######## design 1 ########
**src/rtl/dmem_arbiter.sv**
```systemverilog
// dmem_arbiter: round-robin two-port data memory sequencer with sub-word loads and RMW stores (option: DMEM_ARB_FIXED_PRIO_EN)
module dmem_arbiter #(
  parameter int ADDR_WIDTH = 32
) (
  input  logic                  clock,
  input  logic                  reset,
  input  logic                  p0_req,
  input  logic                  p0_we,
  input  logic [1:0]            p0_size,
  input  logic                  p0_unsigned,
  input  logic [ADDR_WIDTH-1:0] p0_addr,
  input  logic [31:0]           p0_wdata,
  output logic                  p0_ack,
  output logic                  p0_err,
  output logic [31:0]           p0_rdata,
  input  logic                  p1_req,
  input  logic                  p1_we,
  input  logic [1:0]            p1_size,
  input  logic                  p1_unsigned,
  input  logic [ADDR_WIDTH-1:0] p1_addr,
  input  logic [31:0]           p1_wdata,
  output logic                  p1_ack,
  output logic                  p1_err,
  output logic [31:0]           p1_rdata,
  output logic                  mem_write_enable,
  output logic                  mem_read_enable,
  output logic [ADDR_WIDTH-1:0] mem_addr,
  output logic [31:0]           mem_write_data,
  input  logic [31:0]           mem_read_data,
  output logic                  busy
);
  typedef enum logic [1:0] {IDLE, LOAD_WAIT, RMW_WRITE, RESP} state_t;
  state_t state, state_nx;
  logic win, any_req, accept, bad, resp;
  logic s_we, s_uns, l_we, l_uns, l_port, l_err;
  logic [1:0] s_size, l_size;
  logic [ADDR_WIDTH-1:0] s_addr, l_addr;
  logic [31:0] s_wdata, l_wdata, rdata_q, mask, merged, shifted, ext;
  logic [4:0] shift;
  assign any_req = p0_req | p1_req;
`ifdef DMEM_ARB_FIXED_PRIO_EN
  assign win = !p0_req;
`else
  logic rr;
  assign win = (p0_req & p1_req) ? rr : p1_req;
`endif
  assign s_we    = win ? p1_we       : p0_we;
  assign s_uns   = win ? p1_unsigned : p0_unsigned;
  assign s_size  = win ? p1_size     : p0_size;
  assign s_addr  = win ? p1_addr     : p0_addr;
  assign s_wdata = win ? p1_wdata    : p0_wdata;
  assign bad = (s_size == 2'b11) | (s_size == 2'b01 & s_addr[0]) | (s_size == 2'b10 & |s_addr[1:0]);
  assign accept = state == IDLE & any_req;
  assign shift = l_size == 2'b00 ? {l_addr[1:0], 3'b000} : {l_addr[1], 4'b0000};
  assign mask = l_size == 2'b00 ? 32'h0000_00ff << shift : 32'h0000_ffff << shift;
  assign merged = (mem_read_data & ~mask) | ((l_wdata << shift) & mask);
  assign shifted = mem_read_data >> shift;
  assign ext = l_size == 2'b00 ? {{24{~l_uns & shifted[7]}}, shifted[7:0]} :
               l_size == 2'b01 ? {{16{~l_uns & shifted[15]}}, shifted[15:0]} : mem_read_data;
  // Next state and memory drive; everything toward memory is forced quiet while reset is high
  always_comb begin
    state_nx = state;
    mem_write_enable = 1'b0;
    mem_read_enable = 1'b0;
    mem_addr = '0;
    mem_write_data = '0;
    case (state)
      IDLE: if (any_req) begin
        mem_addr = {s_addr[ADDR_WIDTH-1:2], 2'b00};
        if (bad) state_nx = RESP;
        else if (s_we & s_size == 2'b10) begin
          mem_write_enable = 1'b1;
          mem_write_data = s_wdata;
          state_nx = RESP;
        end else begin
          mem_read_enable = 1'b1;
          state_nx = s_we ? RMW_WRITE : LOAD_WAIT;
        end
      end
      LOAD_WAIT: state_nx = RESP;
      RMW_WRITE: begin
        mem_write_enable = 1'b1;
        mem_addr = {l_addr[ADDR_WIDTH-1:2], 2'b00};
        mem_write_data = merged;
        state_nx = RESP;
      end
      default: state_nx = IDLE;
    endcase
    if (reset) begin
      mem_write_enable = 1'b0;
      mem_read_enable = 1'b0;
      mem_addr = '0;
      mem_write_data = '0;
    end
  end
  // State register, request latch and load result capture
  always_ff @(posedge clock) begin
    if (reset) begin
      state <= IDLE;
      {l_we, l_uns, l_port, l_err, l_size} <= '0;
      l_addr <= '0;
      l_wdata <= '0;
      rdata_q <= '0;
    end else begin
      state <= state_nx;
      if (accept) begin
        {l_we, l_uns, l_port, l_err, l_size} <= {s_we, s_uns, win, bad, s_size};
        l_addr <= s_addr;
        l_wdata <= s_wdata;
      end
      if (state == LOAD_WAIT) rdata_q <= ext;
    end
  end
`ifndef DMEM_ARB_FIXED_PRIO_EN
  // Round-robin pointer: the port not granted most recently is favoured
  always_ff @(posedge clock) begin
    if (reset) rr <= 1'b0;
    else if (accept) rr <= ~win;
  end
`endif
  assign resp = state == RESP & !reset;
  assign p0_ack = resp & !l_port & !l_err;
  assign p0_err = resp & !l_port & l_err;
  assign p1_ack = resp & l_port & !l_err;
  assign p1_err = resp & l_port & l_err;
  assign p0_rdata = (p0_ack & !l_we) ? rdata_q : 32'h0;
  assign p1_rdata = (p1_ack & !l_we) ? rdata_q : 32'h0;
  assign busy = state != IDLE;
endmodule

```
**config.mk**
```make
export PLATFORM = sky130hd
export DESIGN_NAME = dmem_arbiter
export DESIGN_NICKNAME = d
export VERILOG_FILES = /design/src/rtl/dmem_arbiter.sv
export SDC_FILE = /design/constraint.sdc
export NUM_CORES = 1
export LEC_CHECK = 0
export CORE_ASPECT_RATIO = 2
export CORE_MARGIN = 4
export CORE_UTILIZATION = 40
export CTS_CLUSTER_DIAMETER = 100
export CTS_CLUSTER_SIZE = 8
export DETAILED_ROUTE_END_ITERATION = 7
export GPL_TIMING_DRIVEN = 0
export PLACE_DENSITY_LB_ADDON = 0.3
export SYNTH_ARGS = -nofsm -noshare
export SYNTH_HDL_FRONTEND = slang
export SYNTH_SLANG_ARGS = --single-unit
```
**constraint.sdc**
```tcl
create_clock -name clock -period 4.75 [get_ports clock]
set_clock_uncertainty 0.1 [all_clocks]
set_input_delay 0.95 -clock clock [delete_from_list [all_inputs] [get_ports clock]]
set_output_delay 0.95 -clock clock [all_outputs]
set_load 0.005 [all_outputs]
```
######## design 2 ########
File: src/rtl/smart_lane_input_buffer_pkg.sv
// Shared types and defaults for the SMART router input buffer.
// Credit and FlitFixedData match the router's existing link types.
package smart_lane_input_buffer_pkg;

  localparam int INPUT_BUFFER_DEPTH  = 4;
  localparam int INPUT_BUFFER_BYPASS = 1;

  typedef logic        Credit;
  typedef logic [32:0] FlitFixedData;
  typedef logic [$clog2(INPUT_BUFFER_DEPTH+1)-1:0] BufferCount;

endpackage

File: src/rtl/smart_flit_fifo.sv
// Single-lane credit-returning flit FIFO with optional empty-bypass, flush on disable, sticky overflow.
// Latency: stored path 1 cycle, bypass path 0 cycles; credit pulse 1 cycle after each pop.
// Backpressure: head held while out_rdy=0; arrivals with no free slot are dropped and flagged.
module smart_flit_fifo
  import smart_lane_input_buffer_pkg::*;
#(
  parameter int FLIT_WIDTH    = $bits(FlitFixedData),
  parameter int DEPTH         = INPUT_BUFFER_DEPTH,
  parameter int BYPASS_ENABLE = INPUT_BUFFER_BYPASS,
  parameter int CW            = $clog2(DEPTH+1)
) (
  input  logic                  clk,
  input  logic                  rst_n,
  input  logic                  enable,
  input  logic [FLIT_WIDTH-1:0] in_dat,
  input  logic                  in_vld,
  input  logic                  out_rdy,
  output logic [FLIT_WIDTH-1:0] out_dat,
  output logic                  out_vld,
  output logic                  credit,
  output logic [CW-1:0]         occupancy,
  output logic                  overflow_err
);

  localparam int PW = $clog2(DEPTH);

  logic [FLIT_WIDTH-1:0] mem [DEPTH];
  logic [PW-1:0]         rd_ptr, wr_ptr;
  logic [CW-1:0]         count;
  Credit                 credit_q;
  logic                  err_q;

  logic bypass, pop, pop_stored, push_try, push_ok;

  function automatic logic [PW-1:0] ptr_inc(input logic [PW-1:0] p);
    return (p == PW'(DEPTH-1)) ? '0 : p + PW'(1);
  endfunction

  always_comb begin
    bypass     = (BYPASS_ENABLE != 0) && enable && (count == '0) && in_vld && out_rdy;
    out_vld    = enable && ((count != '0) || bypass);
    out_dat    = bypass ? in_dat : mem[rd_ptr];
    pop        = out_vld && out_rdy;
    pop_stored = pop && !bypass;
    push_try   = in_vld && enable && !bypass;
    // A full FIFO still accepts when the head leaves on the same edge.
    push_ok    = push_try && ((count < CW'(DEPTH)) || pop_stored);
  end

  always_ff @(posedge clk or negedge rst_n) begin
    if (!rst_n) begin
      rd_ptr   <= '0;
      wr_ptr   <= '0;
      count    <= '0;
      credit_q <= 1'b0;
      err_q    <= 1'b0;
      for (int i = 0; i < DEPTH; i++) mem[i] <= '0;
    end else if (!enable) begin
      // Flushed entries return no credit; upstream re-seeds on re-enable.
      rd_ptr   <= '0;
      wr_ptr   <= '0;
      count    <= '0;
      credit_q <= 1'b0;
    end else begin
      if (push_ok) begin
        mem[wr_ptr] <= in_dat;
        wr_ptr      <= ptr_inc(wr_ptr);
      end
      if (pop_stored) rd_ptr <= ptr_inc(rd_ptr);
      case ({push_ok, pop_stored})
        2'b10:   count <= count + CW'(1);
        2'b01:   count <= count - CW'(1);
        default: count <= count;
      endcase
      credit_q <= pop;
      err_q    <= err_q | (push_try && !push_ok);
    end
  end

  assign credit       = credit_q;
  assign occupancy    = count;
  assign overflow_err = err_q;

endmodule

File: src/rtl/smart_lane_input_buffer.sv
// Multi-lane router input buffer: one independent smart_flit_fifo per lane, no cross-lane arbitration.
// Latency: 1 cycle stored, 0 cycles on empty bypass; credit returned 1 cycle after each pop.
// Backpressure: per-lane flit_out_ready holds the head; upstream is credit-limited, overruns are flagged.
module smart_lane_input_buffer
  import smart_lane_input_buffer_pkg::*;
#(
  parameter int NUM_LANES     = 1,
  parameter int FLIT_WIDTH    = $bits(FlitFixedData),
  parameter int DEPTH         = INPUT_BUFFER_DEPTH,
  parameter int BYPASS_ENABLE = INPUT_BUFFER_BYPASS,
  parameter int CW            = $clog2(DEPTH+1)
) (
  input  logic                            clk,
  input  logic                            rst_n,
  input  logic [NUM_LANES-1:0]            lane_enable,
  input  logic [NUM_LANES*FLIT_WIDTH-1:0] flit_in,
  input  logic [NUM_LANES-1:0]            flit_in_valid,
  output logic [NUM_LANES-1:0]            credit_out,
  output logic [NUM_LANES*FLIT_WIDTH-1:0] flit_out,
  output logic [NUM_LANES-1:0]            flit_out_valid,
  input  logic [NUM_LANES-1:0]            flit_out_ready,
  output logic [NUM_LANES*CW-1:0]         occupancy,
  output logic [NUM_LANES-1:0]            overflow_err
);

  for (genvar l = 0; l < NUM_LANES; l++) begin : g_lane
    smart_flit_fifo #(
      .FLIT_WIDTH    (FLIT_WIDTH),
      .DEPTH         (DEPTH),
      .BYPASS_ENABLE (BYPASS_ENABLE),
      .CW            (CW)
    ) u_fifo (
      .clk          (clk),
      .rst_n        (rst_n),
      .enable       (lane_enable[l]),
      .in_dat       (flit_in[l*FLIT_WIDTH +: FLIT_WIDTH]),
      .in_vld       (flit_in_valid[l]),
      .out_rdy      (flit_out_ready[l]),
      .out_dat      (flit_out[l*FLIT_WIDTH +: FLIT_WIDTH]),
      .out_vld      (flit_out_valid[l]),
      .credit       (credit_out[l]),
      .occupancy    (occupancy[l*CW +: CW]),
      .overflow_err (overflow_err[l])
    );
  end

endmodule

File: config.mk
export PLATFORM = sky130hd
export DESIGN_NAME = smart_lane_input_buffer
export DESIGN_NICKNAME = d
export VERILOG_FILES = /design/src/rtl/smart_lane_input_buffer_pkg.sv /design/src/rtl/smart_flit_fifo.sv /design/src/rtl/smart_lane_input_buffer.sv
export SDC_FILE = /design/constraint.sdc
export NUM_CORES = 1
export LEC_CHECK = 0
export CORE_MARGIN = 5
export CORE_UTILIZATION = 60
export CTS_CLUSTER_SIZE = 10
export DETAILED_ROUTE_END_ITERATION = 7
export GPL_TIMING_DRIVEN = 0
export PLACE_DENSITY_LB_ADDON = 0.25
export SETUP_SLACK_MARGIN = 0.15
export SLEW_MARGIN = 30
export SYNTH_ARGS = -nofsm -noshare
export SYNTH_HDL_FRONTEND = slang
export SYNTH_SLANG_ARGS = --single-unit
File: constraint.sdc
create_clock -name clk -period 8.5 [get_ports clk]
set_input_delay 2.55 -clock clk [delete_from_list [all_inputs] [get_ports clk]]
set_output_delay 2.55 -clock clk [all_outputs]
set_load 0.005 [all_outputs]
######## design 3 ########
`src/rtl/panel_loader.sv`:
```
// panel_loader
//   Drives an active-low front-panel switch bank on behalf of a command
//   stream: deposit a word (optionally followed by an address increment),
//   press START or press STOP. Each command is a fixed sequence of timed
//   phases. A single 8-bit down-counter times every phase and is reloaded
//   whenever a phase is entered.
//
// Ports
//   clk, rst            clock; asynchronous active-high reset
//   in_valid/in_ready   command handshake (accepted when both high at an edge)
//   in_cmd              00 deposit+increment, 01 deposit, 10 start, 11 stop
//   in_data             word to deposit (cmd 00/01)
//   run                 CPU run indicator, asynchronous to clk
//   nsw                 active-low data switches (12'hFFF = released)
//   ndep_sw, nincp_sw   active-low DEPOSIT / INCREMENT strobes
//   nstart_sw, nstop_sw active-low START / STOP strobes
//   err                 one-cycle pulse for a command refused while running
//   count               words deposited since reset (mod 4096)
module panel_loader #(
  parameter int SETUP_CYC = 2,
  parameter int PULSE_CYC = 4
) (
  input  logic        clk,
  input  logic        rst,
  input  logic        in_valid,
  output logic        in_ready,
  input  logic [1:0]  in_cmd,
  input  logic [11:0] in_data,
  input  logic        run,
  output logic [11:0] nsw,
  output logic        ndep_sw,
  output logic        nincp_sw,
  output logic        nstart_sw,
  output logic        nstop_sw,
  output logic        err,
  output logic [11:0] count
);

  localparam logic [2:0] IDLE  = 3'd0;
  localparam logic [2:0] SETUP = 3'd1;
  localparam logic [2:0] DEP   = 3'd2;
  localparam logic [2:0] HOLD  = 3'd3;
  localparam logic [2:0] INC   = 3'd4;
  localparam logic [2:0] PRESS = 3'd5;
  localparam logic [2:0] GAP   = 3'd6;

  // The counter is loaded with length-1 so that it reads zero in the last
  // cycle of the phase.
  localparam logic [7:0] SETUP_LD = 8'(SETUP_CYC - 1);
  localparam logic [7:0] PULSE_LD = 8'(PULSE_CYC - 1);

  logic [2:0] state;
  logic [7:0] cnt;
  logic       is_inc;
  logic       run_p0;
  logic       run_s;
  logic       phase_done;

  assign phase_done = (cnt == 8'd0);

  always_ff @(posedge clk or posedge rst) begin
    if (rst) begin
      state     <= IDLE;
      cnt       <= 8'd0;
      is_inc    <= 1'b0;
      run_p0    <= 1'b0;
      run_s     <= 1'b0;
      in_ready  <= 1'b1;
      nsw       <= 12'hFFF;
      ndep_sw   <= 1'b1;
      nincp_sw  <= 1'b1;
      nstart_sw <= 1'b1;
      nstop_sw  <= 1'b1;
      err       <= 1'b0;
      count     <= 12'd0;
    end else begin
      // run synchronizer stage boundary
      run_p0 <= run;
      run_s  <= run_p0;
      err    <= 1'b0;
      if (state != IDLE && state != GAP && state != HOLD && state != SETUP
          && state != DEP && state != INC && state != PRESS) begin
        state <= IDLE;
      end
      case (state)
        IDLE: begin
          if (in_valid) begin
            // STOP is always honoured; everything else is refused while
            // the CPU runs.
            if (in_cmd == 2'b11 || !run_s) begin
              in_ready <= 1'b0;
              if (!in_cmd[1]) begin
                nsw    <= ~in_data;
                is_inc <= ~in_cmd[0];
                state  <= SETUP;
                cnt    <= SETUP_LD;
              end else begin
                state <= PRESS;
                cnt   <= PULSE_LD;
                if (in_cmd[0]) nstop_sw  <= 1'b0;
                else           nstart_sw <= 1'b0;
              end
            end else begin
              err <= 1'b1;
            end
          end
        end
        SETUP: begin
          if (phase_done) begin
            state   <= DEP;
            cnt     <= PULSE_LD;
            ndep_sw <= 1'b0;
          end else cnt <= cnt - 8'd1;
        end
        DEP: begin
          if (phase_done) begin
            state   <= HOLD;
            cnt     <= SETUP_LD;
            ndep_sw <= 1'b1;
            count   <= count + 12'd1;
          end else cnt <= cnt - 8'd1;
        end
        HOLD: begin
          if (phase_done) begin
            if (is_inc) begin
              state    <= INC;
              cnt      <= PULSE_LD;
              nincp_sw <= 1'b0;
            end else begin
              state <= GAP;
              cnt   <= SETUP_LD;
              nsw   <= 12'hFFF;
            end
          end else cnt <= cnt - 8'd1;
        end
        INC: begin
          if (phase_done) begin
            state    <= GAP;
            cnt      <= SETUP_LD;
            nincp_sw <= 1'b1;
            nsw      <= 12'hFFF;
          end else cnt <= cnt - 8'd1;
        end
        PRESS: begin
          if (phase_done) begin
            state     <= GAP;
            cnt       <= SETUP_LD;
            nstart_sw <= 1'b1;
            nstop_sw  <= 1'b1;
          end else cnt <= cnt - 8'd1;
        end
        GAP: begin
          if (phase_done) begin
            state    <= IDLE;
            in_ready <= 1'b1;
          end else cnt <= cnt - 8'd1;
        end
        default: state <= IDLE;
      endcase
    end
  end

endmodule

```
`config.mk`:
```
export PLATFORM = sky130hd
export DESIGN_NAME = panel_loader
export DESIGN_NICKNAME = d
export VERILOG_FILES = /design/src/rtl/panel_loader.sv
export SDC_FILE = /design/constraint.sdc
export NUM_CORES = 1
export LEC_CHECK = 0
export CAP_MARGIN = 0
export CELL_PAD_IN_SITES_DETAIL_PLACEMENT = 1
export CELL_PAD_IN_SITES_GLOBAL_PLACEMENT = 2
export CORE_AREA = 2 2 87 89
export CTS_BUF_LIST = sky130_fd_sc_hd__clkbuf_4 sky130_fd_sc_hd__clkbuf_8
export DETAILED_ROUTE_END_ITERATION = 8
export DIE_AREA = 0 0 89 91
export GPL_TIMING_DRIVEN = 0
export PLACE_DENSITY = 0.86
export SLEW_MARGIN = 20
export SYNTH_ARGS = -nofsm -noshare
export SYNTH_HDL_FRONTEND = slang
export SYNTH_SLANG_ARGS = --single-unit
```
`constraint.sdc`:
```
create_clock -name clk -period 2.4 [get_ports clk]
set_input_delay 0.48 -clock clk [delete_from_list [all_inputs] [get_ports clk]]
set_output_delay 0.48 -clock clk [all_outputs]
set_load 0.03 [all_outputs]
```
######## design 4 ########
**src/rtl/change_dispenser.sv**
```systemverilog
// change_dispenser
// Greedy coin refund engine with per-denomination coin inventories.
// A refund latches an amount, then repeatedly picks the largest coin
// (5, 2, 1 rupees) that fits the remaining amount and is in stock, and
// offers it to the ejector through a valid/ready handshake.
//
// Ports
//   clk, reset        clock and asynchronous active-high reset
//   start             begin a refund (only honoured while idle)
//   refund_amount     rupees to return, latched on an accepted start
//   restock_valid     add restock_count coins of restock_type this cycle
//   restock_type      denomination code 01=1, 10=2, 11=5, 00=none
//   restock_count     number of coins to add
//   coin_valid        a coin of coin_type is waiting for the ejector
//   coin_type         denomination of the pending coin
//   coin_ready        ejector acknowledge
//   busy              refund in progress
//   done              one-cycle completion pulse
//   error             qualifies done: refund could not be completed
//   remaining         rupees still owed in the current or last refund
//   inv1, inv2, inv5  coin inventory per denomination
module change_dispenser #(
    parameter int AMT_W = 7,
    parameter int INV_W = 8
) (
    input  logic             clk,
    input  logic             reset,
    input  logic             start,
    input  logic [AMT_W-1:0] refund_amount,
    input  logic             restock_valid,
    input  logic [1:0]       restock_type,
    input  logic [INV_W-1:0] restock_count,
    output logic             coin_valid,
    output logic [1:0]       coin_type,
    input  logic             coin_ready,
    output logic             busy,
    output logic             done,
    output logic             error,
    output logic [AMT_W-1:0] remaining,
    output logic [INV_W-1:0] inv1,
    output logic [INV_W-1:0] inv2,
    output logic [INV_W-1:0] inv5
);

    typedef enum logic [1:0] {IDLE, SELECT, EMIT, FINISH} state_t;

    localparam logic [1:0] CODE1 = 2'b01;
    localparam logic [1:0] CODE2 = 2'b10;
    localparam logic [1:0] CODE5 = 2'b11;

    state_t           state;
    state_t           state_next;
    logic [1:0]       pick_type;
    logic             pick_ok;
    logic             fail_q;
    logic             handshake;
    logic [AMT_W-1:0] coin_value;

    assign handshake  = (state == EMIT) && coin_ready;
    assign coin_valid = (state == EMIT);
    assign busy       = (state != IDLE);
    assign done       = (state == FINISH);
    assign error      = (state == FINISH) && fail_q;

    // Saturating inventory update; the decrement only happens on a
    // handshake, which implies the counter is at least one.
    function automatic logic [INV_W-1:0] next_inv(
        input logic [INV_W-1:0] cur,
        input logic             add_en,
        input logic [INV_W-1:0] add,
        input logic             dec
    );
        logic [INV_W:0] sum;
        sum = {1'b0, cur} + (add_en ? {1'b0, add} : {(INV_W+1){1'b0}})
              - {{INV_W{1'b0}}, dec};
        if (sum[INV_W]) begin
            return {INV_W{1'b1}};
        end
        return sum[INV_W-1:0];
    endfunction

    // Greedy choice: largest denomination that fits and is in stock.
    always_comb begin
        pick_type = 2'b00;
        pick_ok   = 1'b0;
        if (remaining >= AMT_W'(5) && inv5 != '0) begin
            pick_type = CODE5;
            pick_ok   = 1'b1;
        end else if (remaining >= AMT_W'(2) && inv2 != '0) begin
            pick_type = CODE2;
            pick_ok   = 1'b1;
        end else if (remaining >= AMT_W'(1) && inv1 != '0) begin
            pick_type = CODE1;
            pick_ok   = 1'b1;
        end
    end

    always_comb begin
        coin_value = '0;
        case (coin_type)
            CODE5:   coin_value = AMT_W'(5);
            CODE2:   coin_value = AMT_W'(2);
            CODE1:   coin_value = AMT_W'(1);
            default: coin_value = '0;
        endcase
    end

    always_comb begin
        state_next = state;
        case (state)
            IDLE: begin
                if (start) begin
                    state_next = (refund_amount != '0) ? SELECT : FINISH;
                end
            end
            SELECT: begin
                if (remaining == '0 || !pick_ok) begin
                    state_next = FINISH;
                end else begin
                    state_next = EMIT;
                end
            end
            EMIT: begin
                if (coin_ready) begin
                    state_next = SELECT;
                end
            end
            FINISH:  state_next = IDLE;
            default: state_next = IDLE;
        endcase
    end

    always_ff @(posedge clk or posedge reset) begin
        if (reset) begin
            state <= IDLE;
        end else begin
            state <= state_next;
        end
    end

    always_ff @(posedge clk or posedge reset) begin
        if (reset) begin
            remaining <= '0;
            coin_type <= 2'b00;
            fail_q    <= 1'b0;
        end else begin
            case (state)
                IDLE: begin
                    if (start) begin
                        remaining <= refund_amount;
                        fail_q    <= 1'b0;
                    end
                end
                SELECT: begin
                    if (remaining == '0) begin
                        fail_q <= 1'b0;
                    end else if (pick_ok) begin
                        coin_type <= pick_type;
                    end else begin
                        fail_q <= 1'b1;
                    end
                end
                EMIT: begin
                    if (coin_ready) begin
                        remaining <= remaining - coin_value;
                    end
                end
                default: ;
            endcase
        end
    end

    // Restock and handshake decrement may hit the same or different
    // counters in one edge; each counter folds in both independently.
    always_ff @(posedge clk or posedge reset) begin
        if (reset) begin
            inv1 <= '0;
            inv2 <= '0;
            inv5 <= '0;
        end else begin
            inv1 <= next_inv(inv1, restock_valid && restock_type == CODE1,
                             restock_count, handshake && coin_type == CODE1);
            inv2 <= next_inv(inv2, restock_valid && restock_type == CODE2,
                             restock_count, handshake && coin_type == CODE2);
            inv5 <= next_inv(inv5, restock_valid && restock_type == CODE5,
                             restock_count, handshake && coin_type == CODE5);
        end
    end

endmodule

```
**config.mk**
```make
export PLATFORM = sky130hd
export DESIGN_NAME = change_dispenser
export DESIGN_NICKNAME = d
export VERILOG_FILES = /design/src/rtl/change_dispenser.sv
export SDC_FILE = /design/constraint.sdc
export NUM_CORES = 1
export LEC_CHECK = 0
export ABC_AREA = 1
export CORE_MARGIN = 3
export CORE_UTILIZATION = 39
export DETAILED_ROUTE_END_ITERATION = 10
export MAX_ROUTING_LAYER = met4
export PLACE_DENSITY = 0.7
export SETUP_SLACK_MARGIN = 0.5
export SLEW_MARGIN = 20
export SYNTH_ARGS = -nofsm -noshare
export SYNTH_HDL_FRONTEND = slang
export SYNTH_SLANG_ARGS = --single-unit
```
**constraint.sdc**
```tcl
create_clock -name clk -period 5.17 [get_ports clk]
set_clock_uncertainty 0.2 [all_clocks]
set_input_delay 1.034 -clock clk [delete_from_list [all_inputs] [get_ports clk]]
set_output_delay 1.034 -clock clk [all_outputs]
set_load 0.02 [all_outputs]
```
######## design 5 ########
$ cat src/rtl/mul_by_2_n_seq_pkg.sv
// Shared types and helpers for mul_by_2_n_seq: FSM state encoding and the
// sign-loss test used by the one-bit shift step.
package mul_by_2_n_seq_pkg;

   typedef enum logic [1:0] {
      StIdle  = 2'b00,
      StShift = 2'b01,
      StDone  = 2'b10
   } state_e;

   // A left shift loses sign or magnitude when the two top bits disagree.
   function automatic logic sign_loss(input logic msb, input logic msb_m1);
      return msb ^ msb_m1;
   endfunction

endpackage

$ cat src/rtl/mul_by_2_n_seq.sv
// Sequential in * 2^n, one shift per clock, with overflow flag.
// Define MUL_BY_2_N_SAT_EN to saturate (early exit) on overflow instead of wrapping.
module mul_by_2_n_seq
   import mul_by_2_n_seq_pkg::*;
#(
   parameter int unsigned W     = 64,
   parameter int unsigned LOG2W = 6,
   parameter int unsigned LOG2N = 6
) (
   input  logic             clk,
   input  logic             arst_n,
   input  logic             in_valid,
   output logic             in_ready,
   input  logic [LOG2N-1:0] n,
   input  logic [W-1:0]     in,
   output logic             out_valid,
   input  logic             out_ready,
   output logic [W-1:0]     out,
   output logic             ovf
);

   state_e           state_q, state_d;
   logic [W-1:0]     acc_q, acc_d;
   logic [LOG2N-1:0] cnt_q, cnt_d;
   logic             ovf_q, ovf_d;
   // Shifts done so far; caps the wrapping mode at W shifts when n >= W.
   logic [LOG2W:0]   sh_q, sh_d;
`ifdef MUL_BY_2_N_SAT_EN
   logic             sign_q, sign_d;
`endif

   logic             loss;
   logic             last_shift;

   assign loss       = sign_loss(acc_q[W-1], acc_q[W-2]);
   assign last_shift = (cnt_q == LOG2N'(1)) || (sh_q == (LOG2W+1)'(W-1));

   always_comb begin
      state_d = state_q;
      acc_d   = acc_q;
      cnt_d   = cnt_q;
      ovf_d   = ovf_q;
      sh_d    = sh_q;
`ifdef MUL_BY_2_N_SAT_EN
      sign_d  = sign_q;
`endif
      unique case (state_q)
         StIdle: begin
            if (in_valid) begin
               acc_d   = in;
               cnt_d   = n;
               ovf_d   = 1'b0;
               sh_d    = '0;
`ifdef MUL_BY_2_N_SAT_EN
               sign_d  = in[W-1];
`endif
               state_d = ((n == '0) || (in == '0)) ? StDone : StShift;
            end
         end
         StShift: begin
`ifdef MUL_BY_2_N_SAT_EN
            if (loss) begin
               ovf_d   = 1'b1;
               state_d = StDone;
            end else begin
               acc_d = {acc_q[W-2:0], 1'b0};
               cnt_d = cnt_q - LOG2N'(1);
               sh_d  = sh_q + (LOG2W+1)'(1);
               if (last_shift) state_d = StDone;
            end
`else
            ovf_d = ovf_q | loss;
            acc_d = {acc_q[W-2:0], 1'b0};
            cnt_d = cnt_q - LOG2N'(1);
            sh_d  = sh_q + (LOG2W+1)'(1);
            if (last_shift) state_d = StDone;
`endif
         end
         StDone: begin
            if (out_ready) state_d = StIdle;
         end
         default: state_d = StIdle;
      endcase
   end

   always_ff @(posedge clk or negedge arst_n) begin
      if (!arst_n) begin
         state_q <= StIdle;
         acc_q   <= '0;
         cnt_q   <= '0;
         ovf_q   <= 1'b0;
         sh_q    <= '0;
`ifdef MUL_BY_2_N_SAT_EN
         sign_q  <= 1'b0;
`endif
      end else begin
         state_q <= state_d;
         acc_q   <= acc_d;
         cnt_q   <= cnt_d;
         ovf_q   <= ovf_d;
         sh_q    <= sh_d;
`ifdef MUL_BY_2_N_SAT_EN
         sign_q  <= sign_d;
`endif
      end
   end

   assign in_ready  = (state_q == StIdle);
   assign out_valid = (state_q == StDone);
   assign ovf       = ovf_q;

`ifdef MUL_BY_2_N_SAT_EN
   // Clamp toward the sign captured at accept: 0111..1 or 1000..0.
   assign out = ovf_q ? {sign_q, {(W-1){~sign_q}}} : acc_q;
`else
   assign out = acc_q;
`endif

endmodule
$ cat config.mk
export PLATFORM = sky130hd
export DESIGN_NAME = mul_by_2_n_seq
export DESIGN_NICKNAME = d
export VERILOG_FILES = /design/src/rtl/mul_by_2_n_seq_pkg.sv /design/src/rtl/mul_by_2_n_seq.sv
export SDC_FILE = /design/constraint.sdc
export NUM_CORES = 1
export LEC_CHECK = 0
export CORE_ASPECT_RATIO = 0.9
export CORE_UTILIZATION = 41
export CTS_CLUSTER_DIAMETER = 200
export DETAILED_ROUTE_END_ITERATION = 10
export GPL_TIMING_DRIVEN = 0
export PLACE_DENSITY = 0.78
export SLEW_MARGIN = 20
export SYNTH_ARGS = -nofsm -noshare
export SYNTH_HDL_FRONTEND = slang
export SYNTH_SLANG_ARGS = --single-unit
$ cat constraint.sdc
create_clock -name clk -period 1.5 [get_ports clk]
set_clock_uncertainty 0.15 [all_clocks]
set_input_delay 0.15 -clock clk [delete_from_list [all_inputs] [get_ports clk]]
set_output_delay 0.15 -clock clk [all_outputs]
set_load 0.01 [all_outputs]
### PDN straps and rails, design 4

Pins as bars on the die edge.
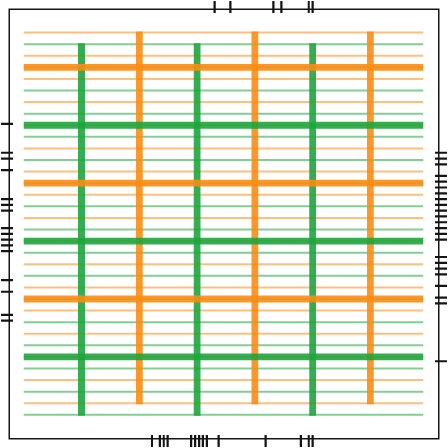
Key: VSS = green; VDD = orange
6 straps on met5. 6 straps on met4. The core has 33 rows. 34 met1 rails follow the rows.

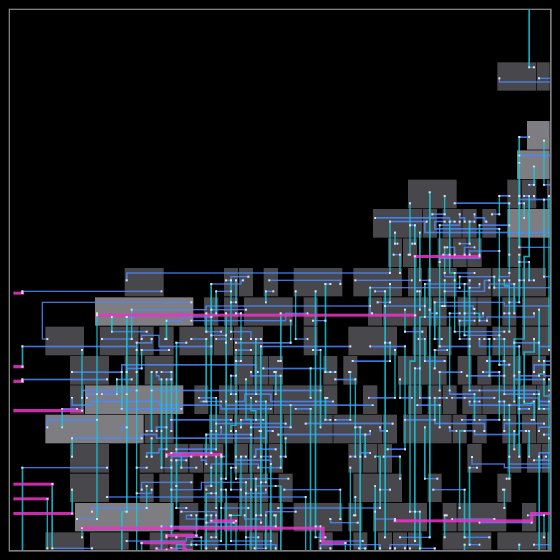
*Zoomed window, design 4*
Region (0, 50) to (50, 100) um. Cells in grey, sequential cells in the stronger grey; small squares are vias.
Key: met2 = cyan; met1 = blue; met3 = magenta
Most frequent: inv_1 (46), nand2_1 (34), ha_1 (17). Netlist names of flops here include `inv5` (4). 148 logic cells have their middle in the window. Sequential cells in the window: 4.

==> flow_metrics.tcl, design 4 <==
# place-and-route summary
set metrics [dict create \
    rsz0062_at_grt "no" \
    routed_via_density 4.84 \
    worst-setup-path-type "input pin to flip-flop" \
    crit_family "simple AND/OR/NAND/NOR gates" \
    cts_sinks 36 \
    ys.flop_type "dfrtp_1" \
    crit_start "restock_valid" \
    met3_usage_pct 2.63 \
    drtIter0Drc 160 \
    seqPwrFrac_pct 19.6 \
    p_sw_share_pct 52.6 \
    end_kind "flip-flop" \
    crit_chain "clkdlybuf4s50_1, inv_1, nor3_1, nand2_1, ha_1, inv_1, ha_1, fa_1, nand3_1, nand3_1, nand4_1, nand3b_1, nand2_2, nand2_1" \
    ys_warn_count 0 \
    dp_hpwl_mm 7.15 \
    p_int_w 0.00128 \
    netlist-cell-type-count 31 \
    fin_crit_sh_pct 78.3 \
    hold_class "flip-flop to flip-flop" \
    status "completed" \
    fin_tns_setup_ns 0 \
    hold_viol_final 0 \
    relSlewSlack_pct 50.8 \
    yosys-top-cells-area "dfrtp_1 (26%), ha_1 (18%), inv_1 (14%)" \
    ir_drop_mv 0.317 \
    port_buffers 58 \
    common_cells "inv_1 (129), nand2_1 (129), ha_1 (51)" \
    netlist_instances 501 \
]
[design 4: cells by family (layout without fill, tap and decap cells)]
logic type / Yosys count / after routing / share of synthesized area, %
buffers and inverters: 134 / 201 / 14.8
AND/OR/NAND/NOR: 218 / 218 / 26.9
AND-OR/OR-AND: 43 / 43 / 8.08
adder cells (fa/ha/maj): 55 / 55 / 20.6
flip-flops: 36 / 36 / 25.9
XOR/XNOR: 15 / 15 / 3.77
[design 4: worst min-delay path, delay by kind of cell (launching register included)]
| family | cells | cell delay [ns] |
|---|---|---|
| AND/OR/NAND/NOR | 2 | 0.10 |
| flip-flops | 1 | 0.35 |
[design 4: metal layers]
| layer | vias up | part of all wire (%) |
|---|---|---|
| li1 | 1674 | - |
| met1 | 1493 | 45 |
| met2 | 88 | 49 |
| met3 | 4 | 5.2 |
| met4 | 0 | 0.38 |
| met5 | - | 0 |
[design 4: state kept, by name, indices dropped and copies added, names as in the netlist]
signal,flops
state,2
inv1,8
fail_q,1
inv2,8
coin_type,2
remaining,7
inv5,8
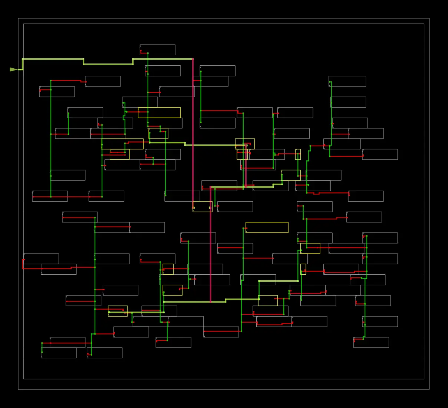
*The clock network, design 5*
clock-net power: 0.00190 W
CTS Sinks: 80

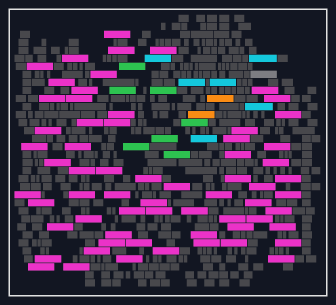
*Sequential cells coloured by netlist name, design 5*
Other sequential cells in the stronger grey, the rest of the logic in the fainter grey.
Key: `sh_q` = green [sequential cells 7, where centre]; `cnt_q` = cyan [sequential cells 6]; `state_q` = orange [sequential cells 2]; `out` = magenta [sequential cells 64]

==> flow_metrics.tcl, design 5 <==
# place-and-route summary
set metrics [dict create \
    violations "setup timing" \
    seq_area_um2 2000 \
    layout_setup_ws_ns -0.0648 \
    p_per_area_nw_per_um2 2130 \
    p_sw_share_pct 40.1 \
    slew_viol_final 0 \
    cp.required_ns 1.59 \
    post_dp_cell_area_um2 5670 \
    setup_viol 33 \
    cpPeakStageDelay_ns 0.40 \
    min_period_ns 1.56 \
    netlist-cell-type-count 37 \
    grt-ovfl-total 0 \
    dp_hpwl_mm 8.85 \
    slowest_stage "dfrtp_1" \
    drtIter0Drc 141 \
    fin_tns_setup_ns -0.766 \
    leakagePower_nw 2.81 \
    crit_fanout 10 \
    ys.flop_type "dfrtp_1" \
    status "finished, violations left" \
    core-area_um2 9660 \
    logic_gates 297 \
    whs_ns 0.103 \
    syn_area_um2 4080 \
    avgSynthCellArea_um2 10.0 \
    critPathBufInv 2 \
    vias 3815 \
    comb_share_pct 33.1 \
    layout_top_cell "dfrtp_1" \
]
design 5: power groups by stage:
stage | combinational, W | clock (W) | sequential (W)
after CTS | 0.00704 | 0.00194 | 0.00405
after detailed placement | 0.00691 | 0 | 0.00411
after floorplan | 0.00364 | 0 | 0.00434
after global placement | 0.00672 | 0 | 0.00406
final | 0.00736 | 0.00190 | 0.00410
after global routing | 0.00799 | 0.00203 | 0.00425
design 5: worst paths after layout:
kind	start	endpoint	cells after the start
setup / recovery	state_q[1]	out[60]	5
setup reg to reg	state_q[1]	out[60]	5
min in group asynchronous	arst_n	out[21]	2
hold / removal	in[48]	out[48]	3
hold reg to reg	sh_q[5]	sh_q[5]	1
max in group asynchronous	arst_n	cnt_q[2]	3
design 5: sequential cells by signal, summed over array words and instances, names as in the netlist:
register,flops
out,64
sh_q,7
cnt_q,6
state_q,2
ovf,1
design 5: per-layer routing:
metal	global-route usage (%)	vias to the layer above	routed length [um]
met1	31.9	1869	5520
met4	6.43	0	227
met3	7.82	18	885
met5	0	-	0
met2	41.4	134	6010
li1	-	1794	-
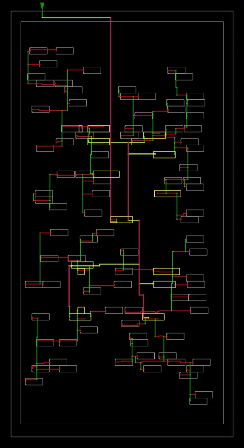
*The clock network, design 1*
CLK BUF: 10
clock-net power: 0.000816 W
CTS buffer count: 9
CTS Sinks: 89

==> flow_metrics.tcl, design 1 <==
# place-and-route summary
set metrics [dict create \
    use_met2_pct 59.0 \
    crit_end "mem_write_data[19]" \
    postLayoutCoreUtil_pct 65.8 \
    whs_ns 0.353 \
    logic_area_um2 3690 \
    pwr-share-clk_pct 19.7 \
    grt_pass1_wl_mm 38.1 \
    clk_share_pct 3.54 \
    layout_setup_ws_ns 0.168 \
    cp.required_ns 3.70 \
    crit_family "buffers and inverters" \
    ys_sh_simple_pct 24.0 \
    dp_hpwl_mm 21.3 \
    rsz0062_at_grt "no" \
    cp.arrival_ns 3.53 \
    clk_latency_ns 0.34 \
    drtIter0Drc 322 \
    postCtsSetupBuffers 0 \
    worst-path-stages 9 \
    status "completed" \
    comb_share_pct 39.0 \
    post-route-drc-count 0 \
    netlist-cell-type-count 50 \
    first_global_vias 7186 \
    ys_sh_aoi_pct 32.1 \
    seqPwrFrac_pct 28.4 \
    reg2reg_depth 7 \
    die_h_um 179 \
    chip_area_um2 16700 \
    sh_seq_area_pct 18.9 \
    yosys-top-cells-area "dfxtp_1 (31%), a21oi_1 (7.9%), nand2_1 (7.4%)" \
    drt_pass1_iterations 5 \
    fin_crit_sh_pct 96.5 \
    async_reset_ff_share_pct 0 \
    cts_tree "yes" \
    root_buffer "clkbuf_16" \
    routed_via_density 5.55 \
    largest_area_cell "dfxtp_1" \
    fp-utilization_pct 40.5 \
    ys_warn_count 0 \
    routed_wl_mm 25.7 \
    fin_cells 1294 \
    vias 7178 \
    place_congestion 1.17 \
    p_per_area_nw_per_um2 438 \
    wl_per_cell_um 19.9 \
    netlist_logic_family_top "AND-OR/OR-AND gates" \
    fmax_ghz 0.218 \
    startpoint_type "input pin" \
    common_cells "nand2_1 (115), a21oi_1 (92), dfxtp_1 (89)" \
    leakagePower_nw 3.38 \
    top_level_ports 307 \
]
==> design 1: power groups by stage <==
| stage | logic (W) | clock network [W] | registers (W) |
|---|---|---|---|
| floorplan | 0.00133 | 0 | 0.00112 |
| global placement | 0.00209 | 0 | 0.00117 |
| detailed placement | 0.00212 | 0 | 0.00118 |
| CTS | 0.00213 | 0.000821 | 0.00117 |
| global route | 0.00234 | 0.000844 | 0.00120 |
| finish | 0.00215 | 0.000816 | 0.00118 |
==> design 1: placed cells by master, fill, tap and decap left out, types with 10 or more instances in the layout <==
master / instances
clkdlybuf4s50_1: 304
nand2_1: 115
a21oi_1: 91
dfxtp_1: 89
nor2_1: 72
and2_1: 65
clkbuf_1: 59
a22oi_1: 55
mux2i_1: 31
o22ai_1: 29
a211oi_1: 29
a22o_1: 17
o21ai_0: 15
nor3_1: 12
a211oi_2: 10
==> design 1: registers in the layout, indices dropped and copies added, names as in the netlist <==
register	flops
l_size	2
l_err	1
l_port	1
l_addr	32
state	2
rr	1
l_uns	1
rdata_q	32
l_we	1
l_wdata	16
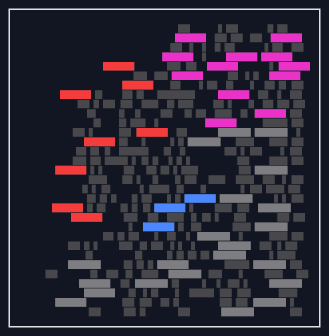
*Sequential cells coloured by netlist name, design 3*
Other sequential cells in the stronger grey, the rest of the logic in the fainter grey.
Key: `count` = magenta [sequential cells 12]; `state` = blue [sequential cells 3]; `cnt` = red [sequential cells 8]
Another 21 sequential cells are not coloured.

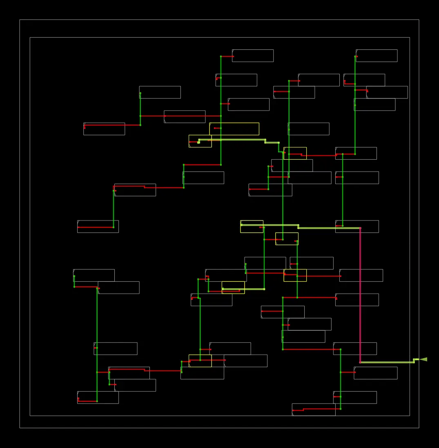
*The clock network, design 3*
clock-net power: 0.000615 W
CTS Sinks: 44
Clk Latency, worst-skew pair: 0.29 ns

==> flow_metrics.tcl, design 3 <==
# place-and-route summary
set metrics [dict create \
    status "completed" \
    synth_top_area_share_pct 28.8 \
    antenna_found_initial 0 \
    cts_tree "yes" \
    synth_top_cell_by_count "dfrtp_1" \
    async_reset_ff_share_pct 100 \
    min_period_ns 2.32 \
    crit_fanout 10 \
    powerSeq_w 0.00119 \
    cts_buffers 5 \
    use_met2_pct 25.3 \
    synth.yosys.seq_area_share_pct 47.9 \
    worst-path-stages 8 \
    htreeDepth 2 \
    worst-setup-path-type "flip-flop to flip-flop" \
    ys_cells 217 \
    reg2reg_depth 8 \
    netlist-cell-type-count 57 \
    enable_flop_cells 0 \
    yosys_area_um2 2340 \
    first_global_vias 1935 \
    n_antenna_cell 0 \
    relSlewSlack_pct 45.3 \
    fp-row-count 31 \
    grt_pass1_wl_mm 9.65 \
    post_dp_cell_area_um2 2960 \
    crit_chain "inv_1, ha_2, or3b_1, buf_2, nor3_4, o221a_4, buf_12, mux2_4" \
    port_buffers 47 \
    layout-drive-gt1-share_pct 22.0 \
    tightest_slew_ns 0.814 \
    synthToLayoutAreaGrowth_pct 33.6 \
    met3_length_um 208 \
    dp_hpwl_mm 4.14 \
]
==> design 3: logic make-up after synthesis <==
group / Yosys count / share of synthesized area, %
compound gates: 42 / 13.6
xor+xnor: 11 / 4.11
fa+ha+maj: 2 / 1.07
buf+inv: 19 / 4.70
flops: 44 / 47.9
mux: 15 / 8.76
simple gates: 84 / 19.9
==> design 3: metrics by stage <==
step,total power (W),cells,utilization [%],hold WS [ns]
after floorplan,0.00249,217,-,0.331
after global placement,0.00296,363,41.2,0.332
after detailed placement,0.00301,364,41.4,0.337
after CTS,0.00366,372,43.3,0.358
after global routing,0.00388,376,43.9,0.376
final,0.00364,376,43.9,0.354
==> design 3: layout make-up <==
type,count,area (um^2),area share [%]
Buffer,13,87.6,2.80
Clock inverter,1,30.0,0.959
Timing Repair Buffer,52,520,16.6
Multi-Input combinational cell,154,1130,36.0
Tap cell,99,124,3.96
Clock buffer,7,96.3,3.08
Sequential cell,44,1120,35.8
Inverter,6,22.5,0.719
==> design 3: flip-flops by register name, indices dropped and copies added, names as in the netlist <==
register	flops
run_p0	1
err	1
state	3
count	12
nsw	12
cnt	8
nincp_sw	1
ndep_sw	1
run_s	1
is_inc	1
nstart_sw	1
nstop_sw	1
in_ready	1
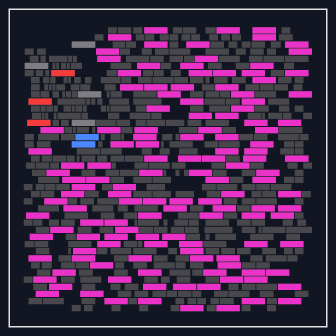
*Sequential cells coloured by netlist name, design 2*
Other sequential cells in the stronger grey, the rest of the logic in the fainter grey.
Key: `g_lane.u_fifo.rd_ptr` = blue [sequential cells 2]; `g_lane.u_fifo.occupancy` = red [sequential cells 3]; `g_lane.u_fifo.mem` = magenta [sequential cells 132, where widely spread]
Another 4 sequential cells are not coloured.

==> flow_metrics.tcl, design 2 <==
# place-and-route summary
set metrics [dict create \
    fin_cells 678 \
    cts_sinks 141 \
    fin_tns_setup_ns 0 \
    nNonClkBuffers 105 \
    holdBufCountCts 0 \
    antenna_found_initial 0 \
    pg_comb_w 0.000607 \
    clk-power_w 0.000771 \
    rr_startpoint "g_lane[0].u_fifo.occupancy[1]" \
    clk_latency_ns 0.42 \
    place_congestion 0.786 \
    routed_via_density 5.90 \
    core-area_um2 12000 \
    synth.yosys.seq_area_share_pct 48.0 \
    crit_end "flit_out[21]" \
    yosys_area_um2 7340 \
    enable_flop_cells 0 \
    leakagePower_nw 4.30 \
    wl_met2_mm 7.32 \
    cp.required_ns 5.95 \
    grtUsageMet1_pct 29.3 \
    netlist-cell-type-count 36 \
    min_period_ns 7.70 \
    drv_cap 0 \
    port_buffers 76 \
    post-route-drc-count 0 \
    status "completed" \
]
-- design 2: per-stage QoR --
stage / total power, W / area [um^2] / util (%)
final: 0.00226 / 8940 / 74.4
after global routing: 0.00236 / 8940 / 74.4
after CTS: 0.00228 / 8940 / 74.4
after detailed placement: 0.00150 / 8320 / 69.3
after global placement: 0.00147 / 8290 / 69.0
after floorplan: 0.00125 / 7340 / -
-- design 2: sequential cells by signal, indices dropped and copies added, names as in the netlist --
name,count
g_lane.u_fifo.credit,1
g_lane.u_fifo.mem,132
g_lane.u_fifo.occupancy,3
g_lane.u_fifo.overflow_err,1
g_lane.u_fifo.rd_ptr,2
g_lane.u_fifo.wr_ptr,2
-- design 2: kinds of logic (layout without fill, tap and decap cells) --
kind of cell	after synthesis	after routing	synth area share, %
xor+xnor	2	2	0.239
fa+ha+maj	5	5	0.954
compound gates	15	15	1.41
simple gates	29	29	3.20
flops	141	141	48.0
mux	198	198	41.6
buf+inv	32	141	4.60
-- design 2: worst max-delay path: stages --
cell and delay (ns):
clkdlybuf4s50_1 0.50, buf_2 0.21, nand2_1 0.12, nor3b_2 0.50, buf_2 0.40, mux2_2 0.38
clkdlybuf4s50_1 0.47

==> notes/layouts.md <==
Pictures saved along the way, in no particular order.

Gate-type map.
(a)
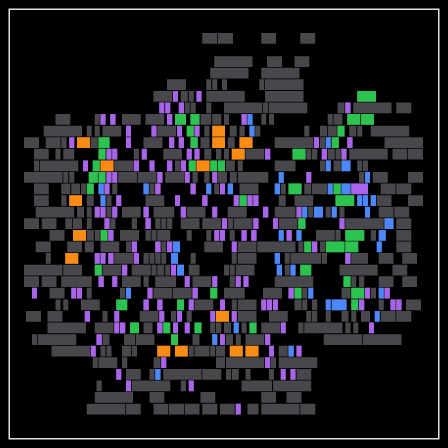
(b)
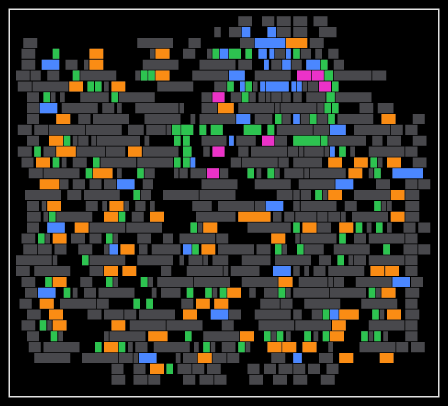
(c)
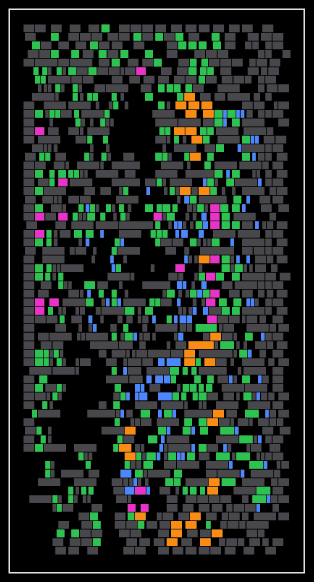
(d)
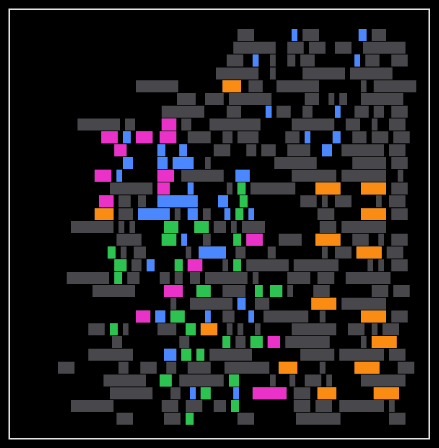
(e)
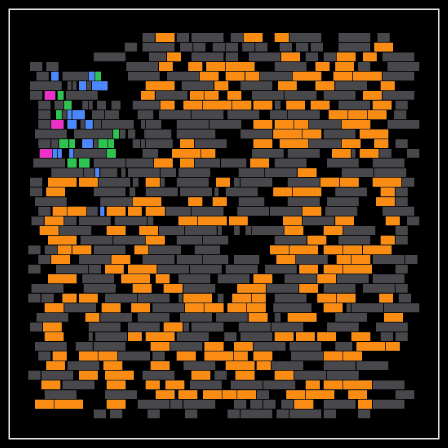
(e): design 2
(c): design 1
(d): design 3
(b): design 5
(a): design 4
- most cells: (c)

Key to (d):
Key: AND-OR and OR-AND gates = magenta [cells 15, most used a221o_1]; NOR gates = blue [cells 34, most used nor2_1]; inverting AOI/OAI gates = green [cells 27, most used o21ai_0]; multiplexers = orange [cells 15, most used mux2_4]


######## design 6 ########
### Zoomed window, design 6

Region (0, 37) to (50, 87) um. Cells in grey, sequential cells in the stronger grey; small squares are vias.
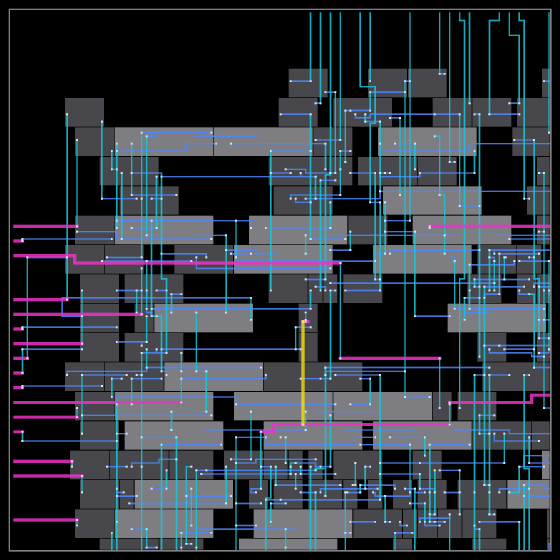

===== src/rtl/char_row_serializer_pkg.sv =====
// rtl/char_row_serializer_pkg.sv - shared OSD char-path defaults and row FSM encoding
package char_row_serializer_pkg;

  localparam int SCREEN_WIDTH_DEF   = 1920;
  localparam int SCREEN_HEIGHT_DEF  = 1080;
  localparam int POS_W_DEF          = 11;
  localparam int CHAR_PIC_WIDTH_DEF = 9;
  localparam int PIX_BITS_DEF       = 1;
  localparam int SCALE_W_DEF        = 3;

  typedef enum logic {
    ST_IDLE  = 1'b0,
    ST_SHIFT = 1'b1
  } state_e;

endpackage


===== src/rtl/char_row_serializer_row_hold_reg.sv =====
// rtl/char_row_serializer_row_hold_reg.sv - one-entry valid/ready holding register for a glyph row
module char_row_serializer_row_hold_reg #(
  parameter int DW      = 9,
  parameter int POS_W   = 11,
  parameter int SCALE_W = 3
) (
  input  logic               clk,
  input  logic               resetn,
  input  logic               i_valid,
  output logic               o_ready,
  input  logic [DW-1:0]      i_data,
  input  logic [POS_W-1:0]   i_posx,
  input  logic [POS_W-1:0]   i_posy,
  input  logic [SCALE_W-1:0] i_scale,
  output logic               o_valid,
  input  logic               i_ready,
  output logic [DW-1:0]      o_data,
  output logic [POS_W-1:0]   o_posx,
  output logic [POS_W-1:0]   o_posy,
  output logic [SCALE_W-1:0] o_scale
);

  logic r_full;
  logic r_alive;

  // r_alive keeps ready low while reset is asserted and opens it on the first clock after release
  always_ff @(posedge clk or negedge resetn) begin
    if (!resetn) begin
      r_full  <= 1'b0;
      r_alive <= 1'b0;
      o_data  <= '0;
      o_posx  <= '0;
      o_posy  <= '0;
      o_scale <= '0;
    end else begin
      r_alive <= 1'b1;
      if (i_valid && o_ready) begin
        r_full  <= 1'b1;
        o_data  <= i_data;
        o_posx  <= i_posx;
        o_posy  <= i_posy;
        o_scale <= i_scale;
      end else if (i_ready) begin
        r_full <= 1'b0;
      end
    end
  end

  assign o_ready = r_alive & ~r_full;
  assign o_valid = r_full;

endmodule


===== src/rtl/char_row_serializer.sv =====
// rtl/char_row_serializer.sv - glyph row to scaled, clipped pixel stream with X/Y coordinates
// Optional zero-bubble row prefetch is enabled by defining ROW_PREFETCH_EN.
module char_row_serializer
  import char_row_serializer_pkg::*;
#(
  parameter int CHAR_PIC_WIDTH = CHAR_PIC_WIDTH_DEF,
  parameter int PIX_BITS       = PIX_BITS_DEF,
  parameter int SCALE_W        = SCALE_W_DEF,
  parameter int POS_W          = POS_W_DEF,
  parameter int SCREEN_WIDTH   = SCREEN_WIDTH_DEF,
  parameter int SCREEN_HEIGHT  = SCREEN_HEIGHT_DEF
) (
  input  logic                               clk,
  input  logic                               resetn,
  input  logic [SCALE_W-1:0]                 cfg_scale,
  input  logic [CHAR_PIC_WIDTH*PIX_BITS-1:0] s_row_pixels_data,
  input  logic                               s_row_pixels_valid,
  input  logic [POS_W-1:0]                   s_row_pixels_posX,
  input  logic [POS_W-1:0]                   s_row_pixels_posY,
  output logic                               s_row_pixels_ready,
  output logic [PIX_BITS-1:0]                m_pixel_data,
  output logic                               m_pixel_valid,
  input  logic                               m_pixel_ready,
  output logic [POS_W-1:0]                   m_pixel_posX,
  output logic [POS_W-1:0]                   m_pixel_posY,
  output logic                               m_pixel_last,
  output logic                               busy
);

  localparam int DW = CHAR_PIC_WIDTH * PIX_BITS;
  localparam int CW = (CHAR_PIC_WIDTH > 1) ? $clog2(CHAR_PIC_WIDTH) : 1;
  localparam logic [CW-1:0]    PIX_LAST = CW'(CHAR_PIC_WIDTH - 1);
  localparam logic [POS_W-1:0] X_LIMIT  = POS_W'(SCREEN_WIDTH);
  localparam logic [POS_W-1:0] Y_LIMIT  = POS_W'(SCREEN_HEIGHT);
  localparam logic [POS_W-1:0] X_MAX    = POS_W'(SCREEN_WIDTH - 1);

  state_e             r_state;
  state_e             w_next_state;
  logic [DW-1:0]      r_data;
  logic [POS_W-1:0]   r_posx;
  logic [POS_W-1:0]   r_posy;
  logic [SCALE_W-1:0] r_scale_m1;
  logic [CW-1:0]      r_pix_cnt;
  logic [SCALE_W-1:0] r_rep_cnt;

  logic               w_fire;
  logic               w_last;
  logic               w_slot;
  logic               w_ld_valid;
  logic               w_ld_in_range;
  logic [DW-1:0]      w_ld_data;
  logic [POS_W-1:0]   w_ld_posx;
  logic [POS_W-1:0]   w_ld_posy;
  logic [SCALE_W-1:0] w_ld_scale;

  assign m_pixel_valid = (r_state == ST_SHIFT);
  assign m_pixel_data  = r_data[DW-1 -: PIX_BITS];
  assign m_pixel_posX  = r_posx;
  assign m_pixel_posY  = r_posy;
  // The row ends at its natural final beat or at the right screen edge, whichever comes first
  assign w_last        = m_pixel_valid &
                         (((r_pix_cnt == PIX_LAST) && (r_rep_cnt == r_scale_m1)) || (r_posx == X_MAX));
  assign m_pixel_last  = w_last;
  assign w_fire        = m_pixel_valid & m_pixel_ready;
  assign w_slot        = (r_state == ST_IDLE) | (w_fire & w_last);
  assign w_ld_in_range = (w_ld_posx < X_LIMIT) && (w_ld_posy < Y_LIMIT);

`ifdef ROW_PREFETCH_EN
  logic               w_hold_valid;
  logic               w_hold_in_ready;
  logic               w_take_hold;
  logic               w_take_in;
  logic [DW-1:0]      w_hold_data;
  logic [POS_W-1:0]   w_hold_posx;
  logic [POS_W-1:0]   w_hold_posy;
  logic [SCALE_W-1:0] w_hold_scale;

  // A row arriving while a load slot is open bypasses the holding register
  assign w_take_hold = w_slot & w_hold_valid;
  assign w_take_in   = w_slot & ~w_hold_valid & s_row_pixels_valid & w_hold_in_ready;

  char_row_serializer_row_hold_reg #(
    .DW      (DW),
    .POS_W   (POS_W),
    .SCALE_W (SCALE_W)
  ) u_hold (
    .clk     (clk),
    .resetn  (resetn),
    .i_valid (s_row_pixels_valid & ~w_take_in),
    .o_ready (w_hold_in_ready),
    .i_data  (s_row_pixels_data),
    .i_posx  (s_row_pixels_posX),
    .i_posy  (s_row_pixels_posY),
    .i_scale (cfg_scale),
    .o_valid (w_hold_valid),
    .i_ready (w_take_hold),
    .o_data  (w_hold_data),
    .o_posx  (w_hold_posx),
    .o_posy  (w_hold_posy),
    .o_scale (w_hold_scale)
  );

  assign s_row_pixels_ready = w_hold_in_ready;
  assign w_ld_valid = w_take_hold | w_take_in;
  assign w_ld_data  = w_hold_valid ? w_hold_data  : s_row_pixels_data;
  assign w_ld_posx  = w_hold_valid ? w_hold_posx  : s_row_pixels_posX;
  assign w_ld_posy  = w_hold_valid ? w_hold_posy  : s_row_pixels_posY;
  assign w_ld_scale = w_hold_valid ? w_hold_scale : cfg_scale;
  assign busy       = (r_state == ST_SHIFT) | w_hold_valid;
`else
  logic r_ready;

  always_ff @(posedge clk or negedge resetn) begin
    if (!resetn) r_ready <= 1'b0;
    else         r_ready <= (w_next_state == ST_IDLE);
  end

  assign s_row_pixels_ready = r_ready;
  assign w_ld_valid = w_slot & s_row_pixels_valid & r_ready;
  assign w_ld_data  = s_row_pixels_data;
  assign w_ld_posx  = s_row_pixels_posX;
  assign w_ld_posy  = s_row_pixels_posY;
  assign w_ld_scale = cfg_scale;
  assign busy       = (r_state == ST_SHIFT);
`endif

  always_comb begin
    w_next_state = r_state;
    if (w_ld_valid)               w_next_state = w_ld_in_range ? ST_SHIFT : ST_IDLE;
    else if (w_fire && w_last)    w_next_state = ST_IDLE;
  end

  always_ff @(posedge clk or negedge resetn) begin
    if (!resetn) r_state <= ST_IDLE;
    else         r_state <= w_next_state;
  end

  always_ff @(posedge clk or negedge resetn) begin
    if (!resetn) begin
      r_data     <= '0;
      r_posx     <= '0;
      r_posy     <= '0;
      r_scale_m1 <= '0;
      r_pix_cnt  <= '0;
      r_rep_cnt  <= '0;
    end else if (w_ld_valid) begin
      r_data     <= w_ld_data;
      r_posx     <= w_ld_posx;
      r_posy     <= w_ld_posy;
      r_scale_m1 <= (w_ld_scale == '0) ? '0 : w_ld_scale - 1'b1;
      r_pix_cnt  <= '0;
      r_rep_cnt  <= '0;
    end else if (w_fire) begin
      r_posx <= r_posx + 1'b1;
      if (r_rep_cnt == r_scale_m1) begin
        r_rep_cnt <= '0;
        r_pix_cnt <= r_pix_cnt + 1'b1;
        r_data    <= r_data << PIX_BITS;
      end else begin
        r_rep_cnt <= r_rep_cnt + 1'b1;
      end
    end
  end

endmodule


===== config.mk =====
export PLATFORM = sky130hd
export DESIGN_NAME = char_row_serializer
export DESIGN_NICKNAME = d
export VERILOG_FILES = /design/src/rtl/char_row_serializer_pkg.sv /design/src/rtl/char_row_serializer_row_hold_reg.sv /design/src/rtl/char_row_serializer.sv
export SDC_FILE = /design/constraint.sdc
export NUM_CORES = 1
export LEC_CHECK = 0
export CAP_MARGIN = 10
export CORE_AREA = 5 5 80 82
export CTS_BUF_LIST = sky130_fd_sc_hd__clkbuf_2
export DETAILED_ROUTE_END_ITERATION = 8
export DIE_AREA = 0 0 85 87
export PLACE_DENSITY = 0.8
export REMOVE_ABC_BUFFERS = 1
export SYNTH_ARGS = -nofsm -noshare
export SYNTH_HDL_FRONTEND = slang
export SYNTH_SLANG_ARGS = --single-unit

===== constraint.sdc =====
create_clock -name clk -period 5.6 [get_ports clk]
set_input_delay 1.12 -clock clk [delete_from_list [all_inputs] [get_ports clk]]
set_output_delay 1.12 -clock clk [all_outputs]
set_load 0.03 [all_outputs]

######## design 7 ########
<file path="src/rtl/gpr_wb_arbiter.sv">
// Write-back arbiter: owns the single GPR write port, merging the in-order
// pipeline write-back stream with buffered out-of-order long-latency results.
module gpr_wb_arbiter #(
  parameter int unsigned DEPTH  = 4,
  parameter int unsigned STARVE = 8
) (
  input  logic                       clk,
  input  logic                       rst,
  input  logic [4:0]                 pipe_regf,
  input  logic [31:0]                pipe_data,
  input  logic                       lat_valid,
  output logic                       lat_ready,
  input  logic [4:0]                 lat_regf,
  input  logic [31:0]                lat_data,
  output logic [4:0]                 gpr_w_regf,
  output logic [31:0]                gpr_w_data,
  input  logic [4:0]                 q_regf_a,
  input  logic [4:0]                 q_regf_b,
  output logic                       q_busy_a,
  output logic                       q_busy_b,
  output logic                       stall_req,
  output logic [$clog2(DEPTH):0]     count
);

  localparam int unsigned AW   = $clog2(DEPTH);
  localparam int unsigned AGEW = $clog2(STARVE + 1);

  logic [AW:0]     wr_ptr;
  logic [AW:0]     rd_ptr;
  logic [4:0]      mem_regf [DEPTH];
  logic [31:0]     mem_data [DEPTH];
  logic [AGEW-1:0] age;
  logic [AGEW-1:0] age_next;
  logic [AW:0]     count_next;
  logic            empty;
  logic            full;
  logic            push;
  logic            pop;
  logic [AW-1:0]   off;

  assign count     = wr_ptr - rd_ptr;
  assign empty     = (count == '0);
  assign full      = (count == (AW + 1)'(DEPTH));
  assign lat_ready = !full;
  // An r0 destination is accepted on the handshake but never stored.
  assign push      = lat_valid && lat_ready && (lat_regf != '0);

  // Write-port selection; a pipe write offered while stalling is dropped.
  always_comb begin
    pop        = 1'b0;
    gpr_w_regf = '0;
    gpr_w_data = '0;
    if (!rst) begin
      if (!empty && (stall_req || (pipe_regf == '0))) begin
        pop        = 1'b1;
        gpr_w_regf = mem_regf[rd_ptr[AW-1:0]];
        gpr_w_data = mem_data[rd_ptr[AW-1:0]];
      end else if (!stall_req && (pipe_regf != '0)) begin
        gpr_w_regf = pipe_regf;
        gpr_w_data = pipe_data;
      end
    end
  end

  // Next occupancy and starvation age.
  always_comb begin
    count_next = count + {{AW{1'b0}}, push} - {{AW{1'b0}}, pop};
    age_next   = age;
    if (empty || pop)
      age_next = '0;
    else if (age != AGEW'(STARVE))
      age_next = age + 1'b1;
  end

  // Pointers, age counter and stall request.
  always_ff @(posedge clk) begin
    if (rst) begin
      wr_ptr    <= '0;
      rd_ptr    <= '0;
      age       <= '0;
      stall_req <= 1'b0;
    end else begin
      if (push) wr_ptr <= wr_ptr + 1'b1;
      if (pop)  rd_ptr <= rd_ptr + 1'b1;
      age <= age_next;
      if (count_next == '0)
        stall_req <= 1'b0;
      else if (age_next == AGEW'(STARVE))
        stall_req <= 1'b1;
    end
  end

  // FIFO storage; contents are only meaningful between the pointers.
  always_ff @(posedge clk) begin
    if (push) begin
      mem_regf[wr_ptr[AW-1:0]] <= lat_regf;
      mem_data[wr_ptr[AW-1:0]] <= lat_data;
    end
  end

  // Hazard query over valid entries (head through tail-1).
  always_comb begin
    q_busy_a = 1'b0;
    q_busy_b = 1'b0;
    off      = '0;
    for (int unsigned i = 0; i < DEPTH; i++) begin
      off = AW'(i) - rd_ptr[AW-1:0];
      if ({1'b0, off} < count) begin
        if ((q_regf_a != '0) && (mem_regf[i] == q_regf_a)) q_busy_a = 1'b1;
        if ((q_regf_b != '0) && (mem_regf[i] == q_regf_b)) q_busy_b = 1'b1;
      end
    end
  end

  // Upstream must hold off pipe writes while stall_req is high.
  a_no_pipe_while_stalled: assert property (
    @(posedge clk) disable iff (rst) !(stall_req && (pipe_regf != '0)));

endmodule

</file>
<file path="config.mk">
export PLATFORM = sky130hd
export DESIGN_NAME = gpr_wb_arbiter
export DESIGN_NICKNAME = d
export VERILOG_FILES = /design/src/rtl/gpr_wb_arbiter.sv
export SDC_FILE = /design/constraint.sdc
export NUM_CORES = 1
export LEC_CHECK = 0
export ABC_AREA = 1
export CORE_MARGIN = 1.5
export CORE_UTILIZATION = 40
export DETAILED_ROUTE_END_ITERATION = 8
export GPL_TIMING_DRIVEN = 1
export HOLD_SLACK_MARGIN = 0.15
export PLACE_DENSITY_LB_ADDON = 0.12
export SETUP_SLACK_MARGIN = 0.15
export SLEW_MARGIN = 20
export SYNTH_ARGS = -nofsm -noshare
export SYNTH_HDL_FRONTEND = slang
export SYNTH_SLANG_ARGS = --single-unit
</file>
<file path="constraint.sdc">
create_clock -name clk -period 4.2 [get_ports clk]
set_clock_uncertainty 0.1 [all_clocks]
set_input_delay 0.84 -clock clk [delete_from_list [all_inputs] [get_ports clk]]
set_output_delay 0.84 -clock clk [all_outputs]
set_load 0.02 [all_outputs]
</file>
### Sequential cells coloured by netlist name, design 7

Other sequential cells in the stronger grey, the rest of the logic in the fainter grey.
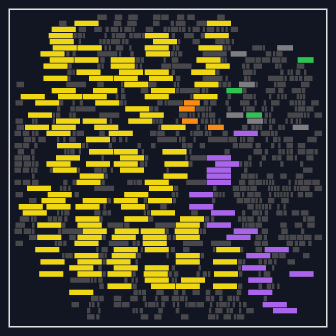
Key: `mem_data` = yellow [sequential cells 128]; `rd_ptr` = green [sequential cells 3]; `mem_regf` = purple [sequential cells 20]; `age` = orange [sequential cells 4]
Another 6 sequential cells are not coloured.

==> flow_metrics.tcl, design 7 <==
# place-and-route summary
set metrics [dict create \
    synth_top_cell_by_count "edfxtp_1" \
    die_h_um 141 \
    dp.cells 1049 \
    slowest_stage "fa_1" \
    largest_area_cell "edfxtp_1" \
    critPathBufInv 4 \
    fp.dieW_um 141 \
    layout-drive-gt1-share_pct 12.9 \
    vias 5489 \
    crit_fanout 13 \
    use_met2_pct 33.9 \
    setup_viol 0 \
    slew_viol_final 0 \
    fp-utilization_pct 40.6 \
    antenna_found_initial 1 \
    yosys_area_um2 7570 \
    routed_via_density 5.07 \
    grtUsageMet1_pct 23.6 \
    tightest_slew_ns 0.866 \
    ys_warn_count 0 \
    met3_length_um 757 \
    crit_family "buffers and inverters" \
    wl_per_cell_um 17.1 \
    ir_drop_mv 0.283 \
    routed_wl_mm 18.5 \
    dp_hpwl_mm 12.1 \
    seq_area_um2 4710 \
    relSlewSlack_pct 42.2 \
    synth.yosys.seq_area_share_pct 62.1 \
    min_period_ns 3.81 \
    first_global_vias 5570 \
    clkTransAtPathRegs_ns 0.07 \
    ys_sh_aoi_pct 11.0 \
    final_cell_mix "edfxtp_1 (148), nand2_1 (109), nor2_1 (97)" \
    cts_buffers 17 \
    fmax_ghz 0.262 \
    cpPeakStageDelay_ns 0.41 \
    drt_pass1_iterations 4 \
    wl_met2_mm 9.33 \
    status "completed" \
]
design 7: worst paths after layout:
check / slack, ns / depth (start not counted) / endpoint / start
setup / recovery: 0.39 / 13 / gpr_w_data[23] / wr_ptr[0]
setup reg to reg: 0.72 / 20 / stall_req / wr_ptr[0]
hold / removal: 0.43 / 2 / stall_req / stall_req
hold reg to reg: 0.43 / 2 / stall_req / stall_req
design 7: what timing repair did:
item                       CTS  global route
gates resized               25            48
hold buffers                 0             0
buffers inserted             0             0
pin swaps                    0             0
setup endpoints to repair   35            31
design 7: layout make-up:
type                       instances  share of cell area, %
antenna                            1                 0.0258
clock buffer                      17                   4.39
clock inverter                    15                   1.52
inverter                          32                   1.29
multi-input combinational        474                   26.5
sequential                       161                   48.6
tap                              234                   3.02
timing repair buffer             148                   14.7
design 7: stage by stage:
stage                     worst slack (ns)  cell area [um^2]  power [W]  util [%]
after floorplan                      0.319              7570    0.00213         -
after global placement               0.263              9150    0.00234      49.1
after detailed placement             0.255              9150    0.00236      49.1
after CTS                           0.0403              9700    0.00382      52.0
after global routing                 0.160              9680    0.00392      51.9
final                                0.390              9680    0.00377      51.9
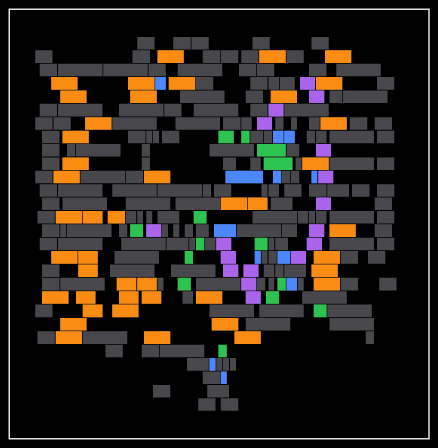
*Gate-type map, design 6*
Key: NOR gates = blue [cells 12, most used nor2_1]; multiplexers = orange [cells 43, most used mux2_4]; XOR/XNOR gates = purple [cells 17, most used xnor2_1]; inverting AOI/OAI gates = green [cells 14, most used a21boi_0]

About 'Zoomed window' of design 6:
Key: met3 = magenta; met2 = cyan; met4 = yellow; met1 = blue
Sequential cells in the window: 21. Most frequent: clkdlybuf4s50_1 (30), dfrtp_1 (21), mux2_4 (13). 99 logic cells have their middle in the window. Netlist names of flops here include `m_pixel_posY` (11), `r_data` (4), `r_pix_cnt` (3).

==> flow_metrics.tcl, design 6 <==
# place-and-route summary
set metrics [dict create \
    clkTransAtPathRegs_ns 0.24 \
    drt_pass1_iterations 4 \
    p_int_w 0.000973 \
    post_dp_cell_area_um2 3100 \
    setup_viol 0 \
    status "completed" \
    seqPwrFrac_pct 37.0 \
    tightest_slew_ns 0.954 \
    cts_resized 0 \
    ys.flop_type "dfrtp_1" \
    ys_cells 189 \
    die_h_um 87 \
    xor_share_pct 6.17 \
    cpPeakStageDelay_ns 0.67 \
    n_antenna_cell 0 \
]
==> design 6: final timing paths <==
path | from | end | slack (ns) | depth (start not counted)
max in group asynchronous | resetn | r_rep_cnt[1] | 4.18 | 1
setup / recovery | r_pix_cnt[0] | m_pixel_last | 1.94 | 6
hold / removal | m_pixel_posY[9] | m_pixel_posY[9] | 0.55 | 1
min in group asynchronous | resetn | m_pixel_posX[5] | 0.81 | 1
hold reg to reg | m_pixel_posY[9] | m_pixel_posY[9] | 0.55 | 1
setup reg to reg | r_rep_cnt[0] | r_data[7] | 3.24 | 5
==> design 6: cell type report <==
| class | count | share of cell area (%) |
|---|---|---|
| Sequential cell | 43 | 34.2 |
| Clock inverter | 3 | 0.636 |
| Multi-Input combinational cell | 133 | 40.1 |
| Clock buffer | 5 | 0.796 |
| Tap cell | 75 | 2.98 |
| Timing Repair Buffer | 65 | 20.4 |
| Inverter | 7 | 0.835 |
==> design 6: registers in the layout (all words and copies together) (netlist names) <==
register,flops
busy,1
m_pixel_posX,11
m_pixel_posY,11
r_data,9
r_pix_cnt,4
r_rep_cnt,3
r_scale_m1,3
s_row_pixels_ready,1

## Gallery

PDN straps and rails.
Pins as bars on the die edge.
panel A
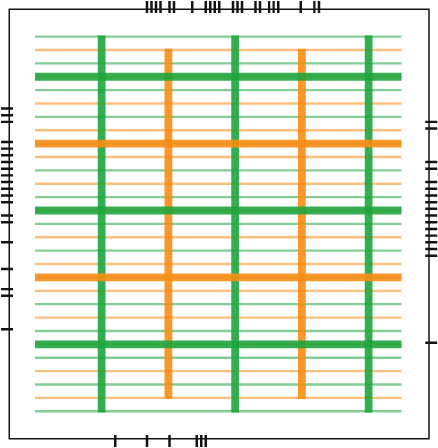
panel B
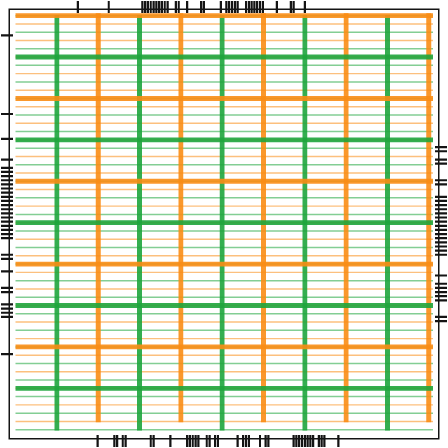
- largest die: panel B
- most pins: panel B
Panel B is design 7.
Panel A is design 6.


######## design 8 ########
### Sequential cells coloured by netlist name, design 8

Other sequential cells in the stronger grey, the rest of the logic in the fainter grey.
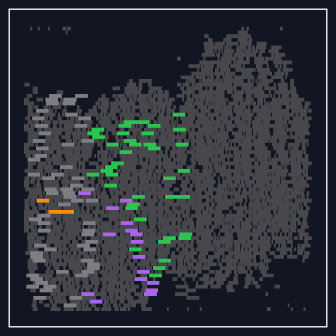

$ cat src/rtl/cnn_dense_pkg.sv
// -----------------------------------------------------------------------------
// cnn_dense_pkg
//   Shared defaults and FSM encoding for the fully-connected classifier stage.
//   Imported by cnn_dense (top) and cnn_dense_mac (datapath).
// -----------------------------------------------------------------------------
package cnn_dense_pkg;

   localparam int DATA_SIZE_DEF = 16;  // signed fixed-point word width
   localparam int MEM_SIZE_DEF  = 16;  // memory address width
   localparam int FRAC_DEF      = 8;   // fractional bits of the Q format
   localparam int ACC_SIZE_DEF  = 40;  // accumulator width, >= 2*DATA_SIZE+8

   typedef enum logic [2:0] {
      S_IDLE  = 3'd0,
      S_BIAS  = 3'd1,
      S_MAC   = 3'd2,
      S_DRAIN = 3'd3,
      S_WR    = 3'd4,
      S_DONE  = 3'd5
   } state_e;

endpackage

$ cat src/rtl/cnn_dense_mac.sv
// -----------------------------------------------------------------------------
// cnn_dense_mac
//   Signed multiply-accumulate register for one dot product.
//   clr    : zero the accumulator
//   load   : acc <= sext(b_in) <<< FRAC (bias aligned to product scale)
//   acc_en : acc <= acc + x_in*w_in (full-precision signed product)
//   acc    : registered accumulator, ACC_SIZE wide, wraps silently
// Ports: clk, rst (async active-low), clr, load, acc_en, b_in, x_in, w_in, acc.
// -----------------------------------------------------------------------------
module cnn_dense_mac
   import cnn_dense_pkg::*;
#(
   parameter int DATA_SIZE = DATA_SIZE_DEF,
   parameter int FRAC      = FRAC_DEF,
   parameter int ACC_SIZE  = ACC_SIZE_DEF
) (
   input  logic                       clk,
   input  logic                       rst,
   input  logic                       clr,
   input  logic                       load,
   input  logic                       acc_en,
   input  logic signed [DATA_SIZE-1:0] b_in,
   input  logic signed [DATA_SIZE-1:0] x_in,
   input  logic signed [DATA_SIZE-1:0] w_in,
   output logic signed [ACC_SIZE-1:0]  acc
);

   logic signed [2*DATA_SIZE-1:0] prod;
   logic signed [ACC_SIZE-1:0]    acc_d, acc_q;

   // NOTE: every signal written here gets a default first, so no path leaves it
   // unassigned and no latch is inferred.
   always_comb begin
      prod  = x_in * w_in;
      acc_d = acc_q;
      if (clr) begin
         acc_d = '0;
      end else if (load) begin
         acc_d = {{(ACC_SIZE-DATA_SIZE){b_in[DATA_SIZE-1]}}, b_in} <<< FRAC;
      end else if (acc_en) begin
         acc_d = acc_q + {{(ACC_SIZE-2*DATA_SIZE){prod[2*DATA_SIZE-1]}}, prod};
      end
   end

   // NOTE: state registers use non-blocking assignment only, so every flop
   // samples the pre-edge value of every other flop.
   always_ff @(posedge clk or negedge rst) begin
      if (!rst) acc_q <= '0;
      else      acc_q <= acc_d;
   end

   assign acc = acc_q;

endmodule

$ cat src/rtl/cnn_dense.sv
// -----------------------------------------------------------------------------
// cnn_dense
//   Fully-connected classifier stage. On en it latches NI/NO and computes NO
//   dot products of length NI: y[j] = sat((b[j]<<<FRAC + sum x[i]*w[j*NI+i]) >>> FRAC).
//   Results go to the result memory through y_we/y_wa/y_wd.
// Ports:
//   clk, rst (async active-low), en (start/hold level), NI, NO (sampled at start)
//   x_rd/w_rd/b_rd : read data, valid one cycle after the matching address
//   done           : job complete, held while en stays high
//   x_ra/w_ra/b_ra : feature / weight (row-major) / bias read addresses
//   y_we/y_wa/y_wd : result write port
//   cls            : argmax class index
// Configuration:
//   CNN_DENSE_ARGMAX_EN defined   -> cls tracks the first index of the largest y.
//   CNN_DENSE_ARGMAX_EN undefined -> no comparator, cls tied to 0.
// -----------------------------------------------------------------------------
module cnn_dense
   import cnn_dense_pkg::*;
#(
   parameter int DATA_SIZE = DATA_SIZE_DEF,
   parameter int MEM_SIZE  = MEM_SIZE_DEF,
   parameter int FRAC      = FRAC_DEF,
   parameter int ACC_SIZE  = ACC_SIZE_DEF
) (
   input  logic                 clk,
   input  logic                 rst,
   input  logic                 en,
   input  logic [DATA_SIZE-1:0] NI,
   input  logic [DATA_SIZE-1:0] NO,
   input  logic [DATA_SIZE-1:0] x_rd,
   input  logic [DATA_SIZE-1:0] w_rd,
   input  logic [DATA_SIZE-1:0] b_rd,
   output logic                 done,
   output logic [MEM_SIZE-1:0]  x_ra,
   output logic [MEM_SIZE-1:0]  w_ra,
   output logic [MEM_SIZE-1:0]  b_ra,
   output logic                 y_we,
   output logic [MEM_SIZE-1:0]  y_wa,
   output logic [DATA_SIZE-1:0] y_wd,
   output logic [DATA_SIZE-1:0] cls
);

   state_e                      state_d, state_q;
   logic [DATA_SIZE-1:0]        ni_d, ni_q, no_d, no_q;
   logic [DATA_SIZE-1:0]        i_d, i_q, j_d, j_q;
   logic [MEM_SIZE-1:0]         wbase_d, wbase_q;
   logic                        mac_clr, mac_load, mac_acc;
   logic signed [ACC_SIZE-1:0]  acc, acc_sh;
   logic signed [DATA_SIZE-1:0] y_sat;
   logic                        job_active;

   cnn_dense_mac #(
      .DATA_SIZE (DATA_SIZE),
      .FRAC      (FRAC),
      .ACC_SIZE  (ACC_SIZE)
   ) u_mac (
      .clk    (clk),
      .rst    (rst),
      .clr    (mac_clr),
      .load   (mac_load),
      .acc_en (mac_acc),
      .b_in   (b_rd),
      .x_in   (x_rd),
      .w_in   (w_rd),
      .acc    (acc)
   );

   assign job_active = (state_q == S_BIAS) || (state_q == S_MAC) ||
                       (state_q == S_DRAIN) || (state_q == S_WR);

   always_comb begin
      state_d  = state_q;
      ni_d     = ni_q;
      no_d     = no_q;
      i_d      = i_q;
      j_d      = j_q;
      wbase_d  = wbase_q;
      mac_clr  = 1'b0;
      mac_load = 1'b0;
      mac_acc  = 1'b0;
      if (job_active && !en) begin
         // Abort: counters freeze, results already written stay in memory.
         state_d = S_IDLE;
      end else begin
         unique case (state_q)
            S_IDLE: begin
               if (en) begin
                  ni_d    = NI;
                  no_d    = NO;
                  i_d     = '0;
                  j_d     = '0;
                  wbase_d = '0;
                  mac_clr = 1'b1;
                  state_d = (NI == '0 || NO == '0) ? S_DONE : S_BIAS;
               end
            end
            S_BIAS: begin
               i_d     = '0;
               state_d = S_MAC;
            end
            S_MAC: begin
               // Read data lags the address by one cycle: the first MAC cycle
               // sees the bias, later cycles see the product for i-1.
               if (i_q == '0) mac_load = 1'b1;
               else           mac_acc  = 1'b1;
               if (i_q == ni_q - DATA_SIZE'(1)) state_d = S_DRAIN;
               else                            i_d     = i_q + DATA_SIZE'(1);
            end
            S_DRAIN: begin
               mac_acc = 1'b1;
               state_d = S_WR;
            end
            S_WR: begin
               if (j_q == no_q - DATA_SIZE'(1)) begin
                  state_d = S_DONE;
               end else begin
                  j_d     = j_q + DATA_SIZE'(1);
                  wbase_d = wbase_q + MEM_SIZE'(ni_q);
                  state_d = S_BIAS;
               end
            end
            S_DONE: begin
               if (!en) state_d = S_IDLE;
            end
            default: state_d = S_IDLE;
         endcase
      end
   end

   always_ff @(posedge clk or negedge rst) begin
      if (!rst) begin
         state_q <= S_IDLE;
         ni_q    <= '0;
         no_q    <= '0;
         i_q     <= '0;
         j_q     <= '0;
         wbase_q <= '0;
      end else begin
         state_q <= state_d;
         ni_q    <= ni_d;
         no_q    <= no_d;
         i_q     <= i_d;
         j_q     <= j_d;
         wbase_q <= wbase_d;
      end
   end

   // Floor rescale, then clamp when the dropped upper bits are not a pure
   // sign extension of the kept word.
   always_comb begin
      acc_sh = acc >>> FRAC;
      if (&acc_sh[ACC_SIZE-1:DATA_SIZE-1] || ~|acc_sh[ACC_SIZE-1:DATA_SIZE-1])
         y_sat = acc_sh[DATA_SIZE-1:0];
      else if (acc_sh[ACC_SIZE-1])
         y_sat = {1'b1, {(DATA_SIZE-1){1'b0}}};
      else
         y_sat = {1'b0, {(DATA_SIZE-1){1'b1}}};
   end

   assign done = (state_q == S_DONE);
   assign y_we = (state_q == S_WR) && en;
   assign x_ra = MEM_SIZE'(i_q);
   assign w_ra = wbase_q + MEM_SIZE'(i_q);
   assign b_ra = MEM_SIZE'(j_q);
   assign y_wa = MEM_SIZE'(j_q);
   assign y_wd = y_sat;

`ifdef CNN_DENSE_ARGMAX_EN
   logic signed [DATA_SIZE-1:0] best_d, best_q;
   logic [DATA_SIZE-1:0]        cls_d, cls_q;

   always_comb begin
      best_d = best_q;
      cls_d  = cls_q;
      if (state_q == S_IDLE && en) begin
         best_d = '0;
         cls_d  = '0;
      end else if (y_we && (j_q == '0 || y_sat > best_q)) begin
         // Strictly greater keeps the lowest index on ties.
         best_d = y_sat;
         cls_d  = j_q;
      end
   end

   always_ff @(posedge clk or negedge rst) begin
      if (!rst) begin
         best_q <= '0;
         cls_q  <= '0;
      end else begin
         best_q <= best_d;
         cls_q  <= cls_d;
      end
   end

   assign cls = cls_q;
`else
   assign cls = '0;
`endif

endmodule

$ cat config.mk
export PLATFORM = sky130hd
export DESIGN_NAME = cnn_dense
export DESIGN_NICKNAME = d
export VERILOG_FILES = /design/src/rtl/cnn_dense_pkg.sv /design/src/rtl/cnn_dense_mac.sv /design/src/rtl/cnn_dense.sv
export SDC_FILE = /design/constraint.sdc
export NUM_CORES = 1
export LEC_CHECK = 0
export CAP_MARGIN = 10
export CORE_MARGIN = 10
export CORE_UTILIZATION = 45
export CTS_CLUSTER_DIAMETER = 80
export DETAILED_ROUTE_END_ITERATION = 12
export GPL_ROUTABILITY_DRIVEN = 0
export PLACE_DENSITY = 0.73
export SLEW_MARGIN = 10
export SYNTH_ARGS = -nofsm -noshare
export SYNTH_HDL_FRONTEND = slang
export SYNTH_SLANG_ARGS = --single-unit
$ cat constraint.sdc
create_clock -name clk -period 3.5 [get_ports clk]
set_clock_uncertainty 0.1 [all_clocks]
set_input_delay 0.35 -clock clk [delete_from_list [all_inputs] [get_ports clk]]
set_output_delay 0.35 -clock clk [all_outputs]
set_load 0.01 [all_outputs]
######## design 9 ########
### src/rtl/cdb_arbiter_pkg.sv
// Shared CDB definitions: widths, producer encodings and the broadcast record
// consumed by the reservation stations, load/store buffer and ROB.
package cdb_arbiter_pkg;

  localparam int NUM_REQ   = 3;
  localparam int SRC_W     = 2;
  localparam int ROB_IDX_W = 4;
  localparam int DATA_W    = 32;

  typedef enum logic [SRC_W-1:0] {
    SRC_ALU = 2'd0,
    SRC_LSB = 2'd1,
    SRC_BR  = 2'd2
  } cdb_src_e;

  typedef struct packed {
    logic                 valid;
    logic [ROB_IDX_W-1:0] rob_idx;
    logic [DATA_W-1:0]    value;
    logic [SRC_W-1:0]     src;
  } cdb_rec_t;

  // Round-robin pointer step; NUM_REQ need not be a power of two.
  function automatic logic [SRC_W-1:0] next_ptr(input logic [SRC_W-1:0] w);
    return (w == SRC_W'(NUM_REQ - 1)) ? '0 : w + SRC_W'(1);
  endfunction

endpackage

### src/rtl/cdb_arbiter_if.sv
// Producer handshake plus CDB broadcast bundle; master = producer/consumer side,
// slave = the arbiter.
interface cdb_arbiter_if;
  import cdb_arbiter_pkg::*;

  logic [NUM_REQ-1:0]           req_valid;
  logic [NUM_REQ*ROB_IDX_W-1:0] req_rob_idx;
  logic [NUM_REQ*DATA_W-1:0]    req_value;
  logic [NUM_REQ-1:0]           req_ready;
  logic                         cdb_valid;
  logic [ROB_IDX_W-1:0]         cdb_rob_idx;
  logic [DATA_W-1:0]            cdb_value;
  logic [SRC_W-1:0]             cdb_src;

  modport master (
    output req_valid, req_rob_idx, req_value,
    input  req_ready, cdb_valid, cdb_rob_idx, cdb_value, cdb_src
  );

  modport slave (
    input  req_valid, req_rob_idx, req_value,
    output req_ready, cdb_valid, cdb_rob_idx, cdb_value, cdb_src
  );
endinterface

### src/rtl/cdb_arbiter_rr_pick.sv
// Combinational round-robin picker: first set bit of req at or after start,
// wrapping from N-1 to 0. Also intended for RS issue selection.
module rr_pick #(
  parameter int N     = 3,
  parameter int IDX_W = 2
) (
  input  logic [N-1:0]     req,
  input  logic [IDX_W-1:0] start,
  output logic             grant_valid,
  output logic [IDX_W-1:0] grant_idx
);

  int j;

  // Walk offsets from farthest to nearest so the nearest hit is the last write.
  always_comb begin
    grant_valid = 1'b0;
    grant_idx   = '0;
    j           = 0;
    for (int k = N - 1; k >= 0; k--) begin
      j = int'(start) + k;
      if (j >= N) j = j - N;
      if (req[j]) begin
        grant_valid = 1'b1;
        grant_idx   = IDX_W'(j);
      end
    end
  end

endmodule

### src/rtl/cdb_arbiter.sv
// CDB arbiter: one holding buffer per producer, round-robin grant of an occupied
// buffer each cycle onto a registered broadcast.
module cdb_arbiter
  import cdb_arbiter_pkg::*;
(
  input  logic          clk_in,
  input  logic          rst_in,
  input  logic          rdy_in,
  input  logic          flush_in,
  cdb_arbiter_if.slave  bus
);

  logic [NUM_REQ-1:0]   occ;
  logic [ROB_IDX_W-1:0] buf_tag [NUM_REQ];
  logic [DATA_W-1:0]    buf_val [NUM_REQ];
  logic [SRC_W-1:0]     rr_ptr;
  cdb_rec_t             cdb_q;

  logic                 grant_valid;
  logic [SRC_W-1:0]     grant_idx;
  logic [ROB_IDX_W-1:0] win_tag;
  logic [DATA_W-1:0]    win_val;
  logic                 accept_en;

  // Ready is held low through reset so nothing looks acceptable before state is defined.
  assign accept_en     = rdy_in && !flush_in && !rst_in;
  assign bus.req_ready = ~occ & {NUM_REQ{accept_en}};

  rr_pick #(
    .N     (NUM_REQ),
    .IDX_W (SRC_W)
  ) u_pick (
    .req         (occ),
    .start       (rr_ptr),
    .grant_valid (grant_valid),
    .grant_idx   (grant_idx)
  );

  always_comb begin
    win_tag = '0;
    win_val = '0;
    for (int i = 0; i < NUM_REQ; i++) begin
      if (grant_idx == SRC_W'(i)) begin
        win_tag = buf_tag[i];
        win_val = buf_val[i];
      end
    end
  end

  always_ff @(posedge clk_in) begin
    if (rst_in) begin
      occ    <= '0;
      rr_ptr <= '0;
      cdb_q  <= '0;
      for (int i = 0; i < NUM_REQ; i++) begin
        buf_tag[i] <= '0;
        buf_val[i] <= '0;
      end
    end else if (rdy_in) begin
      if (flush_in) begin
        occ         <= '0;
        cdb_q.valid <= 1'b0;
      end else begin
        // A granted buffer was occupied, so its ready was low: no accept conflict.
        for (int i = 0; i < NUM_REQ; i++) begin
          if (grant_valid && grant_idx == SRC_W'(i)) begin
            occ[i] <= 1'b0;
          end else if (bus.req_valid[i] && bus.req_ready[i]) begin
            occ[i]     <= 1'b1;
            buf_tag[i] <= bus.req_rob_idx[i*ROB_IDX_W +: ROB_IDX_W];
            buf_val[i] <= bus.req_value[i*DATA_W +: DATA_W];
          end
        end
        cdb_q.valid <= grant_valid;
        if (grant_valid) begin
          cdb_q.rob_idx <= win_tag;
          cdb_q.value   <= win_val;
          cdb_q.src     <= grant_idx;
          rr_ptr        <= next_ptr(grant_idx);
        end
      end
    end
  end

  assign bus.cdb_valid   = cdb_q.valid;
  assign bus.cdb_rob_idx = cdb_q.rob_idx;
  assign bus.cdb_value   = cdb_q.value;
  assign bus.cdb_src     = cdb_q.src;

endmodule

### src/flat_wrapper.sv
// flat-port wrapper written by rule: the top's interface ports become plain ports
module cdb_arbiter_flat import cdb_arbiter_pkg::*;
  (clk_in, rst_in, rdy_in, flush_in, bus_req_valid, bus_req_rob_idx, bus_req_value, bus_req_ready, bus_cdb_valid, bus_cdb_rob_idx, bus_cdb_value, bus_cdb_src);
  cdb_arbiter_if bus_i ();
  input  logic clk_in;
  input  logic rst_in;
  input  logic rdy_in;
  input  logic flush_in;
  input wire logic [$bits(bus_i.req_valid)-1:0] bus_req_valid;
  input wire logic [$bits(bus_i.req_rob_idx)-1:0] bus_req_rob_idx;
  input wire logic [$bits(bus_i.req_value)-1:0] bus_req_value;
  output wire logic [$bits(bus_i.req_ready)-1:0] bus_req_ready;
  output wire logic [$bits(bus_i.cdb_valid)-1:0] bus_cdb_valid;
  output wire logic [$bits(bus_i.cdb_rob_idx)-1:0] bus_cdb_rob_idx;
  output wire logic [$bits(bus_i.cdb_value)-1:0] bus_cdb_value;
  output wire logic [$bits(bus_i.cdb_src)-1:0] bus_cdb_src;
  assign bus_i.req_valid = bus_req_valid;
  assign bus_i.req_rob_idx = bus_req_rob_idx;
  assign bus_i.req_value = bus_req_value;
  assign bus_req_ready = bus_i.req_ready;
  assign bus_cdb_valid = bus_i.cdb_valid;
  assign bus_cdb_rob_idx = bus_i.cdb_rob_idx;
  assign bus_cdb_value = bus_i.cdb_value;
  assign bus_cdb_src = bus_i.cdb_src;
  cdb_arbiter u_core (.clk_in(clk_in), .rst_in(rst_in), .rdy_in(rdy_in), .flush_in(flush_in), .bus(bus_i));
endmodule
### config.mk
export PLATFORM = sky130hd
export DESIGN_NAME = cdb_arbiter_flat
export DESIGN_NICKNAME = d
export VERILOG_FILES = /design/src/rtl/cdb_arbiter_pkg.sv /design/src/rtl/cdb_arbiter_if.sv /design/src/rtl/cdb_arbiter_rr_pick.sv /design/src/rtl/cdb_arbiter.sv /design/src/flat_wrapper.sv
export SDC_FILE = /design/constraint.sdc
export NUM_CORES = 1
export LEC_CHECK = 0
export CORE_MARGIN = 2
export CORE_UTILIZATION = 50
export CTS_CLUSTER_SIZE = 30
export DETAILED_ROUTE_END_ITERATION = 7
export GPL_ROUTABILITY_DRIVEN = 0
export PLACE_DENSITY = 0.78
export RECOVER_POWER = 100
export SLEW_MARGIN = 20
export SYNTH_ARGS = -nofsm -noshare
export SYNTH_HDL_FRONTEND = slang
export SYNTH_SLANG_ARGS = --single-unit
### constraint.sdc
create_clock -name clk_in -period 4.7 [get_ports clk_in]
set_input_delay 0.94 -clock clk_in [delete_from_list [all_inputs] [get_ports clk_in]]
set_output_delay 0.94 -clock clk_in [all_outputs]
set_load 0.05 [all_outputs]
### Zoomed window, design 9

Region (5, 65) to (55, 115) um. Cells in grey, sequential cells in the stronger grey; small squares are vias.
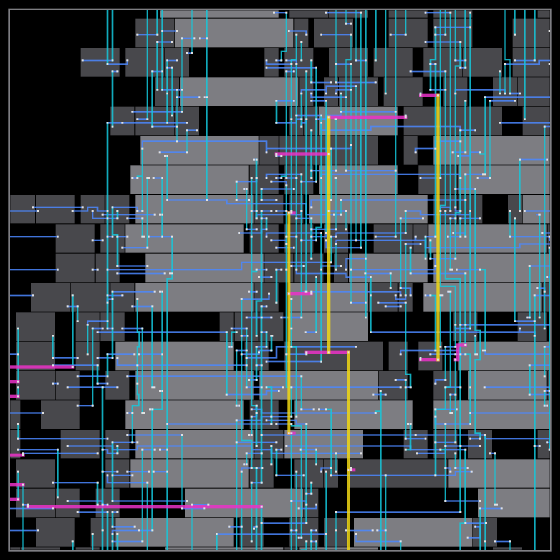
Key: met2 = cyan; met1 = blue; met4 = yellow; met3 = magenta
142 logic cells have their middle in the window. Netlist names of flops here include `u_core.buf_val` (28), `u_core.bus.cdb_value` (7). Sequential cells in the window: 35. Most frequent: edfxtp_1 (28), clkdlybuf4s50_1 (27), and2_1 (18).

==> flow_metrics.tcl, design 9 <==
# place-and-route summary
set metrics [dict create \
    tool_warnings 30 \
    holdBufCountCts 0 \
    setup_viol 0 \
    critPathBufInv 3 \
    netlist-cell-type-count 49 \
    synthToLayoutAreaGrowth_pct 31.5 \
    violations "capacitance limit, slew limit" \
    status "finished, violations left" \
    netlist_logic_family_top "simple AND/OR/NAND/NOR gates" \
    slew_viol_final 278 \
    ys_sh_simple_pct 20.4 \
    nets 810 \
    drv_cap 6 \
]
## design 9: stage by stage
| step | instances | hold WS (ns) | setup slack (ns) | utilization (%) | area, um^2 |
|---|---|---|---|---|---|
| 2_1_floorplan | 553 | 0.454 | 0.326 | - | 6740 |
| 5_1_grt | 881 | 0.485 | 0.316 | 67.2 | 8860 |
| 4_1_cts | 881 | 0.458 | 0.690 | 67.8 | 8940 |
| 3_3_place_gp | 849 | 0.433 | 0.751 | 63.4 | 8360 |
| 3_5_place_dp | 849 | 0.447 | 0.692 | 63.4 | 8360 |
| 6_report | 881 | 0.448 | 0.421 | 67.2 | 8860 |
## design 9: worst paths after layout
check                                              start                  endpoint  slack, ns  cells after the start
worst max-delay path                              rdy_in          bus_req_ready[0]       0.42                      6
worst min-delay path            u_core.bus.cdb_value[29]  u_core.bus.cdb_value[29]       0.45                      2
worst max register to register          u_core.rr_ptr[0]             u_core.occ[2]       1.06                      7
worst min register to register  u_core.bus.cdb_value[29]  u_core.bus.cdb_value[29]       0.45                      2
## design 9: cell type report
cell class	instances	area, um^2
fill	956	4330
sequential	152	4120
multi-input combinational	353	2310
timing repair buffer	163	1600
clock buffer	24	462
tap	176	220
clock inverter	8	121
inverter	5	21.3
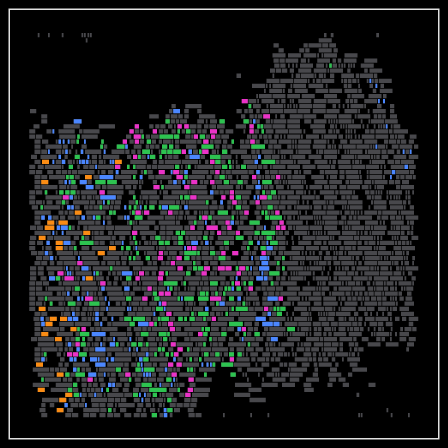
*Gate-type map, design 8*
Key: multiplexers = orange [cells 28, most used mux2_2]; AND-OR and OR-AND gates = magenta [cells 115, most used a21o_1]; inverting AOI/OAI gates = green [cells 267, most used o21ai_0]; NOR gates = blue [cells 198, most used nor2_1]

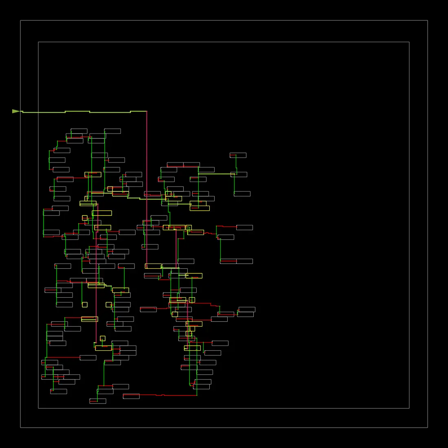
*The clock network, design 8*
final sequential cell count: 123
CTS buffer count: 17
CTS Sinks: 123

About 'Sequential cells coloured by netlist name' of design 8:
Key: `u_mac.acc` = green [sequential cells 40, where centre]; `wbase_q` = purple [sequential cells 16, where south]; `state_q` = orange [sequential cells 3]

==> flow_metrics.tcl, design 8 <==
# place-and-route summary
set metrics [dict create \
    rsz0062_at_grt "yes" \
    fin_cells 3364 \
    port_buffers 164 \
    hold_viol_final 0 \
    layout-drive-gt1-share_pct 32.5 \
    tool_warnings 32 \
    setup_viol 45 \
    synthToLayoutAreaGrowth_pct 40.6 \
    critPathBufInv 8 \
    final_area_um2 27800 \
    rr_startpoint "ni_q[3]" \
    layout_setup_ws_ns -4.21 \
    root_buffer "clkbuf_16" \
    dpl_worst_slack_ns -5.16 \
    r2r_slack_ns -0.10 \
    min_period_ns 7.71 \
    clk_share_pct 2.11 \
    top_register "u_mac.acc" \
    status "finished, violations left" \
    violations "setup timing" \
    yosys_area_um2 19800 \
]
-- design 8: cells in the final DEF, fill, tap and decap left out, drive strengths merged, types with 27 or more instances in the layout --
cell and count:
ha 158, xnor2 116, and2 131, nor2 111, dfrtp 123, clkdlybuf4s50 125, inv 351, nand3 38
xor2 40, a21o 48, fa 265, a21oi 79, buf 468, nand2 207, nor4 28, mux2 27
nor3 44, o21ai 98
-- design 8: layer usage --
| metal | vias to the layer above | wire [um] | GRT usage (%) |
|---|---|---|---|
| li1 | 8354 | - | - |
| met1 | 9356 | 24800 | 27.1 |
| met2 | 743 | 31600 | 38.8 |
| met3 | 173 | 4360 | 4.90 |
| met4 | 10 | 2110 | 7.38 |
| met5 | - | 67 | 0 |
-- design 8: kinds of logic after synthesis --
| family | after synthesis | share of synthesized area (%) |
|---|---|---|
| xor+xnor | 157 | 7.01 |
| flops | 123 | 15.5 |
| compound gates | 382 | 12.8 |
| simple gates | 665 | 16.9 |
| other cells | 1 | 0.0189 |
| mux | 28 | 1.59 |
| fa+ha+maj | 423 | 36.8 |
| buf+inv | 460 | 9.34 |

==> layout pictures side by side <==
PDN straps and rails.
Pins as bars on the die edge.
Plate I
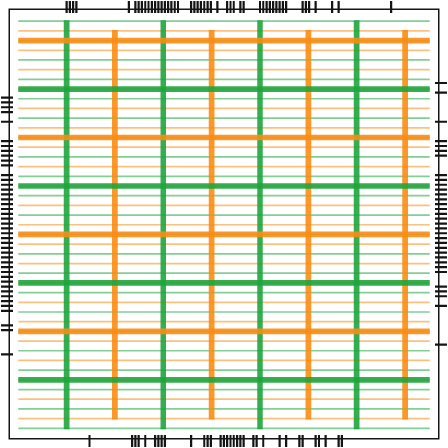
Plate II
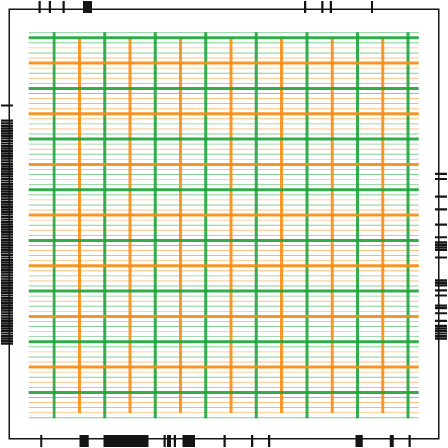
| from | picture |
|---|---|
| design 8 | Plate II |
| design 9 | Plate I |


######## design 10 ########
**src/rtl/pdp1_sbs_pkg.sv**
```systemverilog
// Shared definitions for the PDP-1 sequence-break controller.
// Latency: none (types and constants only).
// Backpressure: not applicable.
package pdp1_sbs_pkg;

  // Number of sequence-break channels; index 0 is channel 1, the highest priority
  localparam int SBS_NCHAN = 4;

  // Model selectors, right-aligned in a 40-bit field so both compare cleanly
  localparam logic [39:0] SBS_MODEL_SBS   = {16'h0000, "SBS"};
  localparam logic [39:0] SBS_MODEL_SBS16 = "SBS16";

  // Break handshake state
  typedef enum logic [1:0] {
    ST_IDLE = 2'd0,
    ST_REQ  = 2'd1,
    ST_SAVE = 2'd2
  } sbs_state_t;

  // One-hot channel vector, bit 0 = channel 1
  function automatic logic [0:3] chan_onehot(input logic [1:0] idx);
    logic [0:3] v;
    v      = 4'b0000;
    v[idx] = 1'b1;
    return v;
  endfunction

endpackage

```
**src/rtl/pdp1_sbs_prio.sv**
```systemverilog
// Priority encoder: picks the highest-priority channel allowed to break now.
// Latency: combinational.
// Backpressure: none; output is a pure function of the current flags.
module pdp1_sbs_prio
  import pdp1_sbs_pkg::*;
(
  input  logic       i_mode,
  input  logic [0:3] i_pending,
  input  logic [0:3] i_enable,
  input  logic [0:3] i_inserv,
  output logic       o_vld,
  output logic [1:0] o_idx
);

  logic [0:3] w_elig;
  logic       w_blk;

  // A channel is blocked by its own in-service flag or any higher-priority one
  always_comb begin
    w_blk  = 1'b0;
    w_elig = 4'b0000;
    for (int i = 0; i < SBS_NCHAN; i++) begin
      w_blk     = w_blk | i_inserv[i];
      w_elig[i] = i_mode & i_pending[i] & i_enable[i] & ~w_blk;
    end
  end

  // Scan from lowest priority upward so the lowest index is the last to win
  always_comb begin
    o_vld = 1'b0;
    o_idx = 2'd0;
    for (int i = SBS_NCHAN - 1; i >= 0; i--) begin
      if (w_elig[i]) begin
        o_vld = 1'b1;
        o_idx = 2'(i);
      end
    end
  end

endmodule

```
**src/rtl/pdp1_sbs_controller.sv**
```systemverilog
// PDP-1 sequence-break controller: latches requests, arbitrates, runs CPU break handshake.
// Latency: request edge to sb_break_req is 2 clocks; cpu_ack to sb_ireqN is 1 clock.
// Backpressure: break_req holds until cpu_ack; ireq holds through SAVE until cpu_done.
module pdp1_sbs_controller
  import pdp1_sbs_pkg::*;
#(
  parameter logic [39:0] sbs_model = SBS_MODEL_SBS16
) (
  input  logic       i_clk,
  input  logic       i_rst_n,
  input  logic [0:3] i_sb_req,
  input  logic       i_cmd_esm,
  input  logic       i_cmd_lsm,
  input  logic       i_cmd_cbs,
  input  logic       i_cmd_asc,
  input  logic       i_cmd_dsc,
  input  logic       i_cmd_isb,
  input  logic [0:1] i_cmd_chan,
  input  logic       i_cpu_ack,
  input  logic       i_cpu_done,
  input  logic       i_cpu_debreak,
  output logic       o_sb_break_req,
  output logic       o_sb_ireq1,
  output logic       o_sb_ireq2,
  output logic       o_sb_ireq3,
  output logic       o_sb_ireq4,
  output logic       o_sb_mode,
  output logic [0:3] o_sb_pending,
  output logic [0:3] o_sb_inserv,
  output logic       o_sb_busy
);

  // Single-channel model folds every request onto channel 1 and ignores enables
  localparam bit SINGLE = (sbs_model == SBS_MODEL_SBS);

  sbs_state_t r_state;
  logic [1:0] r_chan_q;
  logic [0:3] r_req_q;
  logic [0:3] r_pending;
  logic [0:3] r_inserv;
  logic [0:3] r_enable;
  logic [0:3] r_ireq;
  logic       r_mode;
  logic       r_break_req;

  logic [0:3] w_edge;
  logic [0:3] w_isb_vec;
  logic [0:3] w_raw_set;
  logic [0:3] w_set;
  logic [0:3] w_asc_vec;
  logic [0:3] w_dsc_vec;
  logic [0:3] w_enable_eff;
  logic [0:3] w_lowest_ins;
  logic [0:3] w_chan_vec;
  logic [0:3] w_pend_clr;
  logic [0:3] w_ins_base;
  logic       w_abort;
  logic       w_take;
  logic       w_vld;
  logic [1:0] w_idx;

  // New requests: rising device levels plus software-initiated breaks
  assign w_edge    = i_sb_req & ~r_req_q;
  assign w_isb_vec = i_cmd_isb ? chan_onehot(i_cmd_chan) : 4'b0000;
  assign w_raw_set = w_edge | w_isb_vec;
  assign w_set     = SINGLE ? {(|w_raw_set), 3'b000} : w_raw_set;

  assign w_asc_vec    = i_cmd_asc ? chan_onehot(i_cmd_chan) : 4'b0000;
  assign w_dsc_vec    = i_cmd_dsc ? chan_onehot(i_cmd_chan) : 4'b0000;
  assign w_enable_eff = SINGLE ? 4'b1111 : r_enable;

  // Leaving break mode or clearing the flags both cancel an unacknowledged request
  assign w_abort    = i_cmd_cbs | i_cmd_lsm;
  assign w_take     = (r_state == ST_REQ) & ~w_abort & i_cpu_ack;
  assign w_chan_vec = chan_onehot(r_chan_q);

  // Debreak retires the highest-priority (lowest-index) channel in service
  always_comb begin
    w_lowest_ins = 4'b0000;
    for (int i = SBS_NCHAN - 1; i >= 0; i--) begin
      if (r_inserv[i]) w_lowest_ins = chan_onehot(2'(i));
    end
  end

  // Clear first, then set: a request arriving with cbs or ack survives
  assign w_pend_clr = (i_cmd_cbs ? 4'b1111 : 4'b0000) | (w_take ? w_chan_vec : 4'b0000);
  assign w_ins_base = i_cmd_cbs ? 4'b0000
                                : (r_inserv & ~(i_cpu_debreak ? w_lowest_ins : 4'b0000));

  pdp1_sbs_prio u_prio (
    .i_mode    (r_mode),
    .i_pending (r_pending),
    .i_enable  (w_enable_eff),
    .i_inserv  (r_inserv),
    .o_vld     (w_vld),
    .o_idx     (w_idx)
  );

  // Edge-detect history of the device request levels
  always_ff @(posedge i_clk or negedge i_rst_n) begin
    if (!i_rst_n) r_req_q <= 4'b0000;
    else          r_req_q <= i_sb_req;
  end

  // Sequence-break mode; leave wins over enter
  always_ff @(posedge i_clk or negedge i_rst_n) begin
    if (!i_rst_n)       r_mode <= 1'b0;
    else if (i_cmd_lsm) r_mode <= 1'b0;
    else if (i_cmd_esm) r_mode <= 1'b1;
  end

  // Channel enable mask; deactivate wins over activate on the same channel
  always_ff @(posedge i_clk or negedge i_rst_n) begin
    if (!i_rst_n)     r_enable <= 4'b1111;
    else if (!SINGLE) r_enable <= (r_enable | w_asc_vec) & ~w_dsc_vec;
  end

  // Pending flags: cleared by cbs or acceptance, set by new requests
  always_ff @(posedge i_clk or negedge i_rst_n) begin
    if (!i_rst_n) r_pending <= 4'b0000;
    else          r_pending <= (r_pending & ~w_pend_clr) | w_set;
  end

  // In-service flags: debreak/cbs clear before the accepted channel is marked
  always_ff @(posedge i_clk or negedge i_rst_n) begin
    if (!i_rst_n) r_inserv <= 4'b0000;
    else          r_inserv <= w_ins_base | (w_take ? w_chan_vec : 4'b0000);
  end

  // Break handshake with the CPU sequencer, outputs registered
  always_ff @(posedge i_clk or negedge i_rst_n) begin
    if (!i_rst_n) begin
      r_state     <= ST_IDLE;
      r_chan_q    <= 2'd0;
      r_break_req <= 1'b0;
      r_ireq      <= 4'b0000;
    end else begin
      case (r_state)
        ST_IDLE: begin
          if (w_vld && !w_abort) begin
            r_state     <= ST_REQ;
            r_chan_q    <= w_idx;
            r_break_req <= 1'b1;
          end
        end
        ST_REQ: begin
          if (w_abort) begin
            r_state     <= ST_IDLE;
            r_break_req <= 1'b0;
          end else if (i_cpu_ack) begin
            r_state     <= ST_SAVE;
            r_break_req <= 1'b0;
            r_ireq      <= w_chan_vec;
          end
        end
        ST_SAVE: begin
          if (i_cpu_done) begin
            r_state <= ST_IDLE;
            r_ireq  <= 4'b0000;
          end
        end
        default: begin
          r_state     <= ST_IDLE;
          r_break_req <= 1'b0;
          r_ireq      <= 4'b0000;
        end
      endcase
    end
  end

  assign o_sb_break_req = r_break_req;
  assign o_sb_ireq1     = r_ireq[0];
  assign o_sb_ireq2     = r_ireq[1];
  assign o_sb_ireq3     = r_ireq[2];
  assign o_sb_ireq4     = r_ireq[3];
  assign o_sb_mode      = r_mode;
  assign o_sb_pending   = r_pending;
  assign o_sb_inserv    = r_inserv;
  assign o_sb_busy      = (r_state != ST_IDLE);

endmodule

```
**config.mk**
```make
export PLATFORM = sky130hd
export DESIGN_NAME = pdp1_sbs_controller
export DESIGN_NICKNAME = d
export VERILOG_FILES = /design/src/rtl/pdp1_sbs_pkg.sv /design/src/rtl/pdp1_sbs_prio.sv /design/src/rtl/pdp1_sbs_controller.sv
export SDC_FILE = /design/constraint.sdc
export NUM_CORES = 1
export LEC_CHECK = 0
export CELL_PAD_IN_SITES_DETAIL_PLACEMENT = 0
export CELL_PAD_IN_SITES_GLOBAL_PLACEMENT = 1
export CORE_MARGIN = 4
export CORE_UTILIZATION = 35
export DETAILED_ROUTE_END_ITERATION = 16
export GPL_ROUTABILITY_DRIVEN = 0
export PLACE_DENSITY = 0.89
export SYNTH_ARGS = -nofsm -noshare
export SYNTH_HDL_FRONTEND = slang
export SYNTH_SLANG_ARGS = --single-unit
```
**constraint.sdc**
```tcl
create_clock -name i_clk -period 1.9 [get_ports i_clk]
set_input_delay 0.19 -clock i_clk [delete_from_list [all_inputs] [get_ports i_clk]]
set_output_delay 0.19 -clock i_clk [all_outputs]
set_load 0.02 [all_outputs]
```
######## design 11 ########
File: config.mk
export PLATFORM = sky130hd
export DESIGN_NAME = clock_sequencer
export DESIGN_NICKNAME = d
export VERILOG_FILES = /design/src/rtl/clock_sequencer.sv
export SDC_FILE = /design/constraint.sdc
export NUM_CORES = 1
export LEC_CHECK = 0
export CORE_UTILIZATION = 40
export DETAILED_ROUTE_END_ITERATION = 10
export PLACE_DENSITY = 0.75
export SLEW_MARGIN = 40
export SYNTH_ARGS = -nofsm -noshare
export SYNTH_HDL_FRONTEND = slang
export SYNTH_SLANG_ARGS = --single-unit
File: constraint.sdc
create_clock -name clk -period 3.7 [get_ports clk]
set_input_delay 0.37 -clock clk [delete_from_list [all_inputs] [get_ports clk]]
set_output_delay 0.37 -clock clk [all_outputs]
set_load 0.01 [all_outputs]
File: src/rtl/clock_sequencer.sv
// rtl/clock_sequencer.sv - machine-cycle phase clock generator with stretched system reset
// Emits ctrl/read/write phase pulses, supports free-run, single-step and stop-clock halt.
module clock_sequencer #(
  parameter int GAP_CYCLES    = 1,
  parameter int RESET_STRETCH = 4,
  parameter int COUNT_WIDTH   = 32
) (
  input  logic                   clk,
  input  logic                   reset,
  input  logic                   run,
  input  logic                   step,
  input  logic                   halt_req,
  output logic                   ctrl_clk,
  output logic                   read_clk,
  output logic                   write_clk,
  output logic                   sys_reset,
  output logic                   running,
  output logic                   stopped,
  output logic [COUNT_WIDTH-1:0] cycle_count
);

  localparam logic [2:0] ST_RST_HOLD = 3'd0;
  localparam logic [2:0] ST_HALTED   = 3'd1;
  localparam logic [2:0] ST_CTRL     = 3'd2;
  localparam logic [2:0] ST_READ     = 3'd3;
  localparam logic [2:0] ST_WRITE    = 3'd4;
  localparam logic [2:0] ST_GAP      = 3'd5;

  localparam int SW = $clog2(RESET_STRETCH + 1);
  localparam int GW = $clog2(GAP_CYCLES + 1);
  localparam logic [SW-1:0] STRETCH_LAST = SW'(RESET_STRETCH - 1);
  localparam logic [GW-1:0] GAP_LAST     = GW'(GAP_CYCLES - 1);

  logic [2:0]    state;
  logic [SW-1:0] stretch_cnt;
  logic [GW-1:0] gap_cnt;
  logic          run_q;
  logic          step_mode;
  logic          halt_latched;
  logic          start;

  // A run rising edge restarts even after a stop-clock halt; a steady run level does not.
  assign start = step | (run & ~stopped) | (run & ~run_q);

  always_ff @(posedge clk or posedge reset) begin
    if (reset) begin
      state        <= ST_RST_HOLD;
      stretch_cnt  <= '0;
      gap_cnt      <= '0;
      run_q        <= 1'b0;
      step_mode    <= 1'b0;
      halt_latched <= 1'b0;
      ctrl_clk     <= 1'b0;
      read_clk     <= 1'b0;
      write_clk    <= 1'b0;
      sys_reset    <= 1'b1;
      running      <= 1'b0;
      stopped      <= 1'b0;
      cycle_count  <= '0;
    end else begin
      run_q <= run;
      case (state)
        ST_RST_HOLD: begin
          if (stretch_cnt == STRETCH_LAST) begin
            sys_reset <= 1'b0;
            state     <= ST_HALTED;
          end else begin
            stretch_cnt <= stretch_cnt + SW'(1);
          end
        end
        ST_HALTED: begin
          if (start) begin
            state     <= ST_CTRL;
            ctrl_clk  <= 1'b1;
            running   <= 1'b1;
            stopped   <= 1'b0;
            step_mode <= ~run;
          end
        end
        ST_CTRL: begin
          ctrl_clk <= 1'b0;
          read_clk <= 1'b1;
          state    <= ST_READ;
        end
        ST_READ: begin
          read_clk  <= 1'b0;
          write_clk <= 1'b1;
          state     <= ST_WRITE;
          if (halt_req) halt_latched <= 1'b1;
        end
        ST_WRITE: begin
          write_clk   <= 1'b0;
          gap_cnt     <= '0;
          state       <= ST_GAP;
          cycle_count <= cycle_count + COUNT_WIDTH'(1);
        end
        ST_GAP: begin
          if (gap_cnt == GAP_LAST) begin
            if (halt_latched) begin
              state        <= ST_HALTED;
              running      <= 1'b0;
              stopped      <= 1'b1;
              halt_latched <= 1'b0;
            end else if (step_mode || !run) begin
              state   <= ST_HALTED;
              running <= 1'b0;
            end else begin
              state    <= ST_CTRL;
              ctrl_clk <= 1'b1;
            end
          end else begin
            gap_cnt <= gap_cnt + GW'(1);
          end
        end
        default: begin
          state     <= ST_HALTED;
          ctrl_clk  <= 1'b0;
          read_clk  <= 1'b0;
          write_clk <= 1'b0;
          running   <= 1'b0;
        end
      endcase
    end
  end

endmodule

### Zoomed window, design 11

Region (0, 26) to (50, 76) um. Cells in grey, sequential cells in the stronger grey; small squares are vias.
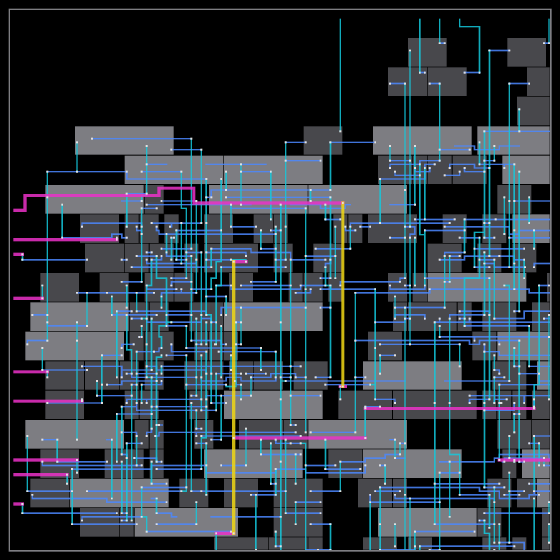
Key: met1 = blue; met4 = yellow; met2 = cyan; met3 = magenta
123 logic cells have their middle in the window. Sequential cells in the window: 22. Most frequent: dfrtp_1 (21), nand2_1 (15), clkdlybuf4s50_1 (15). Netlist names of flops here include `cycle_count` (8), `state` (3), `stretch_cnt` (2).

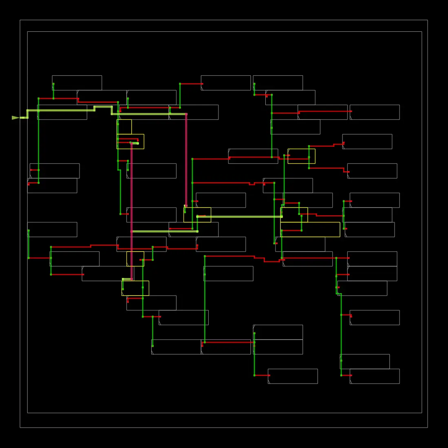
*The clock network, design 11*
clock-net power: 0.000386 W
CTS Sinks: 47

==> flow_metrics.tcl, design 11 <==
# place-and-route summary
set metrics [dict create \
    status "completed" \
    place_congestion 0.823 \
    power_leader "sequential cells" \
    ys.flop_type "dfrtp_1" \
    setup_viol 0 \
    r2r_slack_ns 1.32 \
    end_kind "flip-flop" \
    ys_cells 200 \
    avgSynthCellArea_um2 10.8 \
    largest_reg_flops 32 \
    wl_per_cell_um 13.0 \
    cts_tree "yes" \
    die_h_um 75.6 \
    nets 252 \
    enable_flop_cells 0 \
    fin_cells 315 \
    slew_viol_final 0 \
    p_comb_share_pct 25.3 \
    crit_end "cycle_count[29]" \
    drt_pass1_iterations 4 \
    cts_buffers 5 \
    postLayoutCoreUtil_pct 53.4 \
    synth_nets 208 \
    hold_class "input pin to async pin" \
    ys_warn_count 0 \
    top_register "cycle_count" \
    leakagePower_nw 1.15 \
]
==> design 11: metal layers <==
layer / wire length [um] / track usage [%] / part of all wire, %
met1: 1970 / 22.3 / 48
met2: 1940 / 26.6 / 47
met3: 154 / 3.57 / 3.8
met4: 42 / 5.97 / 1.0
met5: 0 / 0 / 0
==> design 11: worst max-delay path, cell delays in order, from the launching register on <==
cell,delay (ns)
dfrtp_1,0.67
or3b_1,0.53
nor2_1,0.67
nand4_1,0.22
xnor2_1,0.18
==> design 11: layout make-up <==
class	count	area, um^2
flip-flops and latches	47	1180
clock inverters	3	46.3
multi-input cells	138	920
clock buffers	5	68.8
fillers	454	2410
well taps	70	87.6
repair buffers	43	428
inverters	9	33.8
==> design 11: Yosys cell counts (4+ instances only) <==
library cell | number | area share, %
a21oi_1 | 4 | 0.92
and3_1 | 7 | 2.0
dfrtp_1 | 46 | 53
inv_1 | 9 | 1.6
nand2_1 | 18 | 3.1
nand3_1 | 9 | 2.1
nand4_1 | 18 | 5.2
nor2_1 | 9 | 1.6
nor3_1 | 5 | 1.2
nor4_1 | 5 | 1.4
o21ai_0 | 6 | 1.4
xnor2_1 | 25 | 10
xor2_1 | 7 | 2.8
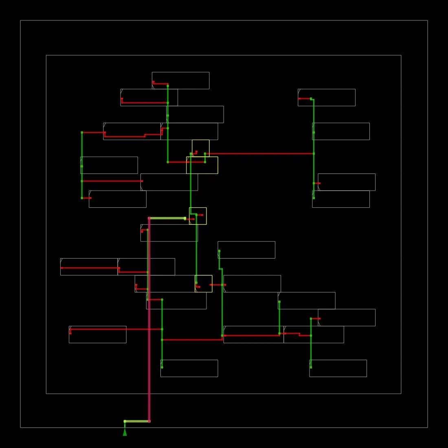
*The clock network, design 10*
CTS buffer count: 3
CLK BUF: 4
skew final: 0.00437 ns
CTS Sinks: 26

==> flow_metrics.tcl, design 10 <==
# place-and-route summary
set metrics [dict create \
    netlist_instances 108 \
    drtIter0Drc 14 \
    syn_area_um2 1150 \
    tool_warnings 26 \
    worst-setup-path-type "flip-flop to output port" \
    synth.yosys.seq_area_share_pct 56.8 \
    slew_viol_final 0 \
    clk_latency_ns 0.31 \
    async_reset_ff_share_pct 100 \
    drt_pass1_iterations 4 \
    hold_class "input pin to async pin" \
    chip_area_um2 4280 \
    die_h_um 65.4 \
    crit_fanout 8 \
    postCtsSetupBuffers 0 \
    power_leader "sequential cells" \
    common_cells "dfrtp_1 (22), nand2_1 (16), a21oi_1 (9), nor2b_1 (9), nor2_1 (7)" \
    postLayoutCoreUtil_pct 51.0 \
    yosys-top-cells-area "dfrtp_1 (48%), dfstp_2 (9.1%), nand2_1 (5.2%)" \
    fp.dieW_um 65.4 \
    ys.flop_type "dfrtp_1" \
    grt_pass1_wl_mm 4.46 \
    whs_ns 0.221 \
    antenna_found_initial 0 \
    largest_area_cell "dfrtp_1" \
    vias 939 \
    status "completed" \
]
[design 10: final cells by class]
type | instances | area [um^2] | area share [%]
multi-input cells | 80 | 492 | 31.1
repair buffers | 35 | 340 | 21.5
flip-flops and latches | 26 | 656 | 41.4
clock buffers | 4 | 36.3 | 2.29
well taps | 44 | 55.1 | 3.48
inverters | 1 | 3.75 | 0.237
[design 10: layer usage]
metal / vias to the layer above / global-route usage (%) / wire (um) / share of wire [%]
li1: 466 / - / - / -
met1: 461 / 17.9 / 1240 / 47
met2: 10 / 22.6 / 1310 / 49
met3: 2 / 1.37 / 72 / 2.7
met4: 0 / 5.44 / 32 / 1.2
met5: - / 0 / 0 / 0
[design 10: worst max-delay path: stages, from the launching register on]
cell             delay [ns]
dfrtp_1                0.47
or2_2                  0.30
clkdlybuf4s50_1        0.54
[design 10: path summary, 6_finish.rpt]
check | start | end | cells after the start
worst max register to register | r_state[1] | o_sb_pending[1] | 4
min in group i_clk | i_sb_req[1] | r_req_q[1] | 1
worst min-delay path | i_rst_n | r_req_q[2] | 2
max in group asynchronous | i_rst_n | r_enable[2] | 2
worst min register to register | r_ireq[3] | r_ireq[3] | 2
worst max-delay path | r_state[0] | o_sb_busy | 2


==> gallery <==
Gate-type map.
shot_01.png
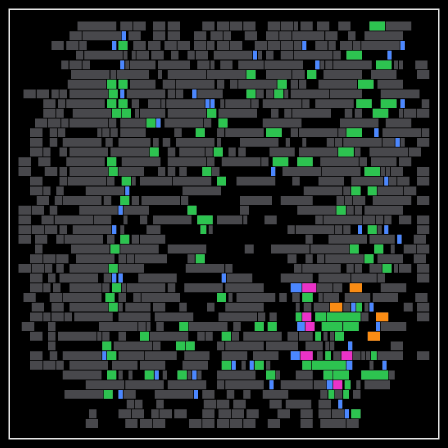
shot_02.png
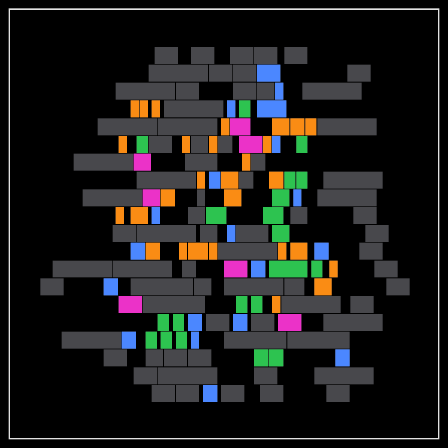
shot_03.png
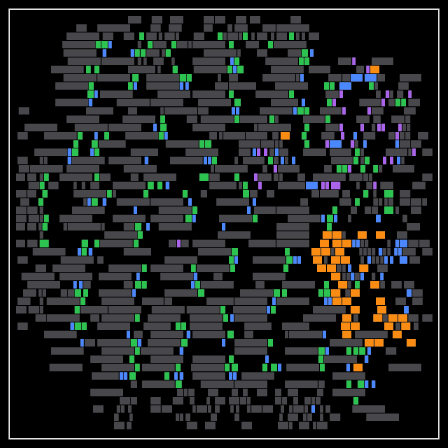
shot_04.png
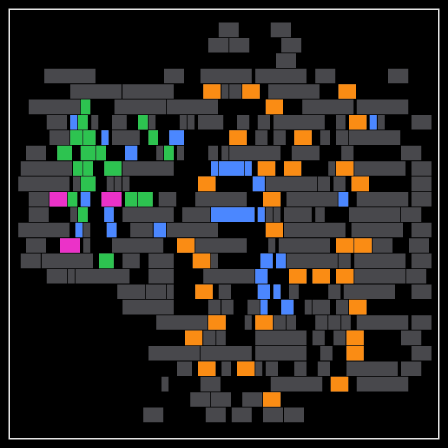
- shot_04.png = design 11
- shot_01.png = design 9
- shot_03.png = design 7
- shot_02.png = design 10


==> notes/layouts.md <==
Pictures saved along the way, in no particular order.

Zoomed window.
picture 1
Region (32, 147) to (82, 197) um. Cells in grey, sequential cells in the stronger grey; small squares are vias.
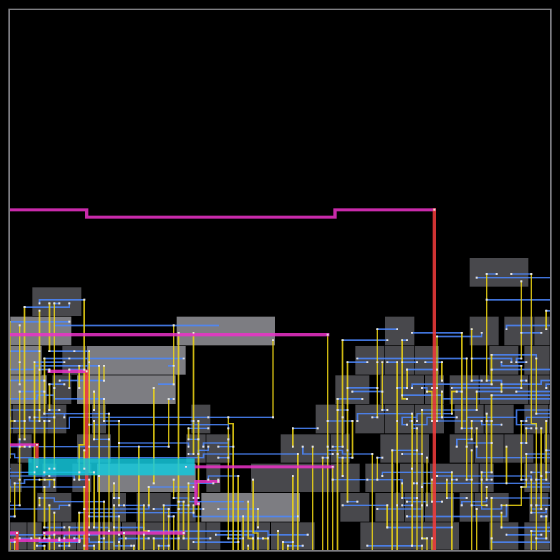
picture 2
Region (5, 65) to (55, 115) um. Cells in grey, sequential cells in the stronger grey; small squares are vias.
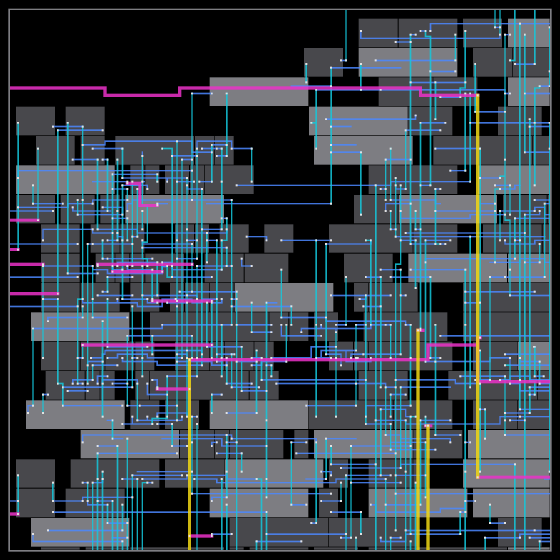
picture 3
Region (2, 47) to (52, 97) um. Cells in grey, sequential cells in the stronger grey; small squares are vias.
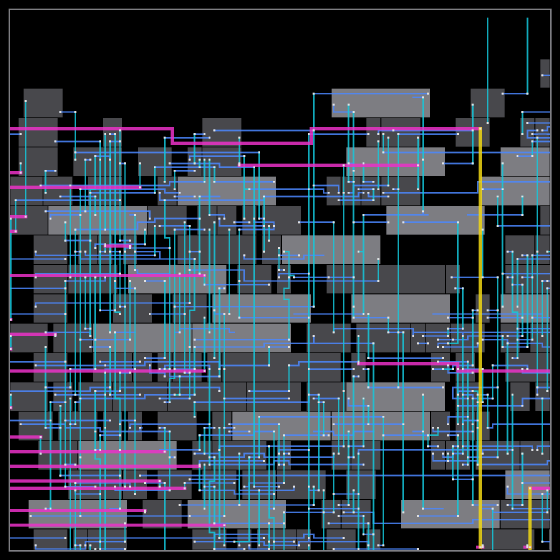
picture 4
Region (10, 80) to (60, 130) um. Cells in grey, sequential cells in the stronger grey; small squares are vias.
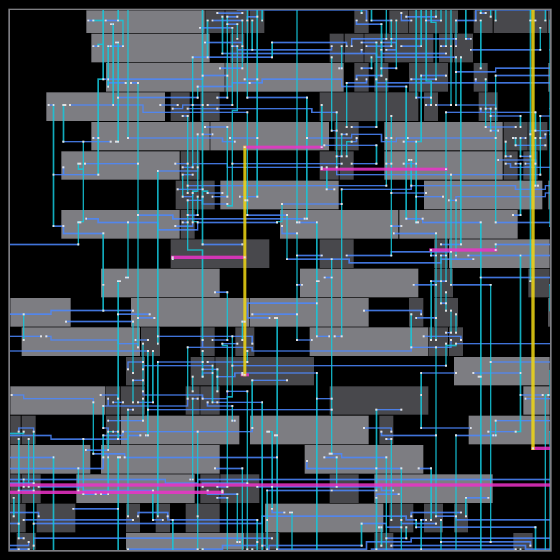
picture 5
Region (0, 109) to (50, 159) um. Cells in grey, sequential cells in the stronger grey; small squares are vias.
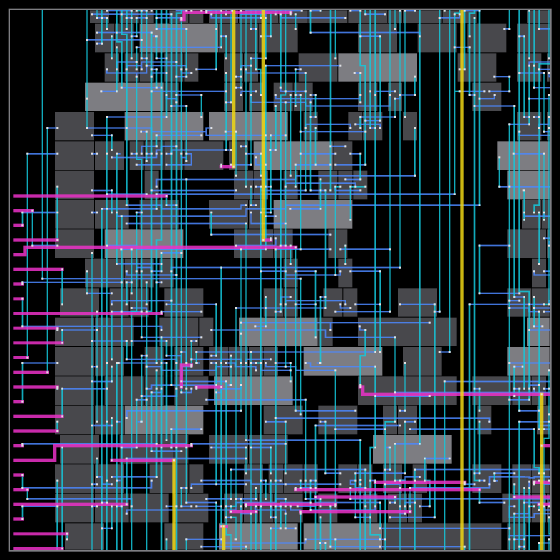
picture 6
Region (0, 41) to (50, 91) um. Cells in grey, sequential cells in the stronger grey; small squares are vias.
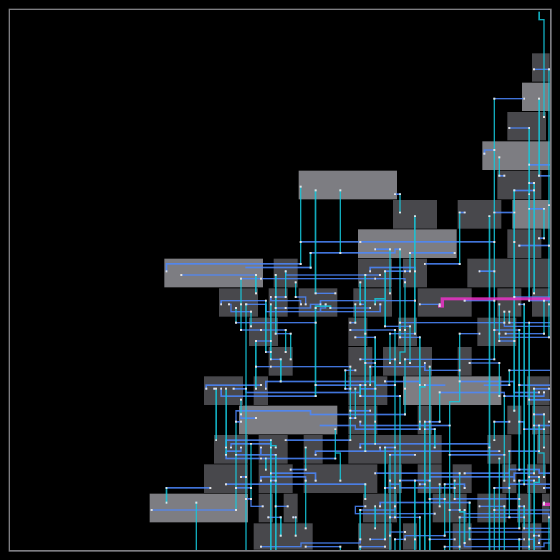
picture 3: design 5
picture 4: design 7
picture 1: design 8
picture 2: design 2
picture 6: design 3
picture 5: design 1

Key to picture 2:
Key: met1 = blue; met2 = cyan; met4 = yellow; met3 = magenta
Netlist names of flops here include `g_lane.u_fifo.mem` (13), `g_lane.u_fifo.occupancy` (3), `g_lane.u_fifo.rd_ptr` (2). Sequential cells in the window: 22. 126 logic cells have their middle in the window. Most frequent: dfrtp_1 (22), clkdlybuf4s50_1 (15), mux2_2 (10).

Power figures rest on the tool's default switching activity, not on a simulated workload.
